# ---- block 1 ----
**config.mk**
```make
export PLATFORM = sky130hd
export DESIGN_NAME = fi_inject_ctrl
export DESIGN_NICKNAME = d
export VERILOG_FILES = /design/src/rtl/fi_pkg.sv /design/src/rtl/fi_channel.sv /design/src/rtl/fi_inject_ctrl.sv
export SDC_FILE = /design/constraint.sdc
export NUM_CORES = 2
export LEC_CHECK = 0
export CAP_MARGIN = 20
export CELL_PAD_IN_SITES_DETAIL_PLACEMENT = 1
export CELL_PAD_IN_SITES_GLOBAL_PLACEMENT = 2
export CORE_MARGIN = 2
export CORE_UTILIZATION = 23
export DETAILED_ROUTE_END_ITERATION = 12
export PLACE_DENSITY_LB_ADDON = 0.1
export SYNTH_ARGS = -nofsm -noshare
export SYNTH_HDL_FRONTEND = slang
export SYNTH_HIERARCHICAL = 1
export SYNTH_SLANG_ARGS = --single-unit
```
**constraint.sdc**
```tcl
create_clock -name dla_core_clk -period 3.82 [get_ports dla_core_clk]
set_clock_uncertainty 0.1 [all_clocks]
set_input_delay 0.955 -clock dla_core_clk [delete_from_list [all_inputs] [get_ports dla_core_clk]]
set_output_delay 0.955 -clock dla_core_clk [all_outputs]
set_load 0.03 [all_outputs]
```
**src/rtl/fi_pkg.sv**
```systemverilog
// fi_pkg: shared fault modes, channel states and the corruption function.
// FI_HITCOUNT_EN selects the optional per-channel hit counter.
package fi_pkg;
  localparam int FI_MODE_W = 2;
  localparam int FI_MAX_W = 1024;
`ifdef FI_HITCOUNT_EN
  localparam bit FI_HIT_EN = 1'b1;
`else
  localparam bit FI_HIT_EN = 1'b0;
`endif
  typedef enum logic [FI_MODE_W-1:0] {FI_FLIP, FI_SA0, FI_SA1, FI_DISARM} fi_mode_e;
  typedef enum logic [1:0] {ST_IDLE, ST_ARMED, ST_ACTIVE} fi_state_e;
  // Operates at FI_MAX_W bits; callers zero-extend and truncate to their bus width.
  function automatic logic [FI_MAX_W-1:0] fi_apply(input logic [FI_MAX_W-1:0] d, input logic [FI_MAX_W-1:0] m, input fi_mode_e mode);
    return mode == FI_FLIP ? d ^ m : mode == FI_SA0 ? d & ~m : mode == FI_SA1 ? d | m : d;
  endfunction
endpackage

```
**src/rtl/fi_channel.sv**
```systemverilog
// fi_channel: one injection channel (FSM, latched config, duration counter).
// Ports: clk/rst, i_we/i_mode/i_mask/i_start/i_dur config write, i_cnt shared
// cycle count, i_data bus in; o_data possibly corrupted bus, o_apply corrupting
// now, o_done last cycle of a finite fault, o_hits (FI_HITCOUNT_EN) data-changing cycles.
module fi_channel
  import fi_pkg::*;
#(
  parameter int DATA_W = 32,
  parameter int CNT_W  = 32
) (
  input  logic              clk,
  input  logic              rst,
  input  logic              i_we,
  input  fi_mode_e          i_mode,
  input  logic [DATA_W-1:0] i_mask,
  input  logic [CNT_W-1:0]  i_start,
  input  logic [CNT_W-1:0]  i_dur,
  input  logic [CNT_W-1:0]  i_cnt,
  input  logic [DATA_W-1:0] i_data,
`ifdef FI_HITCOUNT_EN
  output logic [CNT_W-1:0]  o_hits,
`endif
  output logic [DATA_W-1:0] o_data,
  output logic              o_apply,
  output logic              o_done
);
  fi_state_e         r_state;
  fi_mode_e          r_mode;
  logic [DATA_W-1:0] r_mask, w_f;
  logic [CNT_W-1:0]  r_start, r_dur, r_rem;
  logic              w_load, w_last;
  // A config load overrides the old fault this cycle; DISARM lets the current cycle finish.
  assign w_load  = i_we && i_mode != FI_DISARM;
  assign o_apply = !rst && !w_load && (r_state == ST_ACTIVE || (r_state == ST_ARMED && i_cnt == r_start));
  // r_rem counts applying cycles still owed after the current one.
  assign w_last  = r_dur != '0 && (r_state == ST_ACTIVE ? r_rem == '0 : r_dur == CNT_W'(1));
  assign o_done  = o_apply && w_last && !i_we;
  assign w_f     = DATA_W'(fi_apply(FI_MAX_W'(i_data), FI_MAX_W'(r_mask), r_mode));
  assign o_data  = o_apply ? w_f : i_data;
  always_ff @(posedge clk) begin
    if (rst) begin
      r_state <= ST_IDLE;
      r_mode  <= FI_FLIP;
      r_mask  <= '0;
      r_start <= '0;
      r_dur   <= '0;
      r_rem   <= '0;
    end else if (i_we) begin
      r_state <= w_load ? ST_ARMED : ST_IDLE;
      if (w_load) begin
        r_mode  <= i_mode;
        r_mask  <= i_mask;
        r_start <= i_start;
        r_dur   <= i_dur;
      end
    end else if (o_apply) begin
      r_state <= w_last ? ST_IDLE : ST_ACTIVE;
      r_rem   <= r_state == ST_ARMED ? r_dur - CNT_W'(2) : r_rem - CNT_W'(1);
    end
  end
`ifdef FI_HITCOUNT_EN
  logic [CNT_W-1:0] r_hits;
  always_ff @(posedge clk) begin
    if (rst || i_we) r_hits <= '0;
    else if (o_apply && w_f != i_data && r_hits != '1) r_hits <= r_hits + CNT_W'(1);
  end
  assign o_hits = r_hits;
`endif
endmodule

```
**src/rtl/fi_inject_ctrl.sv**
```systemverilog
// fi_inject_ctrl: run-time configurable fault injector on NUM_CH datapath buses.
// Ports: dla_core_clk/dla_core_rst, data_in/data_out (1-cycle registered),
// cfg_we/cfg_ch/cfg_mode/cfg_mask/cfg_start/cfg_dur config write, cycle_cnt,
// inj_active, inj_done, hit_cnt (only with FI_HITCOUNT_EN).
module fi_inject_ctrl
  import fi_pkg::*;
#(
  parameter int DATA_W = 32,
  parameter int NUM_CH = 4,
  parameter int CNT_W  = 32
) (
  input  logic                                      dla_core_clk,
  input  logic                                      dla_core_rst,
  input  logic [NUM_CH*DATA_W-1:0]                  data_in,
  output logic [NUM_CH*DATA_W-1:0]                  data_out,
  input  logic                                      cfg_we,
  input  logic [(NUM_CH > 1 ? $clog2(NUM_CH) : 1)-1:0] cfg_ch,
  input  logic [FI_MODE_W-1:0]                      cfg_mode,
  input  logic [DATA_W-1:0]                         cfg_mask,
  input  logic [CNT_W-1:0]                          cfg_start,
  input  logic [CNT_W-1:0]                          cfg_dur,
  output logic [CNT_W-1:0]                          cycle_cnt,
  output logic [NUM_CH-1:0]                         inj_active,
  output logic [NUM_CH-1:0]                         inj_done
`ifdef FI_HITCOUNT_EN
  ,
  output logic [NUM_CH*CNT_W-1:0]                   hit_cnt
`endif
);
  logic [CNT_W-1:0]         r_cnt;
  logic [NUM_CH*DATA_W-1:0] r_data_out, w_data_nxt;
  always_ff @(posedge dla_core_clk) begin
    r_cnt      <= dla_core_rst ? '0 : r_cnt + CNT_W'(1);
    r_data_out <= dla_core_rst ? '0 : w_data_nxt;
  end
  assign cycle_cnt = r_cnt;
  assign data_out  = r_data_out;
  for (genvar k = 0; k < NUM_CH; k++) begin : g_ch
    fi_channel #(.DATA_W(DATA_W), .CNT_W(CNT_W)) u_ch (
      .clk     (dla_core_clk),
      .rst     (dla_core_rst),
      .i_we    (cfg_we && int'(cfg_ch) == k),
      .i_mode  (fi_mode_e'(cfg_mode)),
      .i_mask  (cfg_mask),
      .i_start (cfg_start),
      .i_dur   (cfg_dur),
      .i_cnt   (r_cnt),
      .i_data  (data_in[k*DATA_W +: DATA_W]),
`ifdef FI_HITCOUNT_EN
      .o_hits  (hit_cnt[k*CNT_W +: CNT_W]),
`endif
      .o_data  (w_data_nxt[k*DATA_W +: DATA_W]),
      .o_apply (inj_active[k]),
      .o_done  (inj_done[k])
    );
  end
endmodule

```
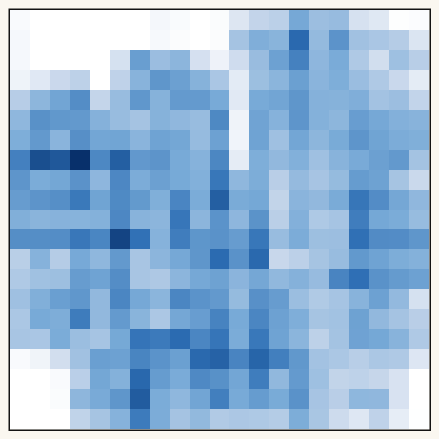
(block_1/route_heat.png)
(1 px per micron) 21 x 21 tiles, from white (low) to dark blue (high), scaled to the fullest tile. Values are wire area over tile area, all layers added.
- nearly empty tiles: 7.0%
- tiles over half the peak: 38%
- emptiest ninth of the die: north-west

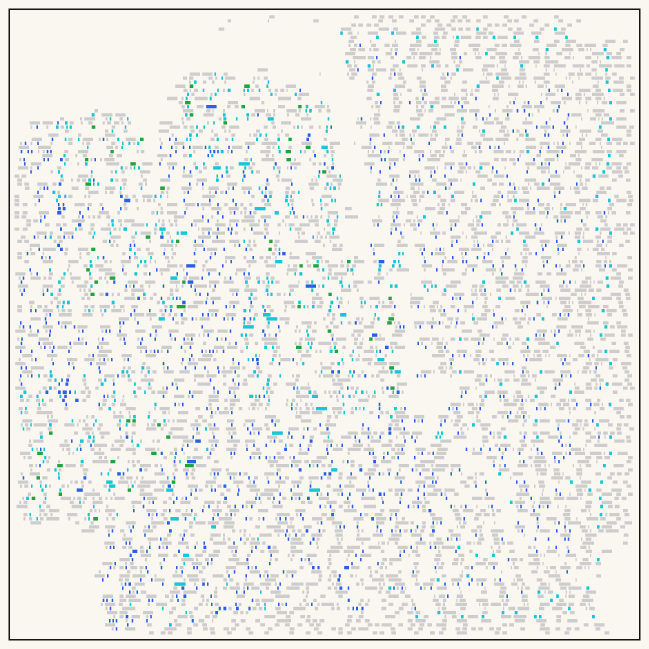
(block_1/gates.png)
(1.5 px per micron)
- non-inverting ao/oa cells: green (cells 60; most used o21a_1)
- nor cells: cyan (cells 546; most used nor2_1)
- nand cells: blue (cells 1037; most used nand2_1; where widely spread)

==> run notes <==
Implementation results are summarized by area below.

Final layout
The most common cell after layout, fill and taps aside is sky130_fd_sc_hd__nand2_1. The sequential portion of the cell area is 0.269. The non-clock inverter instance count of the final layout is 361.

The antenna diode count is 9.

CTS
In this run the clock root is driven by a sky130_fd_sc_hd__clkbuf_16. The skew report gives the latency at the later pin of the worst-skew pair as 0.72 ns. In this run, post-CTS hold repair placed 0 buffers.

Worst hold path
The type recorded for the worst min-delay path is register to register.

Synth
Of the total synthesized cell area, the portion taken by XOR and XNOR cells is 0.0545. The synthesis report lists the Yosys warning total as 6. By area the synthesized netlist is led by sky130_fd_sc_hd__dfxtp_1, sky130_fd_sc_hd__nand2_1, sky130_fd_sc_hd__ha_1.

The flop and latch count out of synthesis is 688.

Timing
Counting pins that exceed their max-slew limit in the final report gives 0. Per the finish-stage timing summary, setup violations number 5. Setup repair after global routing could not meet its margin everywhere.

In the post-route analysis, the smallest setup slack over all paths is -0.440 ns. The maximum clock frequency is 235 MHz.

Worst setup path
The startpoint identified for the worst register-to-register timing path is cycle_cnt[30]. On the critical path the largest part of the delay comes from simple AND/OR/NAND/NOR gates. The critical path's slowest stage uses the library cell sky130_fd_sc_hd__or4_4.

Outcome
The checks that failed: setup timing. The flow ran to the end, but the final reports show violations.

Detailed routing
The number of DRC violations after detailed routing is 0.

Placement
The worst-case setup slack after placement is -0.119 ns.
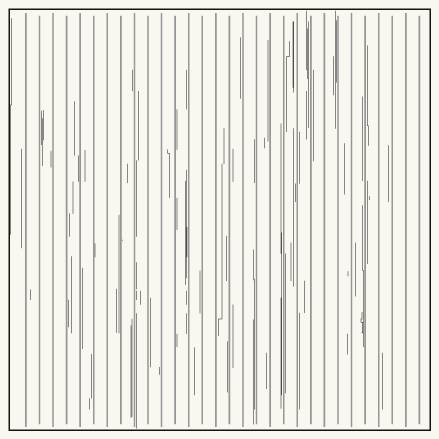
(block_1/m4.png)
(1 px per micron) Supply wires on this layer in gray.
- main direction: vertical
- longest straight run: 163 microns
- wire length on this layer: 5540 microns
- nets with wire on the layer: 50
routed vias: 36295
Total Routed Length: 167000 microns

power breakdown:
part | internal, W | switching, W | total (W) | leakage [nW]
combinational | 0.00188 | 0.00255 | 0.00443 | 12.3
clock | 0.00580 | 0.00385 | 0.00965 | 1.67
sequential | 0.00741 | 0.000211 | 0.00762 | 5.63
total | 0.0151 | 0.00661 | 0.0217 | 19.6
worst min-delay path, stage by stage (launching register included):
cell,delay (ns)
sky130_fd_sc_hd__dfxtp_1,0.30
sky130_fd_sc_hd__nand2_1,0.05
sky130_fd_sc_hd__a21oi_1,0.05

# ---- block 2 ----
`src/rtl/fp_mult_special_pipe_pkg.sv`:
```
// Shared types and constant builders for the FP multiplier special-operand resolver.
// Holds the operand class enum, the sideband record and the qNaN/Inf word builders.
package fp_mult_special_pipe_pkg;

    // Widest word the sideband can carry; narrower formats zero-extend into it.
    localparam int SPEC_W_MAX = 64;

    typedef logic [SPEC_W_MAX-1:0] spec_word_t;

    typedef enum logic [1:0] {
        NORM = 2'd0,
        ZERO = 2'd1,
        INF  = 2'd2,
        NAN  = 2'd3
    } fp_class_e;

    typedef struct packed {
        logic       vld;
        logic       sign;
        fp_class_e  class_a;
        fp_class_e  class_b;
        spec_word_t spec_word;
    } sideband_t;

    function automatic spec_word_t canon_qnan(input int exp_w, input int man_w);
        spec_word_t w;
        w = '0;
        for (int i = 0; i < exp_w; i++) w[man_w + i] = 1'b1;
        w[man_w - 1] = 1'b1;
        return w;
    endfunction

    function automatic spec_word_t inf_word(input logic sign, input int exp_w, input int man_w);
        spec_word_t w;
        w = '0;
        for (int i = 0; i < exp_w; i++) w[man_w + i] = 1'b1;
        w[exp_w + man_w] = sign;
        return w;
    endfunction

endpackage

```
`src/rtl/fp_mult_special_pipe_if.sv`:
```
// Operand/result handshake bundle between the operand stage, the multiplier core and writeback.
// The slave modport is the resolver; the master modport is the surrounding datapath.
interface fp_mult_special_pipe_if #(
    parameter int W = 32
);
    logic         in_valid;
    logic         in_ready;
    logic [W-1:0] a;
    logic [W-1:0] b;
    logic         core_en;
    logic [W-1:0] core_res;
    logic         out_valid;
    logic         out_ready;
    logic [W-1:0] result;
    logic         flag_invalid;
    logic         flag_inf;
    logic         flag_zero;

    modport master (
        output in_valid, a, b, core_res, out_ready,
        input  in_ready, core_en, out_valid, result, flag_invalid, flag_inf, flag_zero
    );

    modport slave (
        input  in_valid, a, b, core_res, out_ready,
        output in_ready, core_en, out_valid, result, flag_invalid, flag_inf, flag_zero
    );
endinterface

```
`src/rtl/fp_mult_special_pipe_classify.sv`:
```
// Combinational IEEE-754 operand classifier (NaN / Inf / zero / normal).
// Subnormals report as ZERO so the multiply path flushes them.
module fp_classify
    import fp_mult_special_pipe_pkg::*;
#(
    parameter int EXP_W = 8,
    parameter int MAN_W = 23
) (
    input  logic [EXP_W-1:0] exp_field,
    input  logic [MAN_W-1:0] man_field,
    output fp_class_e        cls
);
    always_comb begin
        if (&exp_field) begin
            cls = (|man_field) ? NAN : INF;
        end else if (exp_field == '0) begin
            cls = ZERO;
        end else begin
            cls = NORM;
        end
    end
endmodule

```
`src/rtl/fp_mult_special_pipe.sv`:
```
// Special-operand resolver for the pipelined FP multiplier: classifies at accept, delays to core latency, merges.
// Optional macro NAN_PROPAGATE_EN: propagate the first NaN operand's payload (quieted) instead of canonical qNaN.
module fp_mult_special_pipe
    import fp_mult_special_pipe_pkg::*;
#(
    parameter int EXP_W    = 8,
    parameter int MAN_W    = 23,
    parameter int CORE_LAT = 4
) (
    input logic                    clk,
    input logic                    rst_n,
    fp_mult_special_pipe_if.slave  bus
);
    localparam int W = 1 + EXP_W + MAN_W;

    fp_class_e    cls_a;
    fp_class_e    cls_b;
    logic         sign;
    logic [W-1:0] spec_word;
    sideband_t    sb_d;
    sideband_t    sb_q [CORE_LAT];
    sideband_t    sb_last;
    logic         adv;

    logic [W-1:0] m_word;
    logic         m_inv;
    logic         m_inf;
    logic         m_zero;

    logic         out_valid_q;
    logic [W-1:0] result_q;
    logic         inv_q;
    logic         inf_q;
    logic         zero_q;

    fp_classify #(.EXP_W(EXP_W), .MAN_W(MAN_W)) u_cls_a (
        .exp_field (bus.a[MAN_W +: EXP_W]),
        .man_field (bus.a[MAN_W-1:0]),
        .cls       (cls_a)
    );

    fp_classify #(.EXP_W(EXP_W), .MAN_W(MAN_W)) u_cls_b (
        .exp_field (bus.b[MAN_W +: EXP_W]),
        .man_field (bus.b[MAN_W-1:0]),
        .cls       (cls_b)
    );

    // The whole pipe, core included, moves as one unit whenever the output slot can take a word.
    assign adv         = !(out_valid_q && !bus.out_ready);
    assign bus.in_ready = adv;
    assign bus.core_en  = adv;

    // NOTE: every variable assigned in always_comb gets a default first, otherwise a latch is inferred.
    always_comb begin
        sign      = bus.a[W-1] ^ bus.b[W-1];
        spec_word = '0;
        if (cls_a == NAN || cls_b == NAN) begin
`ifdef NAN_PROPAGATE_EN
            spec_word            = (cls_a == NAN) ? bus.a : bus.b;
            spec_word[MAN_W-1]   = 1'b1;
`else
            spec_word = W'(canon_qnan(EXP_W, MAN_W));
`endif
        end else if ((cls_a == INF && cls_b == ZERO) || (cls_a == ZERO && cls_b == INF)) begin
            spec_word = W'(canon_qnan(EXP_W, MAN_W));
        end else if (cls_a == INF || cls_b == INF) begin
            spec_word = W'(inf_word(sign, EXP_W, MAN_W));
        end else if (cls_a == ZERO || cls_b == ZERO) begin
            spec_word = {sign, {(W-1){1'b0}}};
        end
    end

    always_comb begin
        sb_d           = '0;
        sb_d.vld       = bus.in_valid;
        sb_d.sign      = sign;
        sb_d.class_a   = cls_a;
        sb_d.class_b   = cls_b;
        sb_d.spec_word = SPEC_W_MAX'(spec_word);
    end

    assign sb_last = sb_q[CORE_LAT-1];

    // Any special class overrides the core; spec_word already holds the right word for the case.
    always_comb begin
        m_word = bus.core_res;
        m_inv  = 1'b0;
        m_inf  = 1'b0;
        m_zero = 1'b0;
        if (sb_last.class_a == NAN || sb_last.class_b == NAN ||
            (sb_last.class_a == INF && sb_last.class_b == ZERO) ||
            (sb_last.class_a == ZERO && sb_last.class_b == INF)) begin
            m_word = sb_last.spec_word[W-1:0];
            m_inv  = 1'b1;
        end else if (sb_last.class_a == INF || sb_last.class_b == INF) begin
            m_word = sb_last.spec_word[W-1:0];
            m_inf  = 1'b1;
        end else if (sb_last.class_a == ZERO || sb_last.class_b == ZERO) begin
            m_word = sb_last.spec_word[W-1:0];
            m_zero = 1'b1;
        end
    end

    // NOTE: sequential state uses non-blocking assignments so every stage samples the pre-edge value.
    always_ff @(posedge clk or negedge rst_n) begin
        if (!rst_n) begin
            // NOTE: the delay line is a handful of registers, so it is cleared whole rather than just the vld bits.
            for (int i = 0; i < CORE_LAT; i++) sb_q[i] <= '0;
            out_valid_q <= 1'b0;
            result_q    <= '0;
            inv_q       <= 1'b0;
            inf_q       <= 1'b0;
            zero_q      <= 1'b0;
        end else if (adv) begin
            sb_q[0] <= sb_d;
            for (int i = 1; i < CORE_LAT; i++) sb_q[i] <= sb_q[i-1];
            out_valid_q <= sb_last.vld;
            if (sb_last.vld) begin
                result_q <= m_word;
                inv_q    <= m_inv;
                inf_q    <= m_inf;
                zero_q   <= m_zero;
            end
        end
    end

    assign bus.out_valid    = out_valid_q;
    assign bus.result       = result_q;
    assign bus.flag_invalid = inv_q;
    assign bus.flag_inf     = inf_q;
    assign bus.flag_zero    = zero_q;
endmodule

```
`src/flat_wrapper.sv`:
```
// flat-port wrapper written by rule: the top's interface ports become plain ports
module fp_mult_special_pipe_flat import fp_mult_special_pipe_pkg::*;
#(
    parameter int EXP_W    = 8,
    parameter int MAN_W    = 23,
    parameter int CORE_LAT = 4
)
  (clk, rst_n, bus_in_valid, bus_a, bus_b, bus_core_res, bus_out_ready, bus_in_ready, bus_core_en, bus_out_valid, bus_result, bus_flag_invalid, bus_flag_inf, bus_flag_zero);
  fp_mult_special_pipe_if #(.W(32)) bus_i ();
  input logic clk;
  input logic rst_n;
  input wire logic [$bits(bus_i.in_valid)-1:0] bus_in_valid;
  input wire logic [$bits(bus_i.a)-1:0] bus_a;
  input wire logic [$bits(bus_i.b)-1:0] bus_b;
  input wire logic [$bits(bus_i.core_res)-1:0] bus_core_res;
  input wire logic [$bits(bus_i.out_ready)-1:0] bus_out_ready;
  output wire logic [$bits(bus_i.in_ready)-1:0] bus_in_ready;
  output wire logic [$bits(bus_i.core_en)-1:0] bus_core_en;
  output wire logic [$bits(bus_i.out_valid)-1:0] bus_out_valid;
  output wire logic [$bits(bus_i.result)-1:0] bus_result;
  output wire logic [$bits(bus_i.flag_invalid)-1:0] bus_flag_invalid;
  output wire logic [$bits(bus_i.flag_inf)-1:0] bus_flag_inf;
  output wire logic [$bits(bus_i.flag_zero)-1:0] bus_flag_zero;
  assign bus_i.in_valid = bus_in_valid;
  assign bus_i.a = bus_a;
  assign bus_i.b = bus_b;
  assign bus_i.core_res = bus_core_res;
  assign bus_i.out_ready = bus_out_ready;
  assign bus_in_ready = bus_i.in_ready;
  assign bus_core_en = bus_i.core_en;
  assign bus_out_valid = bus_i.out_valid;
  assign bus_result = bus_i.result;
  assign bus_flag_invalid = bus_i.flag_invalid;
  assign bus_flag_inf = bus_i.flag_inf;
  assign bus_flag_zero = bus_i.flag_zero;
  fp_mult_special_pipe #(.EXP_W(EXP_W), .MAN_W(MAN_W), .CORE_LAT(CORE_LAT)) u_core (.clk(clk), .rst_n(rst_n), .bus(bus_i));
endmodule
```
`config.mk`:
```
export PLATFORM = sky130hd
export DESIGN_NAME = fp_mult_special_pipe_flat
export DESIGN_NICKNAME = d
export VERILOG_FILES = /design/src/rtl/fp_mult_special_pipe_pkg.sv /design/src/rtl/fp_mult_special_pipe_if.sv /design/src/rtl/fp_mult_special_pipe_classify.sv /design/src/rtl/fp_mult_special_pipe.sv /design/src/flat_wrapper.sv
export SDC_FILE = /design/constraint.sdc
export NUM_CORES = 1
export LEC_CHECK = 0
export ABC_AREA = 1
export CAP_MARGIN = 15
export CORE_MARGIN = 8
export CORE_UTILIZATION = 30
export CTS_BUF_LIST = sky130_fd_sc_hd__clkbuf_16
export CTS_CLUSTER_DIAMETER = 200
export CTS_CLUSTER_SIZE = 30
export DETAILED_ROUTE_END_ITERATION = 12
export SETUP_SLACK_MARGIN = 0.5
export SYNTH_ARGS = -nofsm -noshare
export SYNTH_HDL_FRONTEND = slang
export SYNTH_SLANG_ARGS = --single-unit
```
`constraint.sdc`:
```
create_clock -name clk -period 1.2 [get_ports clk]
set_input_delay 0.12 -clock clk [delete_from_list [all_inputs] [get_ports clk]]
set_output_delay 0.12 -clock clk [all_outputs]
set_load 0.01 [all_outputs]
```
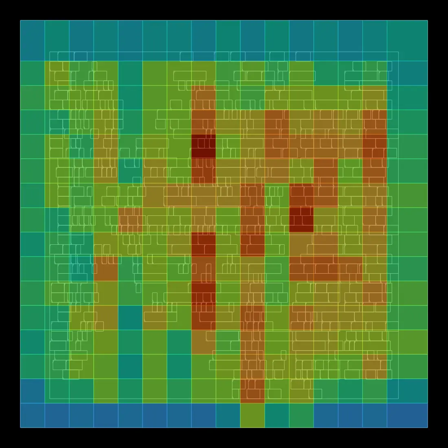
(block_2/congestion_map.png)
met1 Resource Use GR: 0.171
grt met3 use: 0.0520
met2 track demand over resource in global routing: 0.210

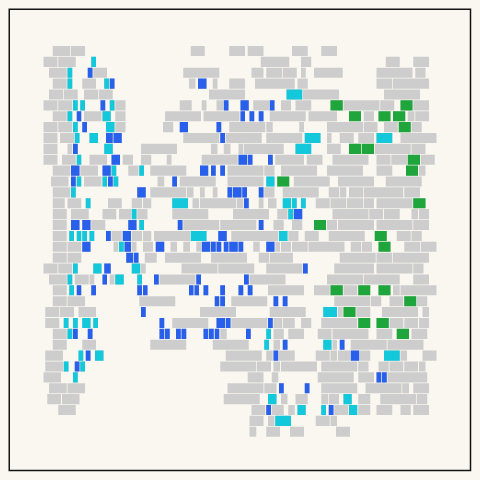
(block_2/gates.png)
(4 px per micron)
- non-inverting ao/oa cells: green (cells 23; most used a22o_1)
- nor cells: cyan (cells 69; most used nor2_1)
- nand cells: blue (cells 104; most used nand2_1)

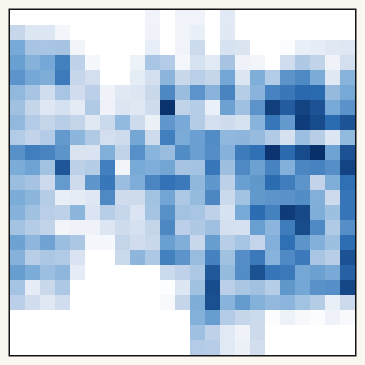
(block_2/route_heat.png)
(3 px per micron) 23 x 23 tiles, from white (low) to dark blue (high), scaled to the fullest tile. Values are wire area over tile area, all layers added.
- emptiest ninth of the die: south-west
- densest ninth of the die: east
- fullest tile: 0.39
- mean over tiles: 0.12
- nearly empty tiles: 22%

==> run notes <==
Implementation results are summarized by area below.

CTS
Per the CTS log, the buffer count on the longest clock path is 2. The buffer cell driving the clock tree root is sky130_fd_sc_hd__clkbuf_16. The number of clock sinks is 68. The registers of the reported paths see a clock transition of 0.05 ns.

Outcome
The run finished, with violations left. The checks that failed: setup timing.

Timing
The final setup violation count is 52. In the final report, the number of pins over their slew limit comes to 0. After layout, the worst setup slack is -0.117 ns. Across all checked pins, the minimum headroom to the slew limit is 0.843.

The worst hold margin is 0.335 ns.

GRT
Summed over all routing layers, the global router reports a total usage of 0.137. The most utilized layer in the global route result is met2. The number of antenna violations at the first check in global routing was 0.

Worst setup path
The cell with the biggest individual delay on the critical path is sky130_fd_sc_hd__dfrtp_1. The category of cells accounting for the largest share of critical-path delay is flip-flops. The reg2reg setup slack is -0.12 ns.

The signal on the critical path passes through inv_2, nor2_4, nor2_4, inv_8, clkbuf_16, a22o_1. The critical path runs through a total of 6 cells. The script reports the combined buffer and inverter count of the critical path as 3. The type of the worst setup path is register to register.

Final layout
For this run, the number of standard cells in the final layout without fillers is 668. The area occupied by multi-input gates is 1240 sq um. The layout buffer count excluding clock buffers is 204. Multi-input logic gates represent a cell area share of 0.222.

Floorplan
According to the floorplan report, the die height is 115 microns. The chip occupies 13200 sq um. The floorplan utilization is 0.305.

Placement
During placement, the flow inserted port buffers numbering 137. Setup slack on the worst path after placement came out at -0.589 ns.

Detailed routing
The detailed-router iteration count before antenna repair is 4. For this run, the detailed router reports a per-instance via density of 4.53. The detailed router's first-iteration violation count is 128. In the routed design, unresolved DRC markers number 0.

Worst hold path
The destination of the worst hold path is u_core.sb_q[240].

Synth
Per the synthesis report, the simple-gate share of the synthesized area is 0.233.
==> report_power, final <==
part           switching (W)  total (W)  internal (W)  leakage (nW)
Clock               0.000879    0.00222       0.00135         0.133
Combinational        0.00236    0.00552       0.00316          1.80
Sequential          0.000461    0.00350       0.00304         0.887
==> per-layer routing <==
layer	wire length [microns]	vias up
met4	96	0
met3	999	7
li1	-	1487
met1	4320	1388
met5	0	-
met2	4340	143
==> per-stage QoR <==
stage,util,setup TNS (ns)
after detailed placement,0.476,-21.04
final,0.583,-2.78
after CTS,0.541,-2.71
after floorplan,-,-1.26
after global routing,0.583,-5.58
after global placement,0.476,-19.47

# ---- block 3 ----
==> block_3/gates.png <==
(3 px per micron)
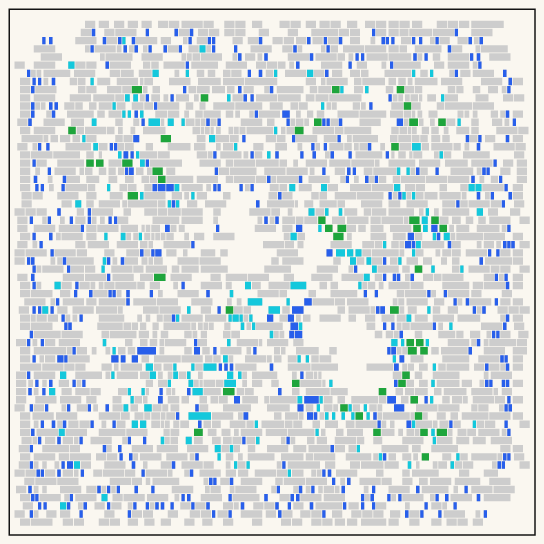
==> block_3/closeup.png <==
Region (72, 37) to (102, 67) microns. Cells in gray, sequential cells in the stronger gray; small squares are vias.
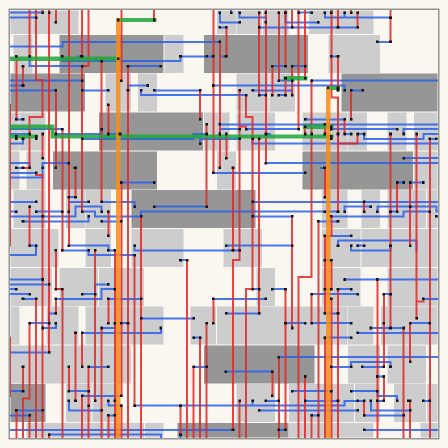
--- src/rtl/draw_row_sched.sv ---
// Row scheduler for a cel: steps a 16.16 row origin and hands rows one at a time to a row drawer.
// Optional vertical clipping of off-screen rows is built when DRAW_SCHED_CLIP_EN is defined.
module draw_row_sched #(
    parameter int COORD_WIDTH = 32,
    parameter int ROWS_WIDTH  = 16,
    parameter int YMAX        = 240
) (
    input  logic                   aclk,
    input  logic                   areset,
    input  logic                   start,
    input  logic                   abort,
    input  logic [COORD_WIDTH-1:0] xpos_in,
    input  logic [COORD_WIDTH-1:0] ypos_in,
    input  logic [COORD_WIDTH-1:0] vdx_in,
    input  logic [COORD_WIDTH-1:0] vdy_in,
    input  logic [ROWS_WIDTH-1:0]  nrows_in,
    input  logic [31:0]            cnt_in,
    output logic                   row_req,
    input  logic                   row_busy,
    output logic [COORD_WIDTH-1:0] xcur,
    output logic [COORD_WIDTH-1:0] ycur,
    output logic [31:0]            cnt,
    output logic [ROWS_WIDTH-1:0]  row_idx,
    output logic                   busy,
    output logic                   done,
    output logic                   aborted
);

    typedef enum logic [2:0] {
        S_IDLE = 3'd0,
        S_LOAD = 3'd1,
        S_REQ  = 3'd2,
        S_WAIT = 3'd3,
        S_STEP = 3'd4,
        S_FIN  = 3'd5
    } state_t;

    state_t                 state_r, next_state_s;
    logic [COORD_WIDTH-1:0] xpos_r, ypos_r, vdx_r, vdy_r;
    logic [ROWS_WIDTH-1:0]  nrows_r;
    logic [31:0]            cnt_r;
    logic [COORD_WIDTH-1:0] xcur_r, ycur_r, xcur_nxt_s, ycur_nxt_s;
    logic [ROWS_WIDTH-1:0]  row_idx_r, row_idx_nxt_s;
    logic                   abort_lat_r, latch_abort_s, abort_pend_s;
    logic                   fin_abort_s, last_row_s;
    logic                   clip_cur_s, clip_nxt_s;
    logic                   row_req_r, busy_r, done_r, aborted_r;
    logic                   row_req_nxt_s, busy_nxt_s, done_nxt_s, aborted_nxt_s;

`ifdef DRAW_SCHED_CLIP_EN
    localparam int YINT_W = COORD_WIDTH - 16;
    localparam logic [YINT_W-1:0] YMAX_C = YINT_W'(YMAX);

    // Integer scanline is off-screen when negative or at/after the clip limit.
    function automatic logic y_clipped(input logic [YINT_W-1:0] yint);
        y_clipped = yint[YINT_W-1] || (yint >= YMAX_C);
    endfunction

    assign clip_cur_s = y_clipped(ycur_r[COORD_WIDTH-1:16]);
    assign clip_nxt_s = y_clipped(ycur_nxt_s[COORD_WIDTH-1:16]);
`else
    logic unused_ymax_s;
    assign unused_ymax_s = (YMAX != 0);
    assign clip_cur_s    = 1'b0;
    assign clip_nxt_s    = 1'b0;
`endif

    assign abort_pend_s = abort | abort_lat_r;
    assign last_row_s   = ((row_idx_r + {{(ROWS_WIDTH-1){1'b0}}, 1'b1}) == nrows_r);

    // State register.
    always_ff @(posedge aclk) begin
        if (areset) begin
            state_r <= S_IDLE;
        end else begin
            state_r <= next_state_s;
        end
    end

    // Next-state logic; also decides whether FIN is reached through an abort.
    always_comb begin
        next_state_s  = state_r;
        fin_abort_s   = 1'b0;
        latch_abort_s = abort_lat_r;
        case (state_r)
            S_IDLE: begin
                latch_abort_s = 1'b0;
                next_state_s  = start ? S_LOAD : S_IDLE;
            end
            S_LOAD: begin
                if (abort) begin
                    next_state_s = S_FIN;
                    fin_abort_s  = 1'b1;
                end else if ((nrows_r == {ROWS_WIDTH{1'b0}}) || (cnt_r == 32'd0)) begin
                    next_state_s = S_FIN;
                end else begin
                    next_state_s = S_REQ;
                end
            end
            S_REQ: begin
                // Once the drawer has accepted the row an abort must wait for it to finish.
                if (row_busy) begin
                    next_state_s  = S_WAIT;
                    latch_abort_s = abort_pend_s;
                end else if (abort_pend_s) begin
                    next_state_s = S_FIN;
                    fin_abort_s  = 1'b1;
                end else if (clip_cur_s) begin
                    next_state_s = S_STEP;
                end else begin
                    next_state_s = S_REQ;
                end
            end
            S_WAIT: begin
                if (row_busy) begin
                    next_state_s  = S_WAIT;
                    latch_abort_s = abort_pend_s;
                end else if (abort_pend_s) begin
                    next_state_s = S_FIN;
                    fin_abort_s  = 1'b1;
                end else begin
                    next_state_s = S_STEP;
                end
            end
            S_STEP: begin
                latch_abort_s = abort_pend_s;
                next_state_s  = last_row_s ? S_FIN : S_REQ;
            end
            S_FIN: begin
                latch_abort_s = 1'b0;
                next_state_s  = S_IDLE;
            end
            default: begin
                latch_abort_s = 1'b0;
                next_state_s  = S_IDLE;
            end
        endcase
    end

    // Row origin and index: loaded in LOAD, advanced in STEP, otherwise held.
    always_comb begin
        xcur_nxt_s    = xcur_r;
        ycur_nxt_s    = ycur_r;
        row_idx_nxt_s = row_idx_r;
        case (state_r)
            S_LOAD: begin
                xcur_nxt_s    = xpos_r;
                ycur_nxt_s    = ypos_r;
                row_idx_nxt_s = {ROWS_WIDTH{1'b0}};
            end
            S_STEP: begin
                xcur_nxt_s    = xcur_r + vdx_r;
                ycur_nxt_s    = ycur_r + vdy_r;
                row_idx_nxt_s = row_idx_r + {{(ROWS_WIDTH-1){1'b0}}, 1'b1};
            end
            default: begin
                xcur_nxt_s    = xcur_r;
                ycur_nxt_s    = ycur_r;
                row_idx_nxt_s = row_idx_r;
            end
        endcase
    end

    // Output decode from the upcoming state so every output is a flop.
    always_comb begin
        row_req_nxt_s = (next_state_s == S_REQ) && !clip_nxt_s;
        busy_nxt_s    = (next_state_s == S_LOAD) || (next_state_s == S_REQ) ||
                        (next_state_s == S_WAIT) || (next_state_s == S_STEP);
        done_nxt_s    = (next_state_s == S_FIN);
        aborted_nxt_s = fin_abort_s;
    end

    // Parameter latch, datapath and output registers.
    always_ff @(posedge aclk) begin
        if (areset) begin
            xpos_r      <= {COORD_WIDTH{1'b0}};
            ypos_r      <= {COORD_WIDTH{1'b0}};
            vdx_r       <= {COORD_WIDTH{1'b0}};
            vdy_r       <= {COORD_WIDTH{1'b0}};
            nrows_r     <= {ROWS_WIDTH{1'b0}};
            cnt_r       <= 32'd0;
            xcur_r      <= {COORD_WIDTH{1'b0}};
            ycur_r      <= {COORD_WIDTH{1'b0}};
            row_idx_r   <= {ROWS_WIDTH{1'b0}};
            abort_lat_r <= 1'b0;
            row_req_r   <= 1'b0;
            busy_r      <= 1'b0;
            done_r      <= 1'b0;
            aborted_r   <= 1'b0;
        end else begin
            if ((state_r == S_IDLE) && start) begin
                xpos_r  <= xpos_in;
                ypos_r  <= ypos_in;
                vdx_r   <= vdx_in;
                vdy_r   <= vdy_in;
                nrows_r <= nrows_in;
                cnt_r   <= cnt_in;
            end
            xcur_r      <= xcur_nxt_s;
            ycur_r      <= ycur_nxt_s;
            row_idx_r   <= row_idx_nxt_s;
            abort_lat_r <= latch_abort_s;
            row_req_r   <= row_req_nxt_s;
            busy_r      <= busy_nxt_s;
            done_r      <= done_nxt_s;
            aborted_r   <= aborted_nxt_s;
        end
    end

    assign row_req = row_req_r;
    assign xcur    = xcur_r;
    assign ycur    = ycur_r;
    assign cnt     = cnt_r;
    assign row_idx = row_idx_r;
    assign busy    = busy_r;
    assign done    = done_r;
    assign aborted = aborted_r;

endmodule

--- config.mk ---
export PLATFORM = sky130hd
export DESIGN_NAME = draw_row_sched
export DESIGN_NICKNAME = d
export VERILOG_FILES = /design/src/rtl/draw_row_sched.sv
export SDC_FILE = /design/constraint.sdc
export NUM_CORES = 1
export LEC_CHECK = 0
export CORE_UTILIZATION = 45
export CTS_CLUSTER_DIAMETER = 40
export DETAILED_ROUTE_END_ITERATION = 12
export PLACE_DENSITY_LB_ADDON = 0.08
export SETUP_SLACK_MARGIN = 0.05
export SYNTH_ARGS = -nofsm -noshare
export SYNTH_HDL_FRONTEND = slang
export SYNTH_SLANG_ARGS = --single-unit
--- constraint.sdc ---
create_clock -name aclk -period 2.64 [get_ports aclk]
set_clock_uncertainty 0.15 [all_clocks]
set_input_delay 0.528 -clock aclk [delete_from_list [all_inputs] [get_ports aclk]]
set_output_delay 0.528 -clock aclk [all_outputs]
set_load 0.02 [all_outputs]
==> run notes <==
Implementation results are summarized by area below.

Synth
The flop and latch count out of synthesis is 264. The cell-mix breakdown from Yosys lists the compound-gate area share as 0.215. Summing every instance area after synthesis gives 13400 sq um.

The number of standard cells reported by yosys is 1711. The synthesized design spends more area on one cell type than any other, namely sky130_fd_sc_hd__dfxtp_1. Summing all multiplexer cells gives an area fraction of 0.0390.

Per the synthesis report, the simple-gate share of the synthesized area is 0.211. The area share of the largest cell type after synthesis is 0.393.

Worst setup path
The maximum fanout count along the critical path is 2. The type of the worst setup path is register to register. The kind of end point of the critical path is a register. Per STA, the highest per-stage delay on the worst path measures 0.36 ns.

Final layout
The area occupied by multi-input gates is 8370 sq um. The most common logic cell in the final layout is sky130_fd_sc_hd__nand2_1. The area added between synthesis and finish is 48.5%.

Timing
Setup slack on the critical path of the routed design comes to -0.236 ns. The clock period minus worst slack is 2.88 ns. The final setup violation count is 16. Setup repair after global routing could not meet its margin everywhere. The final layout reports a setup TNS of -2.03 ns. Final hold analysis gives a worst-case slack of 0.301 ns. Max-slew check failures listed in the final report amount to 0.

Detailed routing
The detailed router's first-iteration violation count is 811. Per the detail_route report, vias per standard cell equal 5.39. Signal nets in the final route climb as high as met5.

Floorplan
The floorplan step set the die width to 175 microns. The full die area is 30600 sq um. The floorplan utilization is 0.463. During I/O placement, the number of pins put on the boundary was 297.

CTS
The clock transition at the register clock pins on the worst setup and hold paths after CTS is 0.06 ns. The total of cells resized after clock tree synthesis is 47. The buffer cell driving the clock tree root is sky130_fd_sc_hd__clkbuf_16. The clock latency on the worst-skew pair is 0.53 ns. The number of hold buffers added after CTS was 0. The clock buffer count from CTS is 40.

Flow run
The logs give a warning total of 32.

Power
Power attributed to sequential cells is 0.00495 W. The top contributor to total power is clock. The share of total power in sequential cells is 0.326.

The leakage power summed over all cells is 7.87 nW.

Worst hold path
The path class of the tightest hold or removal check is register to register.

GRT
Across every metal layer, demand over resource in global routing totals 0.262. Entering global routing, the biggest net connects 105 pins. The number of antenna violations at the first check in global routing is 3. The first-pass GRT wire length is 65900 microns.

Outcome
The final reports fail on setup timing. The run finished, with violations left.

Placement
According to the dpl log, the detail-placed design has an HPWL of 28800 microns. The routability congestion estimate from global placement is 0.882.
## Picture notes: block_3/gates.png
- nand cells: blue (cells 440; most used nand2_1; where widely spread)
- non-inverting ao/oa cells: green (cells 48; most used a21o_1)
- nor cells: cyan (cells 176; most used nor2_1; where widely spread)

## Picture notes: block_3/closeup.png
- M2: red
- M4: orange
- M3: green
- M1: blue
- cells with their middle in the window: 66
- netlist names of flops here include: `ycur` (3), `row_idx` (2)
- most frequent: a21oi_1 (9), nand2_1 (6), buf_4 (6)
- sequential cells in the window: 9

[path summary, 6_finish.rpt]
path,startpoint,endpoint,cells after the start
worst max-delay path,xcur[0],xcur[24],13
worst min register to register,ypos_r[7],ypos_r[7],2
worst max register to register,xcur[0],xcur[24],13
worst min-delay path,ypos_r[7],ypos_r[7],2
[layout make-up]
class                      count  area share
clock inverter                22      0.0147
inverter                      22     0.00414
antenna                        2    0.000251
tap                          384      0.0241
sequential                   264       0.268
clock buffer                  51      0.0584
multi-input combinational   1322       0.419
timing repair buffer         441       0.211

# ---- block 4 ----
[src/rtl/dht11_sensor_emulator.sv]
// DHT11 sensor emulator: answers a host start pulse with the presence
// response and a 40-bit humidity/temperature frame on an open-drain line.
module dht11_sensor_emulator #(
  parameter int unsigned START_MIN_LOW = 500_000,
  parameter int unsigned T_WAIT        = 1_500,
  parameter int unsigned T_RESP_LOW    = 4_000,
  parameter int unsigned T_RESP_HIGH   = 4_000,
  parameter int unsigned T_BIT_LOW     = 2_500,
  parameter int unsigned T_ZERO_HIGH   = 1_300,
  parameter int unsigned T_ONE_HIGH    = 3_500,
  parameter int unsigned T_EOF_LOW     = 2_500,
  parameter int unsigned T_HOLDOFF     = 50_000
) (
  input  logic       clock,
  input  logic       reset,
  input  logic       enable,
  input  logic       line_in,
  output logic       line_drive_low,
  input  logic [7:0] hum_int,
  input  logic [7:0] hum_frac,
  input  logic [7:0] temp_int,
  input  logic [7:0] temp_frac,
  input  logic       corrupt_checksum,
  output logic       busy,
  output logic       frame_done,
  output logic       short_start,
  output logic [7:0] frames_sent
);

  typedef enum logic [3:0] {
    S_IDLE,
    S_START_LOW,
    S_WAIT,
    S_RESP_LOW,
    S_RESP_HIGH,
    S_BIT_LOW,
    S_BIT_HIGH,
    S_EOF_LOW,
    S_HOLDOFF
  } state_t;

  localparam logic [21:0] MIN_LOW  = 22'(START_MIN_LOW);
  localparam logic [21:0] END_WAIT = 22'(T_WAIT - 1);
  localparam logic [21:0] END_RLO  = 22'(T_RESP_LOW - 1);
  localparam logic [21:0] END_RHI  = 22'(T_RESP_HIGH - 1);
  localparam logic [21:0] END_BLO  = 22'(T_BIT_LOW - 1);
  localparam logic [21:0] END_ZERO = 22'(T_ZERO_HIGH - 1);
  localparam logic [21:0] END_ONE  = 22'(T_ONE_HIGH - 1);
  localparam logic [21:0] END_EOF  = 22'(T_EOF_LOW - 1);
  localparam logic [21:0] END_HOLD = 22'(T_HOLDOFF - 1);

  state_t      state_q, state_d;
  logic        line_m_q;
  logic        line_s_q;
  logic [21:0] cnt_q, cnt_d;
  logic [39:0] shreg_q, shreg_d;
  logic [5:0]  bit_idx_q, bit_idx_d;
  logic        drive_q, drive_d;
  logic        frame_done_q, frame_done_d;
  logic        short_start_q, short_start_d;
  logic [7:0]  frames_q, frames_d;
  logic [21:0] cnt_end;
  logic        cnt_done;
  logic [7:0]  chk;

  assign chk = (hum_int + hum_frac + temp_int + temp_frac)
             ^ {7'd0, corrupt_checksum};

  always_comb begin
    cnt_end = '1;
    unique case (state_q)
      S_WAIT:      cnt_end = END_WAIT;
      S_RESP_LOW:  cnt_end = END_RLO;
      S_RESP_HIGH: cnt_end = END_RHI;
      S_BIT_LOW:   cnt_end = END_BLO;
      S_BIT_HIGH:  cnt_end = shreg_q[39] ? END_ONE : END_ZERO;
      S_EOF_LOW:   cnt_end = END_EOF;
      S_HOLDOFF:   cnt_end = END_HOLD;
      default:     cnt_end = '1;
    endcase
  end

  assign cnt_done = (cnt_q == cnt_end);

  always_comb begin
    state_d       = state_q;
    cnt_d         = cnt_q + 22'd1;
    shreg_d       = shreg_q;
    bit_idx_d     = bit_idx_q;
    frame_done_d  = 1'b0;
    short_start_d = 1'b0;
    frames_d      = frames_q;
    drive_d       = (state_q == S_RESP_LOW) ||
                    (state_q == S_BIT_LOW)  ||
                    (state_q == S_EOF_LOW);
    unique case (state_q)
      S_IDLE: begin
        cnt_d = '0;
        if (enable && !line_s_q) begin
          state_d = S_START_LOW;
          cnt_d   = 22'd1;
        end
      end
      S_START_LOW: begin
        if (!line_s_q) begin
          cnt_d = (cnt_q == '1) ? cnt_q : cnt_q + 22'd1;
        end else begin
          cnt_d = '0;
          if (cnt_q >= MIN_LOW) begin
            state_d = S_WAIT;
          end else begin
            state_d       = S_IDLE;
            short_start_d = 1'b1;
          end
        end
      end
      S_WAIT: begin
        if (cnt_done) begin
          state_d   = S_RESP_LOW;
          cnt_d     = '0;
          shreg_d   = {hum_int, hum_frac, temp_int, temp_frac, chk};
          bit_idx_d = '0;
        end
      end
      S_RESP_LOW: begin
        if (cnt_done) begin
          state_d = S_RESP_HIGH;
          cnt_d   = '0;
        end
      end
      S_RESP_HIGH: begin
        if (cnt_done) begin
          state_d = S_BIT_LOW;
          cnt_d   = '0;
        end
      end
      S_BIT_LOW: begin
        if (cnt_done) begin
          state_d = S_BIT_HIGH;
          cnt_d   = '0;
        end
      end
      S_BIT_HIGH: begin
        if (cnt_done) begin
          cnt_d     = '0;
          shreg_d   = {shreg_q[38:0], 1'b0};
          bit_idx_d = bit_idx_q + 6'd1;
          state_d   = (bit_idx_q == 6'd39) ? S_EOF_LOW : S_BIT_LOW;
        end
      end
      S_EOF_LOW: begin
        if (cnt_done) begin
          state_d      = S_HOLDOFF;
          cnt_d        = '0;
          frame_done_d = 1'b1;
          frames_d     = frames_q + 8'd1;
        end
      end
      S_HOLDOFF: begin
        if (cnt_done) begin
          state_d = S_IDLE;
          cnt_d   = '0;
        end
      end
      default: begin
        state_d = S_IDLE;
        cnt_d   = '0;
      end
    endcase
  end

  always_ff @(posedge clock) begin
    if (reset) begin
      line_m_q      <= 1'b1;
      line_s_q      <= 1'b1;
      state_q       <= S_IDLE;
      cnt_q         <= '0;
      shreg_q       <= '0;
      bit_idx_q     <= '0;
      drive_q       <= 1'b0;
      frame_done_q  <= 1'b0;
      short_start_q <= 1'b0;
      frames_q      <= '0;
    end else begin
      line_m_q      <= line_in;
      line_s_q      <= line_m_q;
      state_q       <= state_d;
      cnt_q         <= cnt_d;
      shreg_q       <= shreg_d;
      bit_idx_q     <= bit_idx_d;
      drive_q       <= drive_d;
      frame_done_q  <= frame_done_d;
      short_start_q <= short_start_d;
      frames_q      <= frames_d;
    end
  end

  // Busy only once the host low has become a genuine start request.
  assign busy = (state_q != S_IDLE) &&
                !((state_q == S_START_LOW) && (cnt_q < MIN_LOW));

  assign line_drive_low = drive_q;
  assign frame_done     = frame_done_q;
  assign short_start    = short_start_q;
  assign frames_sent    = frames_q;

endmodule

[config.mk]
export PLATFORM = sky130hd
export DESIGN_NAME = dht11_sensor_emulator
export DESIGN_NICKNAME = d
export VERILOG_FILES = /design/src/rtl/dht11_sensor_emulator.sv
export SDC_FILE = /design/constraint.sdc
export NUM_CORES = 1
export LEC_CHECK = 0
export ABC_AREA = 1
export CAP_MARGIN = 25
export CORE_AREA = 10 10 109 111
export CTS_BUF_LIST = sky130_fd_sc_hd__clkbuf_16
export DETAILED_ROUTE_END_ITERATION = 8
export DIE_AREA = 0 0 119 121
export GPL_TIMING_DRIVEN = 1
export MAX_ROUTING_LAYER = met4
export PLACE_DENSITY = 0.85
export SYNTH_ARGS = -nofsm -noshare
export SYNTH_HDL_FRONTEND = slang
export SYNTH_SLANG_ARGS = --single-unit
[constraint.sdc]
create_clock -name clock -period 3.7 [get_ports clock]
set_input_delay 0.37 -clock clock [delete_from_list [all_inputs] [get_ports clock]]
set_output_delay 0.37 -clock clock [all_outputs]
set_load 0.05 [all_outputs]
==> run notes <==
Implementation results are summarized by area below.

Worst setup path
Looking at the reg2reg group, the worst path ends at state_q[0]. The depth of the worst register-to-register path is 18. Listed in order, past its start point the critical path passes inv_2, nor2_4, nand2_2, nand2_1, inv_2, nand2_2, nand2_1, inv_2, nand2_1, nand2_1, nand2_1, nor2_2, nand2_1, nand2_1, nand2_1, nor2_1, nand2_1, a21oi_1.

Broken down by cell family, the worst path's largest delay share belongs to simple AND/OR/NAND/NOR gates. The worst register-to-register path has a setup slack of 0.39 ns. The termination of the worst setup path is state_q[0]. According to the timing report, the critical path is launched from state_q[2]. The kind of end point of the critical path is a register.

The number of cells on the critical path is 18. The start of the worst register-to-register path is state_q[2].

Final layout
Per the layout report, the design carries 887 filler cells. The top cell types in the final layout, fill and taps aside, are sky130_fd_sc_hd__nand2_1, sky130_fd_sc_hd__dfxtp_1, sky130_fd_sc_hd__inv_1. The clock buffer and inverter area fraction after layout is 0.0485.

The number of non-filler instances in the completed layout is 958. The fraction of cell area in multi-input combinational cells is reported as 0.512. By area, logic gates come first. The finished cells cover 6190 sq um.

Per the layout report, the design carries 57 non-clock buffers. The most common logic cell in the final layout is sky130_fd_sc_hd__nand2_1. The share of final-layout standard cells stronger than drive strength 1 is 0.0606. The sequential cell area in the final layout is 1700 sq um. The layout net count is 882.

Placement
The placed instances occupy a cell area of 5890 sq um. In the placement report, post-DP HPWL is listed as 11800 microns. Per the gpl log, the routability congestion estimate is 0.951.

The worst-case setup slack after placement is 0.105 ns.

Floorplan
The chip occupies 14400 sq um. The die boundary width is 119 microns. The tap cell count is 133.

The region available for standard cell placement spans 9640 sq um.

GRT
The number of antenna violations at the first check in global routing is 0. The first global-routing pass estimated 25400 microns of wire. For met2 alone, demand over resource in global routing was 0.363. Routing resource usage on met1 recorded by global route was 0.263. On met3, the global router reports a usage of 0.0330.

Synth
The stat command in Yosys gives a chip area of 5340 sq um. The area fraction in full adders, half adders and majority gates is 0.0783. When the netlist entered floorplanning its net count stood at 848. Of the synthesized area, sequential elements account for 0.319.

Of the total synthesized cell area, the portion taken by AND, OR, NAND and NOR gates is 0.317. Of the post-synthesis cell area, the dominant cell type holds 0.319. Among the non-sequential cells, simple AND/OR/NAND/NOR gates take the most area. The number of different library cells used by synthesis comes to 36. The cell type contributing the most total cell area after synthesis is sky130_fd_sc_hd__dfxtp_1. For reference, the top cells by count after synthesis are sky130_fd_sc_hd__nand2_1, sky130_fd_sc_hd__dfxtp_1, sky130_fd_sc_hd__inv_1, sky130_fd_sc_hd__nor2_1, sky130_fd_sc_hd__a21oi_1. The synthesis stat section lists a flop and latch total of 85.

The most common flop cell mapped by yosys is sky130_fd_sc_hd__dfxtp_1.

Power
The share of total power in sequential cells is 0.426. The leakage power summed over all cells is 2.41 nW. The worst voltage drop across the vdd grid is 0.189 mV. The clock group share of total power is 0.421.

Outcome
The run finished with clean final reports.

CTS
The H-tree was split into 3 levels. The buffer cell driving the clock tree root is sky130_fd_sc_hd__clkbuf_16. The clock buffer count from CTS is 9.

The clock transition at the register clock pins on the worst setup and hold paths after CTS is 0.07 ns. Once the clock tree was built, the setup fixing pass inserted 0 buffers.

Detailed routing
The detailed router finished its first iteration with 535 violations. The per-cell via count in the routed design is 5.67. In the detailed route, the total length drawn on met2 is 7490 microns.

The routed wire length is 15400 microns. For this block, the via count after detailed routing is 5429.

Timing
The setup skew after layout is 0.00972 ns. The highest clock rate this design can be run at is 302 MHz. The final critical-path setup slack is 0.388 ns. Setup repair after global routing left no endpoint under its margin. The worst hold margin is 0.411 ns.

Worst hold path
The worst hold path depth is 1.

Flow run
OpenROAD emitted warnings numbering 28.
power by group through the flow:
stage | Sequential [W] | Combinational [W] | Clock [W]
floorplan | 0.000943 | 0.000211 | 0
finish | 0.000922 | 0.000331 | 0.000911
CTS | 0.000922 | 0.000330 | 0.000921
global route | 0.000923 | 0.000369 | 0.000958
detailed placement | 0.000943 | 0.000328 | 0
global placement | 0.000943 | 0.000319 | 0
sequential cells by signal, summed over array words and instances, names as in the netlist:
register / count
state_q: 4
shreg_q: 40
line_s_q: 1
line_m_q: 1
cnt_q: 22
short_start: 1
line_drive_low: 1
frame_done: 1
frames_sent: 8
bit_idx_q: 6
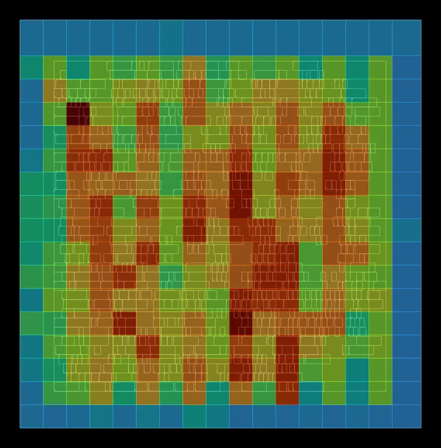
(block_4/congestion_map.png)
layer with the highest usage after global routing: met2
mean routed wirelength per cell: 16.1 microns

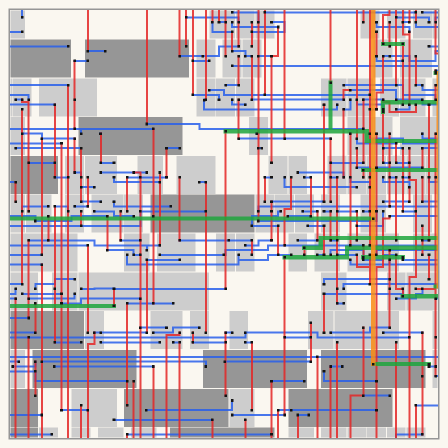
(block_4/closeup.png)
Region (44, 21) to (74, 51) microns. Cells in gray, sequential cells in the stronger gray; small squares are vias.
- M4: orange
- M3: green
- M2: red
- M1: blue
- sequential cells in the window: 10
- cells with their middle in the window: 81
- most frequent: nand2_1 (26), dfxtp_1 (10), nand3_1 (9)
- netlist names of flops here include: `shreg_q` (6), `bit_idx_q` (2)


# ---- block 5 ----
**src/rtl/flash_req_arbiter.sv**
```systemverilog
// Two-port flash arbiter: one op at a time to the controller; gnt the cycle after a request, done the cycle after llc_valid.
// Define FLASH_ARB_ROUND_ROBIN_EN for alternating priority on ties; otherwise port 1 always wins.
module flash_req_arbiter #(
  parameter int TIMEOUT_CYC = 4096
) (
  input  logic        ACLK,
  input  logic        ARESETn,
  input  logic        r0_req,
  input  logic [23:0] r0_addr,
  output logic        r0_gnt,
  output logic [31:0] r0_rdata,
  output logic        r0_done,
  input  logic        r1_req,
  input  logic [1:0]  r1_op,
  input  logic [23:0] r1_addr,
  input  logic [31:0] r1_wdata,
  output logic        r1_gnt,
  output logic [31:0] r1_rdata,
  output logic        r1_done,
  output logic        err,
  output logic        llc_start,
  output logic [23:0] llc_address,
  output logic [31:0] llc_word,
  output logic        llc_dir,
  output logic        llc_erase,
  input  logic [31:0] llc_rdata,
  input  logic        llc_valid,
  input  logic        llc_busy
);
  typedef enum logic [1:0] {S_IDLE, S_ISSUE, S_WAIT, S_DONE} state_t;
  localparam logic [15:0] CNT_LAST = 16'(TIMEOUT_CYC - 1);

  state_t      state_q, state_d;
  logic        winner_q, winner_d;
  logic        is_read_q, is_read_d;
  logic        start_q, start_d;
  logic [23:0] addr_q, addr_d;
  logic [31:0] word_q, word_d;
  logic        dir_q, dir_d;
  logic        erase_q, erase_d;
  logic [31:0] rdata0_q, rdata0_d;
  logic [31:0] rdata1_q, rdata1_d;
  logic [15:0] cnt_q, cnt_d;
  logic        gnt0_q, gnt0_d, gnt1_q, gnt1_d;
  logic        done0_q, done0_d, done1_q, done1_d;
  logic        err_q, err_d;
  logic        pick1;
  logic        accept;

  assign accept = (state_q == S_IDLE) && !llc_busy && (r0_req || r1_req);

`ifdef FLASH_ARB_ROUND_ROBIN_EN
  // pref1_q = 1 when port 0 was granted last, so port 1 gets the next tie.
  logic pref1_q, pref1_d;
  assign pick1 = r1_req && (!r0_req || pref1_q);

  always_comb begin
    pref1_d = pref1_q;
    if (accept) pref1_d = !pick1;
  end

  always_ff @(posedge ACLK or negedge ARESETn) begin
    if (!ARESETn) pref1_q <= 1'b0;
    else          pref1_q <= pref1_d;
  end
`else
  assign pick1 = r1_req;
`endif

  always_comb begin
    state_d   = state_q;
    winner_d  = winner_q;
    is_read_d = is_read_q;
    start_d   = start_q;
    addr_d    = addr_q;
    word_d    = word_q;
    dir_d     = dir_q;
    erase_d   = erase_q;
    rdata0_d  = rdata0_q;
    rdata1_d  = rdata1_q;
    cnt_d     = cnt_q;
    gnt0_d    = 1'b0;
    gnt1_d    = 1'b0;
    done0_d   = 1'b0;
    done1_d   = 1'b0;
    err_d     = 1'b0;
    unique case (state_q)
      S_IDLE: begin
        if (accept) begin
          winner_d = pick1;
          start_d  = 1'b1;
          cnt_d    = 16'd0;
          state_d  = S_ISSUE;
          if (pick1) begin
            addr_d    = r1_addr;
            word_d    = r1_wdata;
            dir_d     = r1_op[0];
            erase_d   = r1_op[1];
            is_read_d = (r1_op == 2'b00);
            gnt1_d    = 1'b1;
          end else begin
            addr_d    = r0_addr;
            dir_d     = 1'b0;
            erase_d   = 1'b0;
            is_read_d = 1'b1;
            gnt0_d    = 1'b1;
          end
        end
      end
      S_ISSUE: state_d = S_WAIT;
      S_WAIT: begin
        if (llc_valid) begin
          start_d = 1'b0;
          state_d = S_DONE;
          done0_d = !winner_q;
          done1_d = winner_q;
          if (is_read_q && !winner_q) rdata0_d = llc_rdata;
          if (is_read_q && winner_q)  rdata1_d = llc_rdata;
        end else if (cnt_q == CNT_LAST) begin
          start_d = 1'b0;
          err_d   = 1'b1;
          state_d = S_DONE;
          done0_d = !winner_q;
          done1_d = winner_q;
        end else begin
          cnt_d = cnt_q + 16'd1;
        end
      end
      S_DONE: state_d = S_IDLE;
      default: state_d = S_IDLE;
    endcase
  end

  always_ff @(posedge ACLK or negedge ARESETn) begin
    if (!ARESETn) begin
      state_q   <= S_IDLE;
      winner_q  <= 1'b0;
      is_read_q <= 1'b0;
      start_q   <= 1'b0;
      addr_q    <= '0;
      word_q    <= '0;
      dir_q     <= 1'b0;
      erase_q   <= 1'b0;
      rdata0_q  <= '0;
      rdata1_q  <= '0;
      cnt_q     <= '0;
      gnt0_q    <= 1'b0;
      gnt1_q    <= 1'b0;
      done0_q   <= 1'b0;
      done1_q   <= 1'b0;
      err_q     <= 1'b0;
    end else begin
      state_q   <= state_d;
      winner_q  <= winner_d;
      is_read_q <= is_read_d;
      start_q   <= start_d;
      addr_q    <= addr_d;
      word_q    <= word_d;
      dir_q     <= dir_d;
      erase_q   <= erase_d;
      rdata0_q  <= rdata0_d;
      rdata1_q  <= rdata1_d;
      cnt_q     <= cnt_d;
      gnt0_q    <= gnt0_d;
      gnt1_q    <= gnt1_d;
      done0_q   <= done0_d;
      done1_q   <= done1_d;
      err_q     <= err_d;
    end
  end

  assign r0_gnt      = gnt0_q;
  assign r1_gnt      = gnt1_q;
  assign r0_done     = done0_q;
  assign r1_done     = done1_q;
  assign r0_rdata    = rdata0_q;
  assign r1_rdata    = rdata1_q;
  assign err         = err_q;
  assign llc_start   = start_q;
  assign llc_address = addr_q;
  assign llc_word    = word_q;
  assign llc_dir     = dir_q;
  assign llc_erase   = erase_q;
endmodule
```
**config.mk**
```make
export PLATFORM = sky130hd
export DESIGN_NAME = flash_req_arbiter
export DESIGN_NICKNAME = d
export VERILOG_FILES = /design/src/rtl/flash_req_arbiter.sv
export SDC_FILE = /design/constraint.sdc
export NUM_CORES = 1
export LEC_CHECK = 0
export CAP_MARGIN = 25
export CORE_ASPECT_RATIO = 0.7
export CORE_MARGIN = 5
export CORE_UTILIZATION = 40
export DETAILED_ROUTE_END_ITERATION = 6
export PLACE_DENSITY = 0.75
export SLEW_MARGIN = 0
export SYNTH_ARGS = -nofsm -noshare
export SYNTH_HDL_FRONTEND = slang
export SYNTH_SLANG_ARGS = --single-unit
export TNS_END_PERCENT = 30
```
**constraint.sdc**
```tcl
create_clock -name ACLK -period 2.44 [get_ports ACLK]
set_input_delay 0.488 -clock ACLK [delete_from_list [all_inputs] [get_ports ACLK]]
set_output_delay 0.488 -clock ACLK [all_outputs]
set_load 0.01 [all_outputs]
```
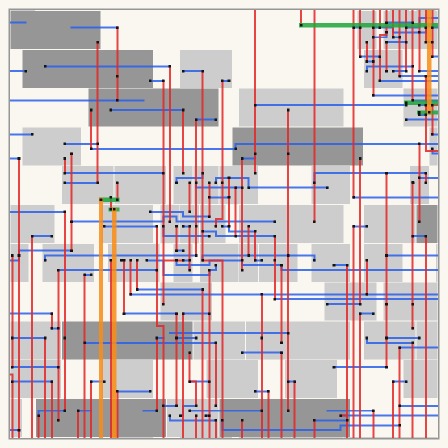
(block_5/closeup.png)
Region (64, 19) to (94, 49) microns. Cells in gray, sequential cells in the stronger gray; small squares are vias.
- M4: orange
- M2: red
- M3: green
- M1: blue
- netlist names of flops here include: `llc_address` (3)
- most frequent: clkdlybuf4s50_1 (17), dfrtp_1 (7)
- sequential cells in the window: 7
- cells with their middle in the window: 50

==> run notes <==
Implementation results are summarized by area below.

Final layout
The plain and repair buffers instantiated in the layout total 268. The library cells used most frequently in the layout, excluding fill and tap cells, are sky130_fd_sc_hd__clkdlybuf4s50_1, sky130_fd_sc_hd__dfrtp_1, sky130_fd_sc_hd__mux2_2.

Timing
The setup TNS is 0 ns. In the final report, the number of pins over their slew limit comes to 0. The actual slew at the worst max-slew pin is 0.638 ns.

Worst hold path
The type recorded for the worst min-delay path is primary input to async pin.

Floorplan
According to the floorplan report, the placeable core area is 14900 sq um.

Placement
The cell count after placement is 881.

Outcome
The run finished with clean final reports.

Worst setup path
The required time of the critical path is 2.71 ns.

Synth
The area fraction of the largest cell type after synthesis is 0.605. Per the post-synthesis stats, the area per cell is 13.7 sq um.

GRT
The via count of the first global-routing pass is 5300.

Power
The worst voltage drop across the vdd grid is 0.626 mV. The switching power of the nets is 0.00366 W.
==> metrics by stage <==
stage	total power, W	setup WS (ns)	util	area [sq um]
floorplan	0.00608	0.431	-	6120
global placement	0.00886	0.130	0.603	8960
detailed placement	0.00902	0.0256	0.603	8960
CTS	0.0118	0.168	0.645	9590
global route	0.0123	0.0224	0.645	9590
finish	0.0117	0.139	0.645	9590
==> cells by family (layout without fill, tap and decap cells) <==
kind of cell | count (synthesis) | count (layout)
DFF | 148 | 148
adders and majority gates | 4 | 4
muxes | 97 | 97
AOI/OAI and AO/OA | 64 | 64
and+or+nand+nor | 99 | 99
buffers and inverters | 34 | 306

# ---- block 6 ----
==> block_6/pinout.png <==
(6 px per micron) Pins as bars across the die edge, other pins in gray.
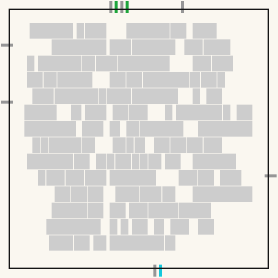
==> block_6/gates.png <==
(12 px per micron)
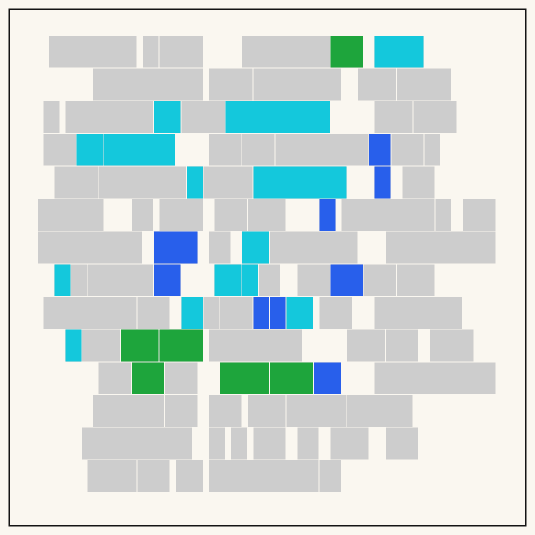
File: config.mk
export PLATFORM = sky130hd
export DESIGN_NAME = bus_arbiter
export DESIGN_NICKNAME = d
export VERILOG_FILES = /design/src/rtl/bus_arbiter.sv
export SDC_FILE = /design/constraint.sdc
export NUM_CORES = 1
export LEC_CHECK = 0
export CAP_MARGIN = 20
export CORE_MARGIN = 2
export CORE_UTILIZATION = 46
export CTS_CLUSTER_SIZE = 25
export DETAILED_ROUTE_END_ITERATION = 6
export GPL_ROUTABILITY_DRIVEN = 1
export PLACE_DENSITY = 0.75
export SLEW_MARGIN = 20
export SYNTH_ARGS = -nofsm -noshare
export SYNTH_HDL_FRONTEND = slang
export SYNTH_SLANG_ARGS = --single-unit
File: constraint.sdc
create_clock -name clk -period 2 [get_ports clk]
set_input_delay 0.6 -clock clk [delete_from_list [all_inputs] [get_ports clk]]
set_output_delay 0.6 -clock clk [all_outputs]
set_load 0.02 [all_outputs]
File: src/rtl/bus_arbiter.sv
// bus_arbiter: two-master bus arbiter with turnaround cycle, alternating tie-break and tenure limit
module bus_arbiter #(
    parameter int TENURE_MAX = 8
) (
    input  logic       clk,
    input  logic       rst,
    input  logic       busreq_1,
    input  logic       busreq_2,
    output logic       grant_1,
    output logic       grant_2,
    output logic       bus_busy,
    output logic [1:0] owner,
    output logic       timeout
);
    localparam int CW = $clog2(TENURE_MAX + 1);
    localparam logic [CW-1:0] TM = CW'(TENURE_MAX);

    typedef enum logic [1:0] {IDLE, GNT1, GNT2, TURN} state_t;

    state_t        state, next_state, arb;
    logic          last_owner;
    logic [CW-1:0] cnt;
    logic          expire;

    // arbitration result for IDLE/TURN and next-state selection
    always_comb begin
        next_state = state;
        expire = 1'b0;
        arb = (busreq_1 && busreq_2) ? (last_owner ? GNT1 : GNT2) :
              busreq_1 ? GNT1 : busreq_2 ? GNT2 : IDLE;
        case (state)
            IDLE, TURN: next_state = arb;
            GNT1: begin
                if (!busreq_1) next_state = TURN;
                else if (cnt == TM && busreq_2) begin
                    next_state = TURN;
                    expire = 1'b1;
                end
            end
            GNT2: begin
                if (!busreq_2) next_state = TURN;
                else if (cnt == TM && busreq_1) begin
                    next_state = TURN;
                    expire = 1'b1;
                end
            end
            default: next_state = IDLE;
        endcase
    end

    // state, tenure counter, tie-break memory and registered outputs
    always_ff @(posedge clk) begin
        if (rst) begin
            state <= IDLE;
            cnt <= '0;
            last_owner <= 1'b1;
            timeout <= 1'b0;
            grant_1 <= 1'b0;
            grant_2 <= 1'b0;
            bus_busy <= 1'b0;
            owner <= 2'b00;
        end else begin
            state <= next_state;
            timeout <= expire;
            grant_1 <= next_state == GNT1;
            grant_2 <= next_state == GNT2;
            bus_busy <= next_state == GNT1 || next_state == GNT2;
            owner <= {next_state == GNT2, next_state == GNT1};
            if (next_state == GNT1 || next_state == GNT2) begin
                cnt <= (next_state != state) ? CW'(1) : (cnt == TM) ? cnt : cnt + CW'(1);
                if (next_state != state) last_owner <= next_state == GNT2;
            end else begin
                cnt <= '0;
            end
        end
    end
endmodule

==> run notes <==
Implementation results are summarized by area below.

Outcome
The flow ran to the end, but the final reports show violations. The checks that failed: setup timing.

CTS
Post-CTS repair ended up resizing 13 cells. The clock buffer count from CTS is 3. In this run the clock root is driven by a sky130_fd_sc_hd__clkbuf_4.

TritonCTS built the clock tree. The number of setup buffers added after CTS is 1. The count of hold-fix buffers inserted at cts is 0. The number of clock sinks is 11.

Power
The power report lists cell-internal power as 0.00115 W. For the sequential group, total power comes out at 0.000352 W. The power density of the placed cells is 1920 nW/um^2.

Worst setup path
The worst flop-to-flop path endpoint is cnt[2]. OpenSTA lists the critical path endpoint as cnt[2]. The cell with the biggest individual delay on the critical path is sky130_fd_sc_hd__dfxtp_4. The report lists the cells along the critical path as inv_4, ha_4, and2_4, a2111o_1, a32oi_2, nand3_2, buf_6, nor4b_4.

Synth
The cell-mix breakdown from Yosys lists the adder-cell area share as 0.108. The synthesized design contains 0 enable-type register cells. The post-synthesis cell count is 77. The cell with the most instances after synthesis is sky130_fd_sc_hd__dfxtp_1. The Yosys warning count is 0.

Counting instances in the post-synthesis netlist gives the leading cell types as sky130_fd_sc_hd__dfxtp_1, sky130_fd_sc_hd__inv_1, sky130_fd_sc_hd__ha_1, sky130_fd_sc_hd__nor2_1, sky130_fd_sc_hd__nand2_1. The cell-mix breakdown from Yosys lists the simple-gate area share as 0.244. Yosys attributes the largest share of cell area to sky130_fd_sc_hd__dfxtp_1, sky130_fd_sc_hd__ha_1, sky130_fd_sc_hd__inv_1.

Timing
The relative slew slack is 0.585. The portion of the clock cycle consumed by the worst path in the final layout is 1.02. In the final report, the number of endpoints failing setup comes to 2. The final layout reports a setup TNS of -0.0790 ns.

The final number of max-transition violations is 0. Setup slack on the critical path of the routed design comes to -0.0415 ns. Setup repair after global routing could not meet its margin everywhere.

Detailed routing
The detailed-router iteration count before antenna repair is 4. For this run, the detailed router reports a per-instance via density of 5.48.

Worst hold path
The number of cells on the worst hold path is listed as 2.

Placement
Note, the detailed placer reported a final HPWL of 1190 microns. The number of buffers inserted by port buffering is 9.

Floorplan
The floorplan utilization is 0.479. The die extent in y is 42.9 microns. The total area inside the core boundary comes to 1450 sq um.

GRT
The number of antenna violations at the first check in global routing is 0. Entering global routing, the biggest net connects 11 pins.

Final layout
The cell area after layout is 1090 sq um. The area growth from synthesis to layout is 56.0%.
Notes on block_6/pinout.png above:
- `owner`: green (pins 2; direction output; edge north)
- `busreq_1`: cyan (pins 1; direction input; edge south)

Notes on block_6/gates.png above:
- non-inverting ao/oa cells: green (cells 6)
- nor cells: cyan (cells 14; most used nor2_1)
- nand cells: blue (cells 9; most used nand2_1)
Top cell excl fill/tap: sky130_fd_sc_hd__buf_4
non-filler instance count after layout: 119
share of cell area taken by multi-input logic gates: 0.520

## cell type report
class / count / area, sq um
fillers: 101 / 367
inverters: 8 / 32.5
clock buffers: 4 / 26.3
multi-input cells: 54 / 566
flip-flops and latches: 11 / 228
well taps: 16 / 20.0
repair buffers: 26 / 215
## routing by layer
metal / up-vias / global-route usage / share of wire
li1: 325 / - / -
met1: 317 / 0.243 / 0.43
met2: 8 / 0.321 / 0.53
met3: 2 / 0.0851 / 0.033
met4: 0 / 0.0813 / 0.0062
met5: - / 0 / 0

# ---- block 7 ----
### config.mk
export PLATFORM = sky130hd
export DESIGN_NAME = freq_meter
export DESIGN_NICKNAME = d
export VERILOG_FILES = /design/src/rtl/freq_meter_pkg.sv /design/src/rtl/sync_edge_det.sv /design/src/rtl/freq_meter.sv
export SDC_FILE = /design/constraint.sdc
export NUM_CORES = 1
export LEC_CHECK = 0
export ABC_CLOCK_PERIOD_IN_PS = 1900
export CAP_MARGIN = 20
export CORE_MARGIN = 2
export CORE_UTILIZATION = 49
export DETAILED_ROUTE_END_ITERATION = 16
export GPL_TIMING_DRIVEN = 0
export PLACE_DENSITY = 0.76
export SLEW_MARGIN = 0
export SYNTH_ARGS = -nofsm -noshare
export SYNTH_HDL_FRONTEND = slang
export SYNTH_SLANG_ARGS = --single-unit
### constraint.sdc
create_clock -name clk -period 1.9 [get_ports clk]
set_input_delay 0.38 -clock clk [delete_from_list [all_inputs] [get_ports clk]]
set_output_delay 0.38 -clock clk [all_outputs]
set_load 0.1 [all_outputs]
### src/rtl/freq_meter_pkg.sv
// Shared types and default constants for the frequency meter.
package freq_meter_pkg;

    // Measurement FSM states
    typedef enum logic [1:0] {
        IDLE = 2'd0,
        GATE = 2'd1,
        DONE = 2'd2
    } state_t;

    // Defaults: a 1 s gate at 100 MHz gives the result directly in Hz
    localparam int DEF_GATE_CYCLES = 100_000_000;
    localparam int DEF_CNT_W       = 32;
    localparam int DEF_GATE_W      = 27;

endpackage

### src/rtl/sync_edge_det.sv
// Two-flop synchronizer plus one delay flop and a rising-edge detector.
// Safe to reuse for any input that is asynchronous to clk.
module sync_edge_det
    import freq_meter_pkg::*;
(
    input  logic clk,
    input  logic rst,
    input  logic async_in,
    output logic rise
);

    logic s1;
    logic s2;
    logic s3;

    // Synchronize the async input and keep one extra stage for edge detection
    always_ff @(posedge clk or negedge rst) begin
        if (!rst) begin
            s1 <= 1'b0;
            s2 <= 1'b0;
            s3 <= 1'b0;
        end else begin
            s1 <= async_in;
            s2 <= s1;
            s3 <= s2;
        end
    end

    assign rise = s2 & ~s3;

endmodule

### src/rtl/freq_meter.sv
// Frequency meter: counts rising edges of sig_in over a gate of GATE_CYCLES
// clk cycles and latches the count. Optional period measurement between
// consecutive rising edges is compiled in when PERIOD_MEAS_EN is defined.
module freq_meter
    import freq_meter_pkg::*;
#(
    parameter int GATE_CYCLES = DEF_GATE_CYCLES,
    parameter int CNT_W       = DEF_CNT_W,
    parameter int GATE_W      = DEF_GATE_W
) (
    input  logic             clk,
    input  logic             rst,
    input  logic             sig_in,
    input  logic             start,
    input  logic             cont,
    output logic             busy,
    output logic [CNT_W-1:0] freq_out,
    output logic             freq_valid,
    output logic             ovf,
    output logic [CNT_W-1:0] period_out,
    output logic             period_valid
);

    localparam logic [GATE_W-1:0] GATE_LAST = GATE_W'(GATE_CYCLES - 1);
    localparam logic [CNT_W-1:0]  CNT_MAX   = '1;

    state_t            state;
    logic [GATE_W-1:0] gate_cnt;
    logic [CNT_W-1:0]  edge_cnt;
    logic              ovf_int;
    logic              rise;

    sync_edge_det u_sync (
        .clk      (clk),
        .rst      (rst),
        .async_in (sig_in),
        .rise     (rise)
    );

    assign busy = (state != IDLE);

    // Gate FSM, saturating edge counter and result registers
    always_ff @(posedge clk or negedge rst) begin
        if (!rst) begin
            state      <= IDLE;
            gate_cnt   <= '0;
            edge_cnt   <= '0;
            ovf_int    <= 1'b0;
            freq_out   <= '0;
            ovf        <= 1'b0;
            freq_valid <= 1'b0;
        end else begin
            freq_valid <= 1'b0;
            case (state)
                IDLE: begin
                    if (start) begin
                        state    <= GATE;
                        gate_cnt <= '0;
                        edge_cnt <= '0;
                        ovf_int  <= 1'b0;
                    end
                end
                GATE: begin
                    gate_cnt <= gate_cnt + GATE_W'(1);
                    if (rise) begin
                        if (edge_cnt == CNT_MAX) begin
                            ovf_int <= 1'b1;
                        end else begin
                            edge_cnt <= edge_cnt + CNT_W'(1);
                        end
                    end
                    if (gate_cnt == GATE_LAST) begin
                        state <= DONE;
                    end
                end
                DONE: begin
                    freq_out   <= edge_cnt;
                    ovf        <= ovf_int;
                    freq_valid <= 1'b1;
                    if (cont) begin
                        state    <= GATE;
                        gate_cnt <= '0;
                        edge_cnt <= '0;
                        ovf_int  <= 1'b0;
                    end else begin
                        state <= IDLE;
                    end
                end
                default: state <= IDLE;
            endcase
        end
    end

`ifdef PERIOD_MEAS_EN
    logic [CNT_W-1:0] per_cnt;
    logic             seen_rise;

    // Free-running period counter; the first rise after reset only arms it
    always_ff @(posedge clk or negedge rst) begin
        if (!rst) begin
            per_cnt      <= '0;
            seen_rise    <= 1'b0;
            period_out   <= '0;
            period_valid <= 1'b0;
        end else begin
            period_valid <= 1'b0;
            if (rise) begin
                per_cnt   <= '0;
                seen_rise <= 1'b1;
                if (seen_rise) begin
                    period_valid <= 1'b1;
                    period_out   <= (per_cnt == CNT_MAX) ? CNT_MAX : per_cnt + CNT_W'(1);
                end
            end else if (per_cnt != CNT_MAX) begin
                per_cnt <= per_cnt + CNT_W'(1);
            end
        end
    end
`else
    assign period_out   = '0;
    assign period_valid = 1'b0;
`endif

endmodule

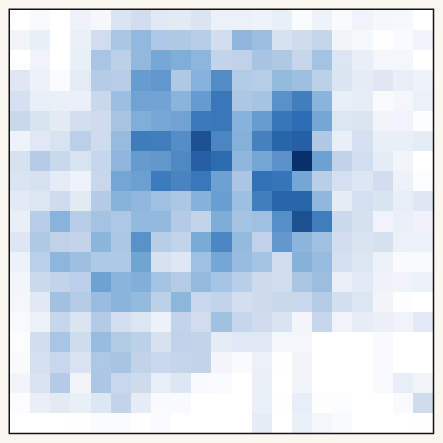
(block_7/route_heat.png)
(4 px per micron) 21 x 21 tiles, from white (low) to dark blue (high), scaled to the fullest tile. Values are wire area over tile area, all layers added.
- fullest tile: 0.89
- emptiest ninth of the die: south-east
- nearly empty tiles: 12%
- tiles over half the peak: 13%
- mean over tiles: 0.22
mean routed wirelength per cell: 17.5 microns
Total Routed Length: 14600 microns
routed vias: 4801

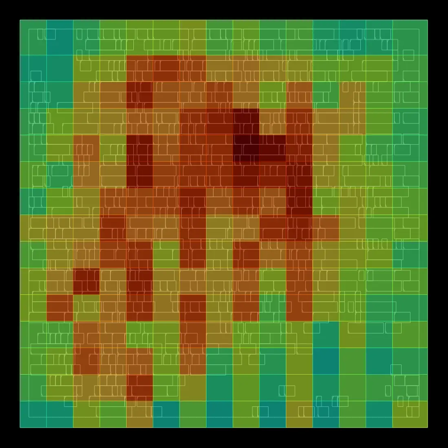
(block_7/congestion_map.png)
met2 track demand over resource in global routing: 0.406
grt met3 use: 0.0495
met1 Resource Use GR: 0.301

[worst max-delay path, delay by kind of cell (launching register included)]
family | cells | cell delay [ns]
AND/OR/NAND/NOR | 3 | 0.77
AND-OR/OR-AND | 2 | 0.53
flip-flops | 1 | 0.37
buffers and inverters | 2 | 0.32
[placed cells by master, fill, tap and decap left out, drive strengths merged, types with 7 or more instances in the layout]
master and count:
nand2 124, buf 101, dfrtp 99, clkdlybuf4s15 34, conb 33, nor2 30
clkbuf 30, nand3 26, o21ai 22, a21oi 21, a31oi 15, xnor2 14
nand4 14, nor3 13, nor4 13, and3 10, and4 9, inv 7
or4 7
==> run notes <==
Implementation results are summarized by area below.

Worst setup path
The worst flop-to-flop path endpoint is edge_cnt[25]. The cell with the biggest individual delay on the critical path is sky130_fd_sc_hd__or4_4. The critical path starts at edge_cnt[15]. The required time of the critical path is 2.17 ns.

The depth of the worst register-to-register path is 7. The report lists the cells along the critical path as clkbuf_8, nand4_1, or4_4, o21ai_4, buf_6, nor3_2, a211o_1.

Final layout
The number of antenna diodes in the final layout is 0. The area occupied by multi-input gates is 2710 sq um. The fraction of area in multi-input gates is 0.389. The number of non-filler instances in the completed layout is 833. The count of clock buffers in the final design is 14.

The fraction of final cell area spent on non-clock buffers in this run is 0.198. The count of fill cells added during filler insertion is 743. For this run, the post-layout net count is 699.

The non-clock inverter instance count of the final layout is 7. The layout contains a multi-input combinational cell count of 420. The fraction of final cell area spent on clock buffers and inverters in this run is 0.0269.

Timing
The clock period minus worst slack is 2.10 ns. Setup repair after global routing could not meet its margin everywhere. Setup violations remaining at the end of the flow were counted as 36. The final number of max-transition violations is 0.

The final critical-path setup slack is -0.204 ns.

CTS
The number of hold buffers added after CTS was 1. The number of buffers inserted to repair setup after CTS is 39. The total of cells resized after clock tree synthesis is 158. The total number of H-tree levels is 3. The tree is rooted in a sky130_fd_sc_hd__clkbuf_8.

TritonCTS built the clock tree.

Power
The group that draws the most power in this run is registers. Summed over all sequential cells, the power is 0.00260 W. The worst voltage drop across the vdd grid is 0.594 mV.

The leakage power summed over all cells is 3.18 nW. The total power draw is 0.00602 W. Per report_power, the Combinational row totals 0.00205 W.

Placement
Summed over all nets, the half-perimeter wirelength after detailed placement is 7930 microns. The routability congestion estimate from global placement is 0.956. The number of placed instances, taps included, is 764. Buffers placed on the I/O ports in this run total 39.

Detailed routing
The number of DRC violations after detailed routing is 0. The detailed-router iteration count before antenna repair is 5. The detailed-routed wire length on met2 is 7220 microns.

The top routing layer in use is met4. The wire length the detailed router placed on met1 is 5760 microns. The per-cell via count in the routed design is 5.76.

GRT
The global routing stage identified its most utilized layer as met2.

Floorplan
The chip occupies 11200 sq um. The tap cell count is 136. The number of core rows is 37.

The floorplan report gives the top-level pin count as 73. The horizontal die dimension reported for this design is 106 microns. From bottom edge to top edge, the die measures 106 microns. The area of the core is 10200 sq um.

Outcome
The flow ran to the end, but the final reports show violations. The checks that failed: setup timing.

Synth
In this run the cell area of the synthesized design comes to 5070 sq um. The Yosys warning count is 0. Among all cell types in the netlist, the one instantiated most often is sky130_fd_sc_hd__nand2_1. The synthesized-area fraction occupied by xor and xnor cells is 0.0346.

The number of standard cells reported by yosys is 556. Per the synthesis report, the dominant area consumer among library cells is sky130_fd_sc_hd__dfrtp_1. After synthesis, the netlist uses 54 different library cells.

In the synthesized netlist the dominant register cell turns out to be sky130_fd_sc_hd__dfrtp_1. The area share of the largest cell type after synthesis is 0.489. The flop and latch count out of synthesis is 99. For reference, the top cells by area after synthesis are sky130_fd_sc_hd__dfrtp_1, sky130_fd_sc_hd__nand2_1, sky130_fd_sc_hd__buf_4.

Worst hold path
STA reports the tightest min-delay check as being of type register to register.

# ---- block 8 ----
==> block_8/route_heat.png <==
(2 px per micron) 22 x 30 tiles, from white (low) to dark blue (high), scaled to the fullest tile. Values are wire area over tile area, all layers added.
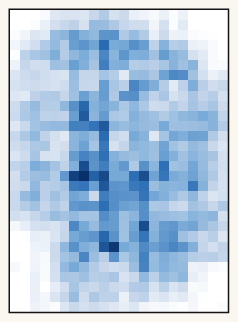
==> block_8/m4.png <==
(3 px per micron) Supply wires on this layer in gray.
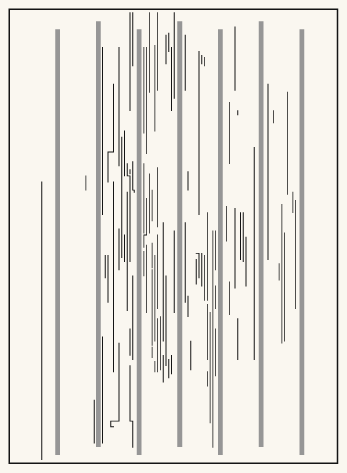
===== config.mk =====
export PLATFORM = sky130hd
export DESIGN_NAME = alu_issue
export DESIGN_NICKNAME = d
export VERILOG_FILES = /design/src/rtl/alu_issue.sv
export SDC_FILE = /design/constraint.sdc
export NUM_CORES = 1
export LEC_CHECK = 0
export CORE_ASPECT_RATIO = 1.4
export CORE_MARGIN = 2
export CORE_UTILIZATION = 48
export DETAILED_ROUTE_END_ITERATION = 16
export PLACE_DENSITY = 0.81
export SYNTH_ARGS = -nofsm -noshare
export SYNTH_HDL_FRONTEND = slang
export SYNTH_SLANG_ARGS = --single-unit
export TNS_END_PERCENT = 10

===== constraint.sdc =====
create_clock -name clk -period 1.9 [get_ports clk]
set_input_delay 0.57 -clock clk [delete_from_list [all_inputs] [get_ports clk]]
set_output_delay 0.57 -clock clk [all_outputs]
set_load 0.1 [all_outputs]

===== src/rtl/alu_issue.sv =====
`timescale 1ns/1ps
// -----------------------------------------------------------------------------
// alu_issue
// Decode-and-issue stage in front of the RV32I execute-stage ALU.
// It decodes the integer ALU instruction classes (R-type, I-type ALU, LUI and
// AUIPC) into a 5-bit ALU op code and the A/B operands. The decoded result is
// handed to execute through a 2-entry skid buffer with a valid/ready handshake.
// Unsupported encodings are still issued, with out_illegal set.
//
// Optional feature macro: ALU_ISSUE_SLT_EN
//   defined   : SLT/SLTU/SLTI/SLTIU decode to subtract with an out_cmp request
//   undefined : those encodings are illegal and out_cmp is tied to 2'b00
//
// Ports
//   clk, rst_n          clock, asynchronous active-low reset
//   flush               synchronous flush that empties both buffer slots
//   in_valid/in_ready   upstream handshake
//   in_inst, in_pc      instruction word and its address
//   in_rs1_data/rs2     register read data
//   out_valid/out_ready downstream handshake
//   out_alu_op          {sub/arith, shift-right, class[2:0]}
//   out_a, out_b        ALU operands
//   out_rd, out_we      destination register, write enable (legal and rd != 0)
//   out_illegal         unsupported encoding flag
//   out_cmp             compare request: 00 none, 01 SLT, 10 SLTU
// -----------------------------------------------------------------------------
module alu_issue (
    input  logic        clk,
    input  logic        rst_n,
    input  logic        flush,
    input  logic        in_valid,
    output logic        in_ready,
    input  logic [31:0] in_inst,
    input  logic [31:0] in_pc,
    input  logic [31:0] in_rs1_data,
    input  logic [31:0] in_rs2_data,
    output logic        out_valid,
    input  logic        out_ready,
    output logic [4:0]  out_alu_op,
    output logic [31:0] out_a,
    output logic [31:0] out_b,
    output logic [4:0]  out_rd,
    output logic        out_we,
    output logic        out_illegal,
    output logic [1:0]  out_cmp
);

    localparam logic [6:0] OPC_OP     = 7'b0110011;
    localparam logic [6:0] OPC_OP_IMM = 7'b0010011;
    localparam logic [6:0] OPC_LUI    = 7'b0110111;
    localparam logic [6:0] OPC_AUIPC  = 7'b0010111;
    localparam logic [6:0] F7_ZERO    = 7'b0000000;
    localparam logic [6:0] F7_ALT     = 7'b0100000;
    localparam logic [4:0] OP_ADD     = 5'b00000;
    localparam logic [4:0] OP_SUB     = 5'b10000;
    localparam logic [4:0] OP_SLL     = 5'b00001;
    localparam logic [4:0] OP_SRL     = 5'b01001;
    localparam logic [4:0] OP_SRA     = 5'b11001;
    localparam logic [4:0] OP_PASS_B  = 5'b00010;

    typedef enum logic [1:0] {
        EMPTY = 2'd0,
        ONE   = 2'd1,
        FULL  = 2'd2
    } cnt_t;

    typedef struct packed {
        logic [4:0]  op;
        logic [31:0] a;
        logic [31:0] b;
        logic [4:0]  rd;
        logic        we;
        logic        illegal;
`ifdef ALU_ISSUE_SLT_EN
        logic [1:0]  cmp;
`endif
    } issue_t;

    cnt_t   cnt_reg, cnt_next;
    issue_t out_slot_reg, out_slot_next;
    issue_t skid_slot_reg, skid_slot_next;
    issue_t dec;

    logic       accept;
    logic       deliver;
    logic [6:0] opcode;
    logic [2:0] f3;
    logic [6:0] f7;
    logic [4:0] rd;
    logic [31:0] imm_i;
    logic [31:0] imm_u;

    assign opcode = in_inst[6:0];
    assign rd     = in_inst[11:7];
    assign f3     = in_inst[14:12];
    assign f7     = in_inst[31:25];
    assign imm_i  = {{20{in_inst[31]}}, in_inst[31:20]};
    assign imm_u  = {in_inst[31:12], 12'b0};

    // ---------------------------------------------------------------------
    // Instruction decode
    // ---------------------------------------------------------------------
    always_comb begin
        logic legal;
        legal   = 1'b0;
        dec     = '0;
        dec.op  = OP_PASS_B;
        dec.rd  = rd;
        case (opcode)
            OPC_OP: begin
                dec.a = in_rs1_data;
                dec.b = in_rs2_data;
                case (f3)
                    3'b000: begin
                        if (f7 == F7_ZERO) begin
                            legal  = 1'b1;
                            dec.op = OP_ADD;
                        end else if (f7 == F7_ALT) begin
                            legal  = 1'b1;
                            dec.op = OP_SUB;
                        end
                    end
                    3'b001: begin
                        if (f7 == F7_ZERO) begin
                            legal  = 1'b1;
                            dec.op = OP_SLL;
                        end
                    end
                    3'b101: begin
                        if (f7 == F7_ZERO) begin
                            legal  = 1'b1;
                            dec.op = OP_SRL;
                        end else if (f7 == F7_ALT) begin
                            legal  = 1'b1;
                            dec.op = OP_SRA;
                        end
                    end
                    3'b100, 3'b110, 3'b111: begin
                        if (f7 == F7_ZERO) begin
                            legal  = 1'b1;
                            dec.op = {2'b00, f3};
                        end
                    end
`ifdef ALU_ISSUE_SLT_EN
                    3'b010, 3'b011: begin
                        if (f7 == F7_ZERO) begin
                            legal   = 1'b1;
                            dec.op  = OP_SUB;
                            dec.cmp = f3[0] ? 2'b10 : 2'b01;
                        end
                    end
`endif
                    default: legal = 1'b0;
                endcase
            end
            OPC_OP_IMM: begin
                dec.a = in_rs1_data;
                dec.b = imm_i;
                case (f3)
                    // ADDI has no subtract form, so inst[30] is ignored here
                    3'b000: begin
                        legal  = 1'b1;
                        dec.op = OP_ADD;
                    end
                    3'b001: begin
                        if (f7 == F7_ZERO) begin
                            legal  = 1'b1;
                            dec.op = OP_SLL;
                        end
                    end
                    3'b101: begin
                        if (f7 == F7_ZERO) begin
                            legal  = 1'b1;
                            dec.op = OP_SRL;
                        end else if (f7 == F7_ALT) begin
                            legal  = 1'b1;
                            dec.op = OP_SRA;
                        end
                    end
                    3'b100, 3'b110, 3'b111: begin
                        legal  = 1'b1;
                        dec.op = {2'b00, f3};
                    end
`ifdef ALU_ISSUE_SLT_EN
                    3'b010, 3'b011: begin
                        legal   = 1'b1;
                        dec.op  = OP_SUB;
                        dec.cmp = f3[0] ? 2'b10 : 2'b01;
                    end
`endif
                    default: legal = 1'b0;
                endcase
            end
            OPC_LUI: begin
                legal  = 1'b1;
                dec.op = OP_PASS_B;
                dec.a  = '0;
                dec.b  = imm_u;
            end
            OPC_AUIPC: begin
                legal  = 1'b1;
                dec.op = OP_ADD;
                dec.a  = in_pc;
                dec.b  = imm_u;
            end
            default: legal = 1'b0;
        endcase

        // Illegal words travel as a harmless pass-B of zero with no writeback
        if (!legal) begin
            dec.op = OP_PASS_B;
            dec.a  = '0;
            dec.b  = '0;
`ifdef ALU_ISSUE_SLT_EN
            dec.cmp = 2'b00;
`endif
        end
        dec.illegal = !legal;
        dec.we      = legal && (rd != 5'd0);
    end

    // ---------------------------------------------------------------------
    // Skid buffer: output slot drives the ports, skid slot catches the word
    // accepted while the output slot is stalled.
    // ---------------------------------------------------------------------
    assign in_ready  = (cnt_reg != FULL);
    assign out_valid = (cnt_reg != EMPTY);
    assign accept    = in_valid && in_ready;
    assign deliver   = out_valid && out_ready;

    always_comb begin
        cnt_next       = cnt_reg;
        out_slot_next  = out_slot_reg;
        skid_slot_next = skid_slot_reg;
        if (flush) begin
            cnt_next       = EMPTY;
            out_slot_next  = '0;
            skid_slot_next = '0;
        end else begin
            case (cnt_reg)
                EMPTY: begin
                    if (accept) begin
                        out_slot_next = dec;
                        cnt_next      = ONE;
                    end
                end
                ONE: begin
                    if (accept && deliver) begin
                        out_slot_next = dec;
                    end else if (accept) begin
                        skid_slot_next = dec;
                        cnt_next       = FULL;
                    end else if (deliver) begin
                        cnt_next = EMPTY;
                    end
                end
                FULL: begin
                    if (deliver) begin
                        out_slot_next = skid_slot_reg;
                        cnt_next      = ONE;
                    end
                end
                default: cnt_next = EMPTY;
            endcase
        end
    end

    always_ff @(posedge clk or negedge rst_n) begin
        if (!rst_n) begin
            cnt_reg       <= EMPTY;
            out_slot_reg  <= '0;
            skid_slot_reg <= '0;
        end else begin
            cnt_reg       <= cnt_next;
            out_slot_reg  <= out_slot_next;
            skid_slot_reg <= skid_slot_next;
        end
    end

    assign out_alu_op  = out_slot_reg.op;
    assign out_a       = out_slot_reg.a;
    assign out_b       = out_slot_reg.b;
    assign out_rd      = out_slot_reg.rd;
    assign out_we      = out_slot_reg.we;
    assign out_illegal = out_slot_reg.illegal;
`ifdef ALU_ISSUE_SLT_EN
    assign out_cmp     = out_slot_reg.cmp;
`else
    assign out_cmp     = 2'b00;
`endif

endmodule

==> run notes <==
Implementation results are summarized by area below.

Outcome
The run finished, with violations left. The checks that failed: setup timing.

Final layout
Of the cells placed in the final design, the portion with a size suffix greater than 1 is 0.272. The layout has 777 filler cells. The post-route utilization of the core is recorded as 0.815. The final report lists a non-filler cell total of 1299.

Worst setup path
Across all register-to-register paths, the minimum setup slack is -0.16 ns. The worst setup path is launched from a register. The maximum fanout count along the critical path is 4.

The type of the worst setup path is register to primary output. The worst flop-to-flop path endpoint is out_a[24]. The termination of the worst setup path is in_ready. The worst setup path is captured at a primary output. At the worst endpoint, the arrival time is 1.54 ns.

Timing
The final number of max-transition violations is 0. The final critical-path setup slack is -0.209 ns. Setup repair after global routing could not meet its margin everywhere. After routing, the total negative slack on setup checks comes to -2.31 ns. The final timing report counts setup violations totalling 45.

Flow run
The tally of OpenROAD warnings is 29.

Synth
The flop and latch count out of synthesis is 154. The mux share of post-synthesis cell area is 0.0247. Of the post-synthesis cell area, the dominant cell type holds 0.521.

Of the total synthesized cell area, the portion taken by AND-OR and OR-AND cells is 0.257. In this run, the synthesized area fraction spent on adder and majority cells is recorded as 0. In the post-synthesis netlist, the biggest area contributors are sky130_fd_sc_hd__dfrtp_1, sky130_fd_sc_hd__a21oi_1, sky130_fd_sc_hd__nand2_1.

Power
After layout, the design draws a total of 0.00955 W. The power density of the placed cells is 779 nW/um^2.

Placement
Logged for this run, the post-placement worst setup slack is -0.903 ns. The post-place instance area is 11200 sq um. In this run, placement finished with an instance count of 1245. The placed wire-length estimate is 17700 microns. The number of buffers inserted by port buffering is 210. The routability congestion estimate from global placement is 0.893.

GRT
The largest net degree at the start of global routing is 48. The leftover overflow at the end of global routing is 0. The met3 global-route usage is 0.0762.

CTS
The clock drives 154 sinks. The count of hold-fix buffers inserted at cts is 0. On the reported timing paths, the clock transition at the registers reads 0.07 ns. The total number of H-tree levels is 4. The clock passes through at most 2 buffers. The clock latency on the worst-skew pair is 0.44 ns. The number of gates resized after CTS was 52. TritonCTS built the clock tree.

Detailed routing
The detailed router used layers up to and including met5. The number of DRC violations after detailed routing is 0. In this run the remaining antenna-violating nets after routing total 0. The detailed router's first-iteration violation count is 839.

Floorplan
The overall die size recorded for this design is 16400 sq um.
About block_8/route_heat.png:
- emptiest ninth of the die: south-west
- densest ninth of the die: center
- mean over tiles: 0.32
- fullest tile: 0.97
- tiles over half the peak: 19%
- nearly empty tiles: 7.6%
routed vias: 8374
mean routed wirelength per cell: 23.2 microns
GRT Resource Usage Total: 0.334
Total Routed Length: 30200 microns

About block_8/m4.png:
- main direction: vertical
- share of all routed wire: 6.9%
- nets with wire on the layer: 84
- wire length on this layer: 2070 microns

final cells by class:
class | instances | area, sq um | share of cell area
antenna | 2 | 5.00 | 0.000408
inverter | 5 | 22.5 | 0.00184
sequential | 154 | 3850 | 0.314
tap | 192 | 240 | 0.0196
clock inverter | 14 | 128 | 0.0104
timing repair buffer | 330 | 4090 | 0.334
clock buffer | 18 | 429 | 0.0350
multi-input combinational | 584 | 3490 | 0.285
where the power goes:
part	internal, W	total [W]	switching, W
sequential	0.00340	0.00354	0.000146
clock	0.00173	0.00328	0.00156
combinational	0.00108	0.00273	0.00165
total	0.00621	0.00955	0.00335

# ---- block 9 ----
==> block_9/gates.png <==
(3 px per micron)
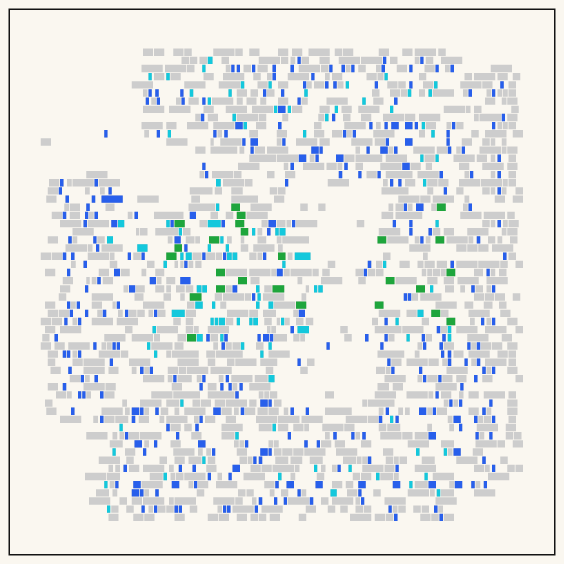
==> block_9/closeup.png <==
Region (76, 39) to (106, 69) microns. Cells in gray, sequential cells in the stronger gray; small squares are vias.
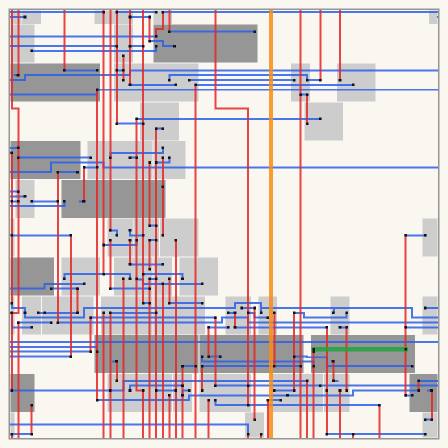
==> config.mk <==
export PLATFORM = sky130hd
export DESIGN_NAME = alu_issue
export DESIGN_NICKNAME = d
export VERILOG_FILES = /design/src/rtl/alu_pkg.sv /design/src/rtl/alu_issue_decode.sv /design/src/rtl/alu_issue.sv
export SDC_FILE = /design/constraint.sdc
export NUM_CORES = 1
export LEC_CHECK = 0
export CAP_MARGIN = 40
export CORE_MARGIN = 10
export CORE_UTILIZATION = 32
export DETAILED_ROUTE_END_ITERATION = 10
export SETUP_SLACK_MARGIN = 0.1
export SLEW_MARGIN = 25
export SYNTH_ARGS = -nofsm -noshare
export SYNTH_HDL_FRONTEND = slang
export SYNTH_SLANG_ARGS = --single-unit
==> constraint.sdc <==
create_clock -name clk -period 3 [get_ports clk]
set_clock_uncertainty 0.1 [all_clocks]
set_input_delay 0.6 -clock clk [delete_from_list [all_inputs] [get_ports clk]]
set_output_delay 0.6 -clock clk [all_outputs]
set_load 0.1 [all_outputs]
==> src/rtl/alu_pkg.sv <==
`default_nettype none
// +----------------------------------------------------------------------+
// | alu_pkg: ALU op codes, RV32I field constants and issue FSM states      |
// | Revision: 1.0                                                          |
// +----------------------------------------------------------------------+
package alu_pkg;

  localparam logic [4:0] ALU_ADD   = 5'b00001;
  localparam logic [4:0] ALU_SUB   = 5'b00011;
  localparam logic [4:0] ALU_AND   = 5'b01010;
  localparam logic [4:0] ALU_OR    = 5'b01100;
  localparam logic [4:0] ALU_XOR   = 5'b01101;
  localparam logic [4:0] ALU_SLL   = 5'b01110;
  localparam logic [4:0] ALU_SRL   = 5'b01111;
  localparam logic [4:0] ALU_SRA   = 5'b10000;
  localparam logic [4:0] ALU_LUI   = 5'b11001;
  localparam logic [4:0] ALU_AUIPC = 5'b11010;

  localparam logic [6:0] OPC_OP     = 7'b0110011;
  localparam logic [6:0] OPC_OP_IMM = 7'b0010011;
  localparam logic [6:0] OPC_LUI    = 7'b0110111;
  localparam logic [6:0] OPC_AUIPC  = 7'b0010111;

  localparam logic [2:0] F3_ADD = 3'b000;
  localparam logic [2:0] F3_SLL = 3'b001;
  localparam logic [2:0] F3_XOR = 3'b100;
  localparam logic [2:0] F3_SR  = 3'b101;
  localparam logic [2:0] F3_OR  = 3'b110;
  localparam logic [2:0] F3_AND = 3'b111;

  localparam logic [6:0] F7_BASE = 7'b0000000;
  localparam logic [6:0] F7_ALT  = 7'b0100000;

  typedef enum logic [2:0] {
    S_IDLE   = 3'd0,
    S_DECODE = 3'd1,
    S_ISSUE  = 3'd2,
    S_WAIT   = 3'd3,
    S_WB     = 3'd4
  } state_e;

endpackage
`default_nettype wire

==> src/rtl/alu_issue_decode.sv <==
`default_nettype none
// +----------------------------------------------------------------------+
// | alu_issue_decode: combinational RV32I decode into ALU op and operands  |
// | Revision: 1.0                                                          |
// +----------------------------------------------------------------------+
module alu_issue_decode
  import alu_pkg::*;
#(
  parameter int WIDTH = 32
) (
  input  logic [31:0]      instr,
  output logic [4:0]       op,
  output logic [WIDTH-1:0] imm,
  output logic [4:0]       rd,
  output logic             use_imm,
  output logic             is_shift,
  output logic             illegal
);

  logic [6:0] opcode;
  logic [6:0] funct7;
  logic [2:0] funct3;

  assign opcode = instr[6:0];
  assign funct3 = instr[14:12];
  assign funct7 = instr[31:25];
  assign rd     = instr[11:7];

  always_comb begin
    op       = ALU_ADD;
    imm      = {{(WIDTH-12){instr[31]}}, instr[31:20]};
    use_imm  = 1'b0;
    is_shift = 1'b0;
    illegal  = 1'b0;
    case (opcode)
      OPC_OP: begin
        // Only base and alternate funct7 exist here; anything else (M-ext) is rejected
        case (funct3)
          F3_ADD: begin
            if (funct7 == F7_ALT) op = ALU_SUB;
            else illegal = (funct7 != F7_BASE);
          end
          F3_SLL: begin op = ALU_SLL; is_shift = 1'b1; illegal = (funct7 != F7_BASE); end
          F3_XOR: begin op = ALU_XOR; illegal = (funct7 != F7_BASE); end
          F3_OR:  begin op = ALU_OR;  illegal = (funct7 != F7_BASE); end
          F3_AND: begin op = ALU_AND; illegal = (funct7 != F7_BASE); end
          F3_SR: begin
            is_shift = 1'b1;
            if (funct7 == F7_BASE) op = ALU_SRL;
            else if (funct7 == F7_ALT) op = ALU_SRA;
            else illegal = 1'b1;
          end
          default: illegal = 1'b1;
        endcase
      end
      OPC_OP_IMM: begin
        use_imm = 1'b1;
        case (funct3)
          F3_ADD: op = ALU_ADD;
          F3_XOR: op = ALU_XOR;
          F3_OR:  op = ALU_OR;
          F3_AND: op = ALU_AND;
          F3_SLL: begin op = ALU_SLL; is_shift = 1'b1; illegal = (funct7 != F7_BASE); end
          F3_SR: begin
            is_shift = 1'b1;
            if (funct7 == F7_BASE) op = ALU_SRL;
            else if (funct7 == F7_ALT) op = ALU_SRA;
            else illegal = 1'b1;
          end
          default: illegal = 1'b1;
        endcase
      end
      OPC_LUI: begin
        op      = ALU_LUI;
        imm     = {{(WIDTH-20){1'b0}}, instr[31:12]};
        use_imm = 1'b1;
      end
      OPC_AUIPC: begin
        op      = ALU_AUIPC;
        imm     = {{(WIDTH-20){1'b0}}, instr[31:12]};
        use_imm = 1'b1;
      end
      default: illegal = 1'b1;
    endcase
  end

endmodule
`default_nettype wire

==> src/rtl/alu_issue.sv <==
`default_nettype none
// +----------------------------------------------------------------------+
// | alu_issue: decode/issue stage feeding a shift-by-1 ALU; optional WAIT  |
// | watchdog enabled by ALU_ISSUE_TIMEOUT_EN.   Revision: 1.0              |
// +----------------------------------------------------------------------+
module alu_issue
  import alu_pkg::*;
#(
  parameter int WIDTH = 32,
  parameter int OP_W  = 5
`ifdef ALU_ISSUE_TIMEOUT_EN
  , parameter int TIMEOUT_CYCLES = 16
`endif
) (
  input  logic             clk,
  input  logic             rst,
  input  logic             instr_valid,
  output logic             instr_ready,
  input  logic [31:0]      instr,
  input  logic [WIDTH-1:0] pc,
  output logic [4:0]       rs1_addr,
  output logic [4:0]       rs2_addr,
  input  logic [WIDTH-1:0] rs1_data,
  input  logic [WIDTH-1:0] rs2_data,
  output logic             alu_en,
  output logic [OP_W-1:0]  alu_op,
  output logic [WIDTH-1:0] alu_a,
  output logic [WIDTH-1:0] alu_b,
  input  logic             alu_valid,
  input  logic [WIDTH-1:0] alu_result,
  output logic             wb_valid,
  output logic             wb_we,
  output logic [4:0]       wb_rd,
  output logic [WIDTH-1:0] wb_data,
  output logic             illegal
);

  state_e           state_q, state_d;
  logic [31:0]      instr_q, instr_d;
  logic [WIDTH-1:0] pc_q, pc_d, a_q, a_d, b_q, b_d, wb_data_q, wb_data_d;
  logic [OP_W-1:0]  op_q, op_d;
  logic [4:0]       rd_q, rd_d, cnt_q, cnt_d;
  logic             alu_en_q, alu_en_d, ready_q, ready_d;
  logic             wb_valid_q, wb_valid_d, wb_we_q, wb_we_d, illegal_q, illegal_d;

  logic [4:0]       dec_op, dec_rd, shamt;
  logic [WIDTH-1:0] dec_imm;
  logic             dec_use_imm, dec_is_shift, dec_illegal;

  alu_issue_decode #(.WIDTH(WIDTH)) u_decode (
    .instr    (instr_q),
    .op       (dec_op),
    .imm      (dec_imm),
    .rd       (dec_rd),
    .use_imm  (dec_use_imm),
    .is_shift (dec_is_shift),
    .illegal  (dec_illegal)
  );

  assign shamt = dec_use_imm ? dec_imm[4:0] : rs2_data[4:0];

`ifdef ALU_ISSUE_TIMEOUT_EN
  localparam int TW = $clog2(TIMEOUT_CYCLES + 1);
  logic [TW-1:0] timer_q, timer_d;
`endif

  always_comb begin
    state_d    = state_q;
    instr_d    = instr_q;
    pc_d       = pc_q;
    op_d       = op_q;
    a_d        = a_q;
    b_d        = b_q;
    rd_d       = rd_q;
    cnt_d      = cnt_q;
    alu_en_d   = 1'b0;
    wb_valid_d = 1'b0;
    wb_we_d    = 1'b0;
    illegal_d  = 1'b0;
    wb_data_d  = wb_data_q;
`ifdef ALU_ISSUE_TIMEOUT_EN
    timer_d    = timer_q;
`endif
    case (state_q)
      S_IDLE: begin
        if (instr_valid && ready_q) begin
          instr_d = instr;
          pc_d    = pc;
          state_d = S_DECODE;
        end
      end
      S_DECODE: begin
        rd_d = dec_rd;
        if (dec_illegal) begin
          state_d    = S_WB;
          wb_valid_d = 1'b1;
          illegal_d  = 1'b1;
        end else begin
          state_d  = S_ISSUE;
          alu_en_d = 1'b1;
          op_d     = OP_W'(dec_op);
          a_d      = rs1_data;
          b_d      = dec_use_imm ? dec_imm : rs2_data;
          cnt_d    = 5'd1;
          if (dec_op == ALU_LUI) begin
            a_d = dec_imm;
            b_d = '0;
          end else if (dec_op == ALU_AUIPC) begin
            a_d = pc_q;
            b_d = dec_imm;
          end else if (dec_is_shift) begin
            // A zero shift becomes a pass-through add so the result equals a
            if (shamt == 5'd0) begin
              op_d = OP_W'(ALU_ADD);
              b_d  = '0;
            end else begin
              cnt_d = shamt;
              b_d   = WIDTH'(1);
            end
          end
        end
      end
      S_ISSUE: begin
        state_d = S_WAIT;
`ifdef ALU_ISSUE_TIMEOUT_EN
        timer_d = '0;
`endif
      end
      S_WAIT: begin
        if (alu_valid) begin
          if (cnt_q > 5'd1) begin
            cnt_d    = cnt_q - 5'd1;
            a_d      = alu_result;
            alu_en_d = 1'b1;
            state_d  = S_ISSUE;
          end else begin
            cnt_d      = 5'd0;
            wb_data_d  = alu_result;
            wb_valid_d = 1'b1;
            wb_we_d    = (rd_q != 5'd0);
            state_d    = S_WB;
          end
        end
`ifdef ALU_ISSUE_TIMEOUT_EN
        else if (timer_q == TW'(TIMEOUT_CYCLES - 1)) begin
          cnt_d      = 5'd0;
          wb_valid_d = 1'b1;
          illegal_d  = 1'b1;
          state_d    = S_WB;
        end else begin
          timer_d = timer_q + TW'(1);
        end
`endif
      end
      S_WB: state_d = S_IDLE;
      default: state_d = S_IDLE;
    endcase
    ready_d = (state_d == S_IDLE);
  end

  always_ff @(posedge clk) begin
    if (rst) begin
      state_q    <= S_IDLE;
      instr_q    <= '0;
      pc_q       <= '0;
      op_q       <= '0;
      a_q        <= '0;
      b_q        <= '0;
      rd_q       <= '0;
      cnt_q      <= '0;
      alu_en_q   <= 1'b0;
      ready_q    <= 1'b0;
      wb_valid_q <= 1'b0;
      wb_we_q    <= 1'b0;
      illegal_q  <= 1'b0;
      wb_data_q  <= '0;
`ifdef ALU_ISSUE_TIMEOUT_EN
      timer_q    <= '0;
`endif
    end else begin
      state_q    <= state_d;
      instr_q    <= instr_d;
      pc_q       <= pc_d;
      op_q       <= op_d;
      a_q        <= a_d;
      b_q        <= b_d;
      rd_q       <= rd_d;
      cnt_q      <= cnt_d;
      alu_en_q   <= alu_en_d;
      ready_q    <= ready_d;
      wb_valid_q <= wb_valid_d;
      wb_we_q    <= wb_we_d;
      illegal_q  <= illegal_d;
      wb_data_q  <= wb_data_d;
`ifdef ALU_ISSUE_TIMEOUT_EN
      timer_q    <= timer_d;
`endif
    end
  end

  assign instr_ready = ready_q;
  assign rs1_addr    = instr_q[19:15];
  assign rs2_addr    = instr_q[24:20];
  assign alu_en      = alu_en_q;
  assign alu_op      = op_q;
  assign alu_a       = a_q;
  assign alu_b       = b_q;
  assign wb_valid    = wb_valid_q;
  assign wb_we       = wb_we_q;
  assign wb_rd       = rd_q;
  assign wb_data     = wb_data_q;
  assign illegal     = illegal_q;

endmodule
`default_nettype wire

==> run notes <==
Implementation results are summarized by area below.

Outcome
The flow ran to the end, and the final reports show no timing, DRC or antenna violations.

Power
Looking at the group totals, the largest power group turns out to be registers. VDD sags by at most 0.286 mV. The share of total power dissipated in sequential elements is 0.469. Overall power consumption after layout is estimated at 0.00536 W.

The clock group share of total power is 0.407.

Worst hold path
The launch point of the worst min-delay path is recorded as alu_b[19].

Flow run
Max-cap violations in this run came to 0. The stage logs contain a warning count of 27.

Placement
In the placement report, post-DP HPWL is listed as 24000 microns. The worst-case setup slack after placement is 0.229 ns. The routability congestion estimate from global placement is 0.882.

Final layout
In the finished design the tool counted flip-flops and latches totalling 183. The end-of-flow core utilization is 0.463. The sequential cell area in the final layout is 3660 sq um. The count of clock buffers in the final design is 19. Leaving out the clock tree, the finished layout contains an inverter count of 9. The layout buffer count excluding clock buffers is 328. After the last flow step, the layout net total stands at 1476. The layout stage reports a final design area of 11800 sq um. The area added between synthesis and finish is 41.2%.

Floorplan
The die covers 32900 sq um. The report lists the number of standard-cell rows as 58. At the floorplan stage, the core utilization is reported as 0.328.

GRT
The first global-routing pass estimated 49200 microns of wire. The leftover overflow at the end of global routing is 0. The via count of the first global-routing pass is 7990. On met2, the global router reports a usage of 0.306. Entering global routing, the biggest net connects 63 pins.

The number of antenna violations at the first check in global routing came to 0.

CTS
Hold repair after CTS inserted 0 buffers. The later pin in the worst-skew pair is clocked with a latency of 0.43 ns. After clock tree synthesis, the setup repair step added 0 buffers. The clock transition at the register clock pins on the worst setup and hold paths after CTS is 0.07 ns.

Buffers inserted during clock tree synthesis total 17.

Timing
The worst hold margin is 0.353 ns. Counting pins that exceed their max-slew limit in the final report gives 0.

Synth
After synthesis, the most frequently instantiated cells are sky130_fd_sc_hd__nand2_1, sky130_fd_sc_hd__dfxtp_1, sky130_fd_sc_hd__a21oi_1, sky130_fd_sc_hd__nor2_1, sky130_fd_sc_hd__o21ai_0. The area fraction in full adders, half adders and majority gates is 0.00300. Among all cell types in the netlist, the one instantiated most often is sky130_fd_sc_hd__nand2_1. Per the synth stats, the flop cell with the highest instance count is sky130_fd_sc_hd__dfxtp_1. The synthesized-area fraction occupied by xor and xnor cells is 0.00210. The post-synth tally of flip-flops with integrated enable is 0. For this run, the number of Yosys warnings is 0.

Detailed routing
The wire length the detailed router placed on met1 is 14900 microns. The detailed router's first-iteration violation count is 694. The detailed-routed wire length on met2 is 15300 microns.

The routed wire length on met3 is 1700 microns. In this run the remaining antenna-violating nets after routing total 0.

Worst setup path
The reg2reg setup slack is 0.38 ns. The critical path maximum fanout is 9. The worst flop-to-flop path endpoint is alu_b[13].
About block_9/gates.png:
- non-inverting ao/oa cells: green (cells 25; most used a22o_1)
- nand cells: blue (cells 321; most used nand2_1; where widely spread)
- nor cells: cyan (cells 107; most used nor2_1)
non-filler instance count after layout: 1653
Top cell excl fill/tap: sky130_fd_sc_hd__nand2_1
share of cell area taken by multi-input logic gates: 0.358

About block_9/closeup.png:
- M4: orange
- M1: blue
- M2: red
- M3: green
- most frequent: nand2_1 (7), dfxtp_1 (7), buf_4 (6)
- sequential cells in the window: 7
- cells with their middle in the window: 37
- netlist names of flops here include: `alu_a` (2), `cnt_q` (2), `pc_q` (2)

-- worst max-delay path, stage by stage (launching register included) --
cell                      delay [ns]
sky130_fd_sc_hd__dfxtp_1        0.37
sky130_fd_sc_hd__nor4_1         0.44
sky130_fd_sc_hd__buf_4          0.22
sky130_fd_sc_hd__o311a_1        0.24
sky130_fd_sc_hd__o311a_1        0.21
sky130_fd_sc_hd__nor3b_2        0.28
sky130_fd_sc_hd__and3b_1        0.33
sky130_fd_sc_hd__buf_4          0.23
sky130_fd_sc_hd__a22o_1         0.14

# ---- block 10 ----
File: config.mk
export PLATFORM = sky130hd
export DESIGN_NAME = zcntr
export DESIGN_NICKNAME = d
export VERILOG_FILES = /design/src/rtl/zcntr.sv
export SDC_FILE = /design/constraint.sdc
export NUM_CORES = 1
export LEC_CHECK = 0
export ABC_AREA = 1
export CAP_MARGIN = 20
export CORE_AREA = 5 5 42 44
export CTS_BUF_LIST = sky130_fd_sc_hd__clkbuf_8
export DETAILED_ROUTE_END_ITERATION = 12
export DIE_AREA = 0 0 47 49
export PLACE_DENSITY_LB_ADDON = 0.12
export REMOVE_ABC_BUFFERS = 1
export SLEW_MARGIN = 20
export SYNTH_ARGS = -nofsm -noshare
export SYNTH_HDL_FRONTEND = slang
export SYNTH_SLANG_ARGS = --single-unit
File: constraint.sdc
create_clock -name clk -period 1.86 [get_ports clk]
set_clock_uncertainty 0.2 [all_clocks]
set_input_delay 0.465 -clock clk [delete_from_list [all_inputs] [get_ports clk]]
set_output_delay 0.465 -clock clk [all_outputs]
set_load 0.01 [all_outputs]
File: src/rtl/zcntr.sv
// -----------------------------------------------------------------------------
// zcntr -- zero-run event counter
//
// Purpose:
//   Watches an adjustment value on every rising clock edge. It counts the
//   number of separate runs of zero it has seen. A run is one or more
//   back-to-back samples equal to zero. A run is counted on its first sample.
//   The counter re-arms only after a nonzero sample.
//
// Parameters:
//   DATA_W   - width of adj_val
//   CNT_W    - width of the run counter / zCnt
//   SATURATE - 1: counter sticks at 2^CNT_W-1; 0: counter wraps to 0
//
// Ports:
//   clk      in   1       system clock, all state updates on the rising edge
//   rst      in   1       synchronous active-high reset
//   adj_val  in   DATA_W  adjustment value, sampled every rising edge
//   zCnt     out  CNT_W   registered count of zero runs
// -----------------------------------------------------------------------------
module zcntr #(
    parameter int DATA_W   = 7,
    parameter int CNT_W    = 4,
    parameter bit SATURATE = 1'b1
) (
    input  logic              clk,
    input  logic              rst,
    input  logic [DATA_W-1:0] adj_val,
    output logic [CNT_W-1:0]  zCnt
);

    logic             r_prev_zero;
    logic [CNT_W-1:0] r_cnt;
    logic [CNT_W-1:0] r_cnt_next;

    logic             w_is_zero;
    logic             w_run_start;
    logic             w_inc_en;

    // Full-width compare: any set bit, including the MSB, counts as nonzero.
    assign w_is_zero   = (adj_val == '0);

    // A run begins on a zero sample whose previous sample was not zero.
    // r_prev_zero clears on reset. A zero held through reset deassertion
    // therefore counts as a new run at the first edge after reset.
    assign w_run_start = w_is_zero & ~r_prev_zero;

    generate
        if (SATURATE) begin : g_sat
            logic w_at_max;
            assign w_at_max = (r_cnt == {CNT_W{1'b1}});
            // Block the increment at full scale so the count holds there.
            assign w_inc_en = w_run_start & ~w_at_max;
        end else begin : g_wrap
            // The natural modulo-2^CNT_W rollover of the adder does the wrap.
            assign w_inc_en = w_run_start;
        end
    endgenerate

    always_comb begin
        r_cnt_next = r_cnt;
        if (w_inc_en) begin
            r_cnt_next = r_cnt + CNT_W'(1);
        end
    end

    always_ff @(posedge clk) begin
        if (rst) begin
            r_cnt       <= '0;
            r_prev_zero <= 1'b0;
        end else begin
            r_cnt       <= r_cnt_next;
            r_prev_zero <= w_is_zero;
        end
    end

    // zCnt is driven straight from the register, so adj_val has no
    // combinational path to the output.
    assign zCnt = r_cnt;

endmodule

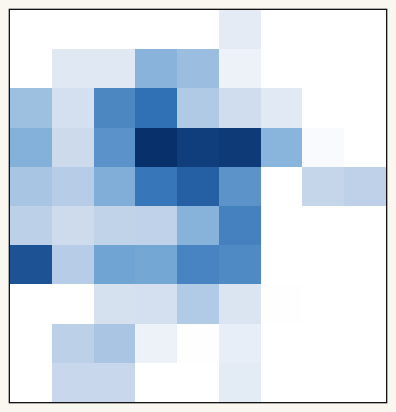
(block_10/route_heat.png)
(8 px per micron) 9 x 10 tiles, from white (low) to dark blue (high), scaled to the fullest tile. Values are wire area over tile area, all layers added.
- densest ninth of the die: center
- fullest tile: 0.20
- emptiest ninth of the die: south-east

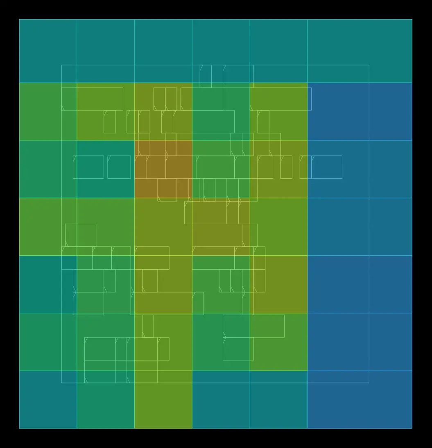
(block_10/congestion_map.png)
post-route core utilization: 0.360
mean routed wirelength per cell: 7.76 microns

==> run notes <==
Implementation results are summarized by area below.

Outcome
The flow ran to the end, and the final reports show no timing, DRC or antenna violations.

Final layout
Multi-input combinational cells in the finished layout were counted as 31. Measured on the final layout, the clock distribution area share stands at 0.0893. Non-clock buffers in the final layout number 13.

Measured on the final layout, buffering overhead outside the clock network stands at 0.253. The layout net count is 78. By instance count after routing, the leading logic cell types are sky130_fd_sc_hd__inv_1, sky130_fd_sc_hd__clkdlybuf4s50_1, sky130_fd_sc_hd__nand2_1. Registers represent a cell area share of 0.199. The library cell used most frequently in the layout, excluding fill and tap cells, is sky130_fd_sc_hd__inv_1.

Of the total standard cell area in the layout, the multi-input combinational portion is 0.315.

Power
The worst-case IR drop observed on VDD is 0.311 mV. Sequential power for this build is 0.000109 W. The biggest slice of the total power is consumed by clock. The power density of the placed cells is 650 nW/um^2. The switching component of the power was reported as 0.0000596 W.

The cell internal power dissipation is 0.000268 W. The power report attributes to the clock group a share of 0.584. The flow reports power dissipated in combinational cells as 0.0000278 W. Per the OpenROAD power report, leakage power amounts to 0.221 nW.

Worst setup path
In this run the critical path is formed by clkdlybuf4s50_1. The type of the worst setup path is register to primary output. The number of cells on the worst reg-to-reg path is 9. The worst flop-to-flop path endpoint is zCnt[3]. The worst path arrival time is 1.13 ns. The number of buffer and inverter stages on the critical path is 1. STA lists the maximum fanout along the critical path as 4.

Synth
Yosys printed 0 warnings. The area fraction in full adders, half adders and majority gates is 0.0402. The commonest cells after synthesis are sky130_fd_sc_hd__inv_1, sky130_fd_sc_hd__nand2_1, sky130_fd_sc_hd__nor2_1, sky130_fd_sc_hd__dfxtp_1, sky130_fd_sc_hd__nand4_1. The post-synth count of flops with an enable pin is 0. The cell with the most instances after synthesis is sky130_fd_sc_hd__inv_1.

Of the post-synthesis cell area, the dominant cell type holds 0.321. After synthesis, the cell types taking the most area are sky130_fd_sc_hd__dfxtp_1, sky130_fd_sc_hd__inv_1, sky130_fd_sc_hd__nand2_1. For reference, the top logic cell family by area is simple AND/OR/NAND/NOR gates. In the synthesis report, Yosys lists the chip area as 312 sq um. Of the total synthesized cell area, the portion taken by AND, OR, NAND and NOR gates is 0.470. The sequential fraction of the synthesis area is 0.321. Per the synth stats, the flop cell with the highest instance count is sky130_fd_sc_hd__dfxtp_1. The cell type contributing the most total cell area after synthesis is sky130_fd_sc_hd__dfxtp_1.

Timing
The final tally of hold violations is 0. The maximum clock frequency is 557 MHz. The final number of max-transition violations is 0. In the post-route analysis, the smallest setup slack over all paths is 0.0639 ns.

Counting I/O delays and the setup requirement, the final critical path takes 1.80 ns. In the finished design, the share of the clock period the worst path needs comes to 0.966. The final setup violation count is 0.

Worst hold path
The startpoint of the lowest-slack hold path is zCnt[2]. The worst hold path depth is 4.

GRT
The met1 capacity usage during global routing is 0.0806. In the global route stage, met2 resource usage came out at 0.0814. The number of antenna violations at the first check in global routing came to 0.

Total global-route track usage over all layers is 0.0681. The first global-routing pass estimated 1060 microns of wire. The leftover overflow at the end of global routing is 0.

Detailed routing
The iteration count recorded for the first detailed-route pass is 1. For this block, the via count after detailed routing is 327. The routed wire length is 644 microns.

Floorplan
The floorplan utilization is 0.222. The area of the core is 1400 sq um. The I/O pin count is 13.

Placement
The number of buffers inserted by port buffering is 12.

CTS
On the reported timing paths, the clock transition at the registers reads 0.04 ns. Post-CTS timing repair inserted 0 buffers for setup. Buffers inserted during clock tree synthesis total 3. The number of clock sinks is 5. The TritonCTS clock tree is built. The number of hold buffers added after CTS was 0. The clock reaches the later pin of the worst-skew pair after 0.22 ns.

Looking at the clock tree report, the H-tree level count equals 1.

Flow run
The tally of OpenROAD warnings is 25.
-- per-stage QoR --
step	power (W)	hold WS, ns
6_report	0.000328	0.345
5_1_grt	0.000350	0.379
4_1_cts	0.000335	0.351
3_5_place_dp	0.000138	0.342
3_3_place_gp	0.000138	0.341
2_1_floorplan	0.000119	0.344
-- flip-flops by register name, summed over array words and instances (netlist names) --
signal / cells
r_prev_zero: 1
zCnt: 4
-- metal layers --
| metal | up-vias | wire length, microns |
|---|---|---|
| li1 | 184 | - |
| met1 | 134 | 292 |
| met2 | 7 | 294 |
| met3 | 2 | 46 |
| met4 | 0 | 10 |
| met5 | - | 0 |


## Gallery

Routing congestion.
shot_01.png
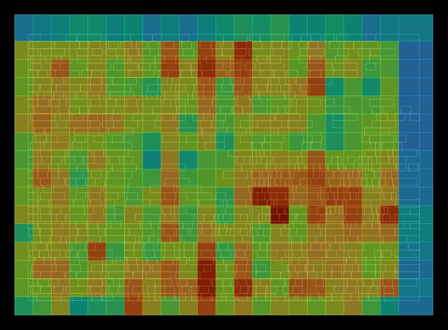
shot_02.png
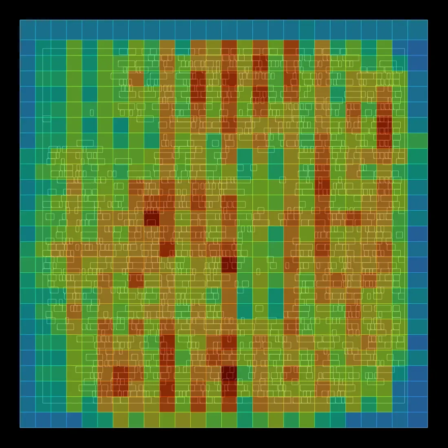
shot_03.png
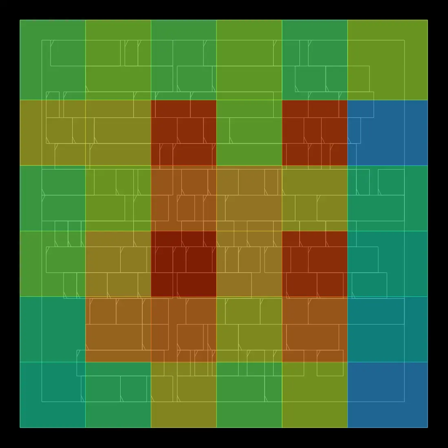
shot_04.png
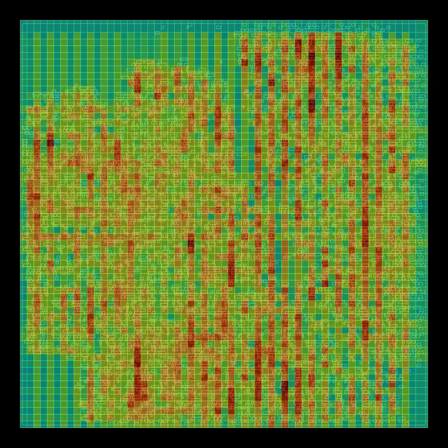
shot_05.png
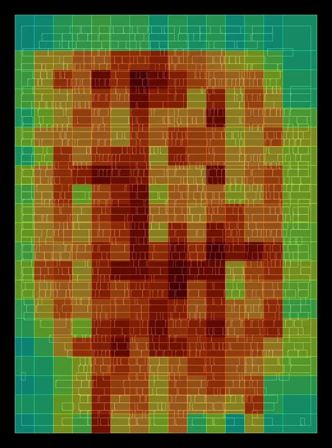
shot_06.png
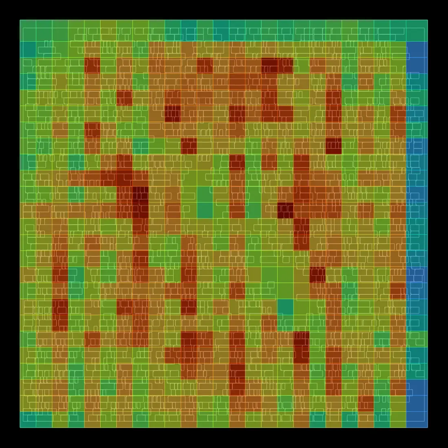
shot_01.png -> block 5
shot_04.png -> block 1
shot_02.png -> block 9
shot_05.png -> block 8
shot_03.png -> block 6
shot_06.png -> block 3
Of these, highest track usage: shot_05.png
Of these, lowest utilization: shot_04.png


==> layout pictures side by side <==
Clock distribution.
image #1
(8 px per micron)
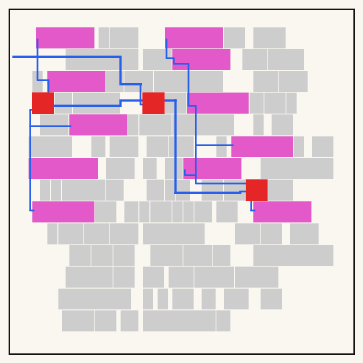
image #2
(8 px per micron)
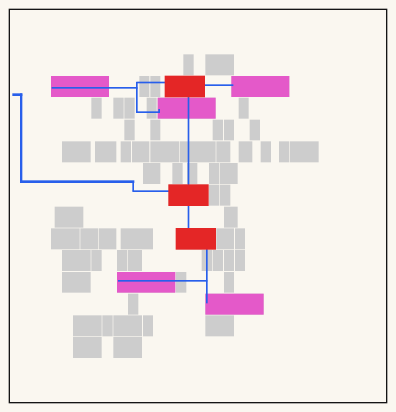
image #3
(3 px per micron)
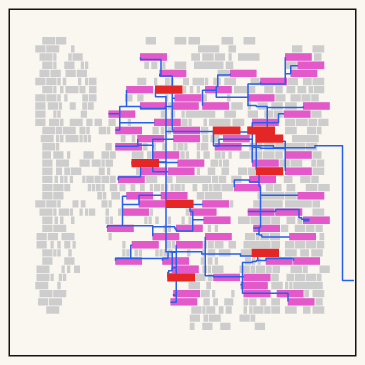
image #4
(2 px per micron)
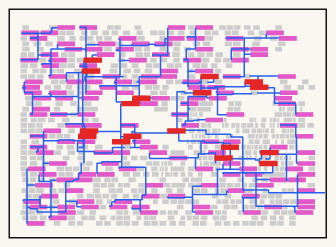
Of these, largest die: image #4
image #4: block 5
image #2: block 10
image #3: block 2
image #1: block 6

Key to image #4:
- clock-net drivers: red (count 17)
- clock wires: blue (length 1860 microns)
- flip-flops: magenta (count 148)
- flops lie: widely spread
- routed clock nets: 18

Power and IR drop assume default switching activity.
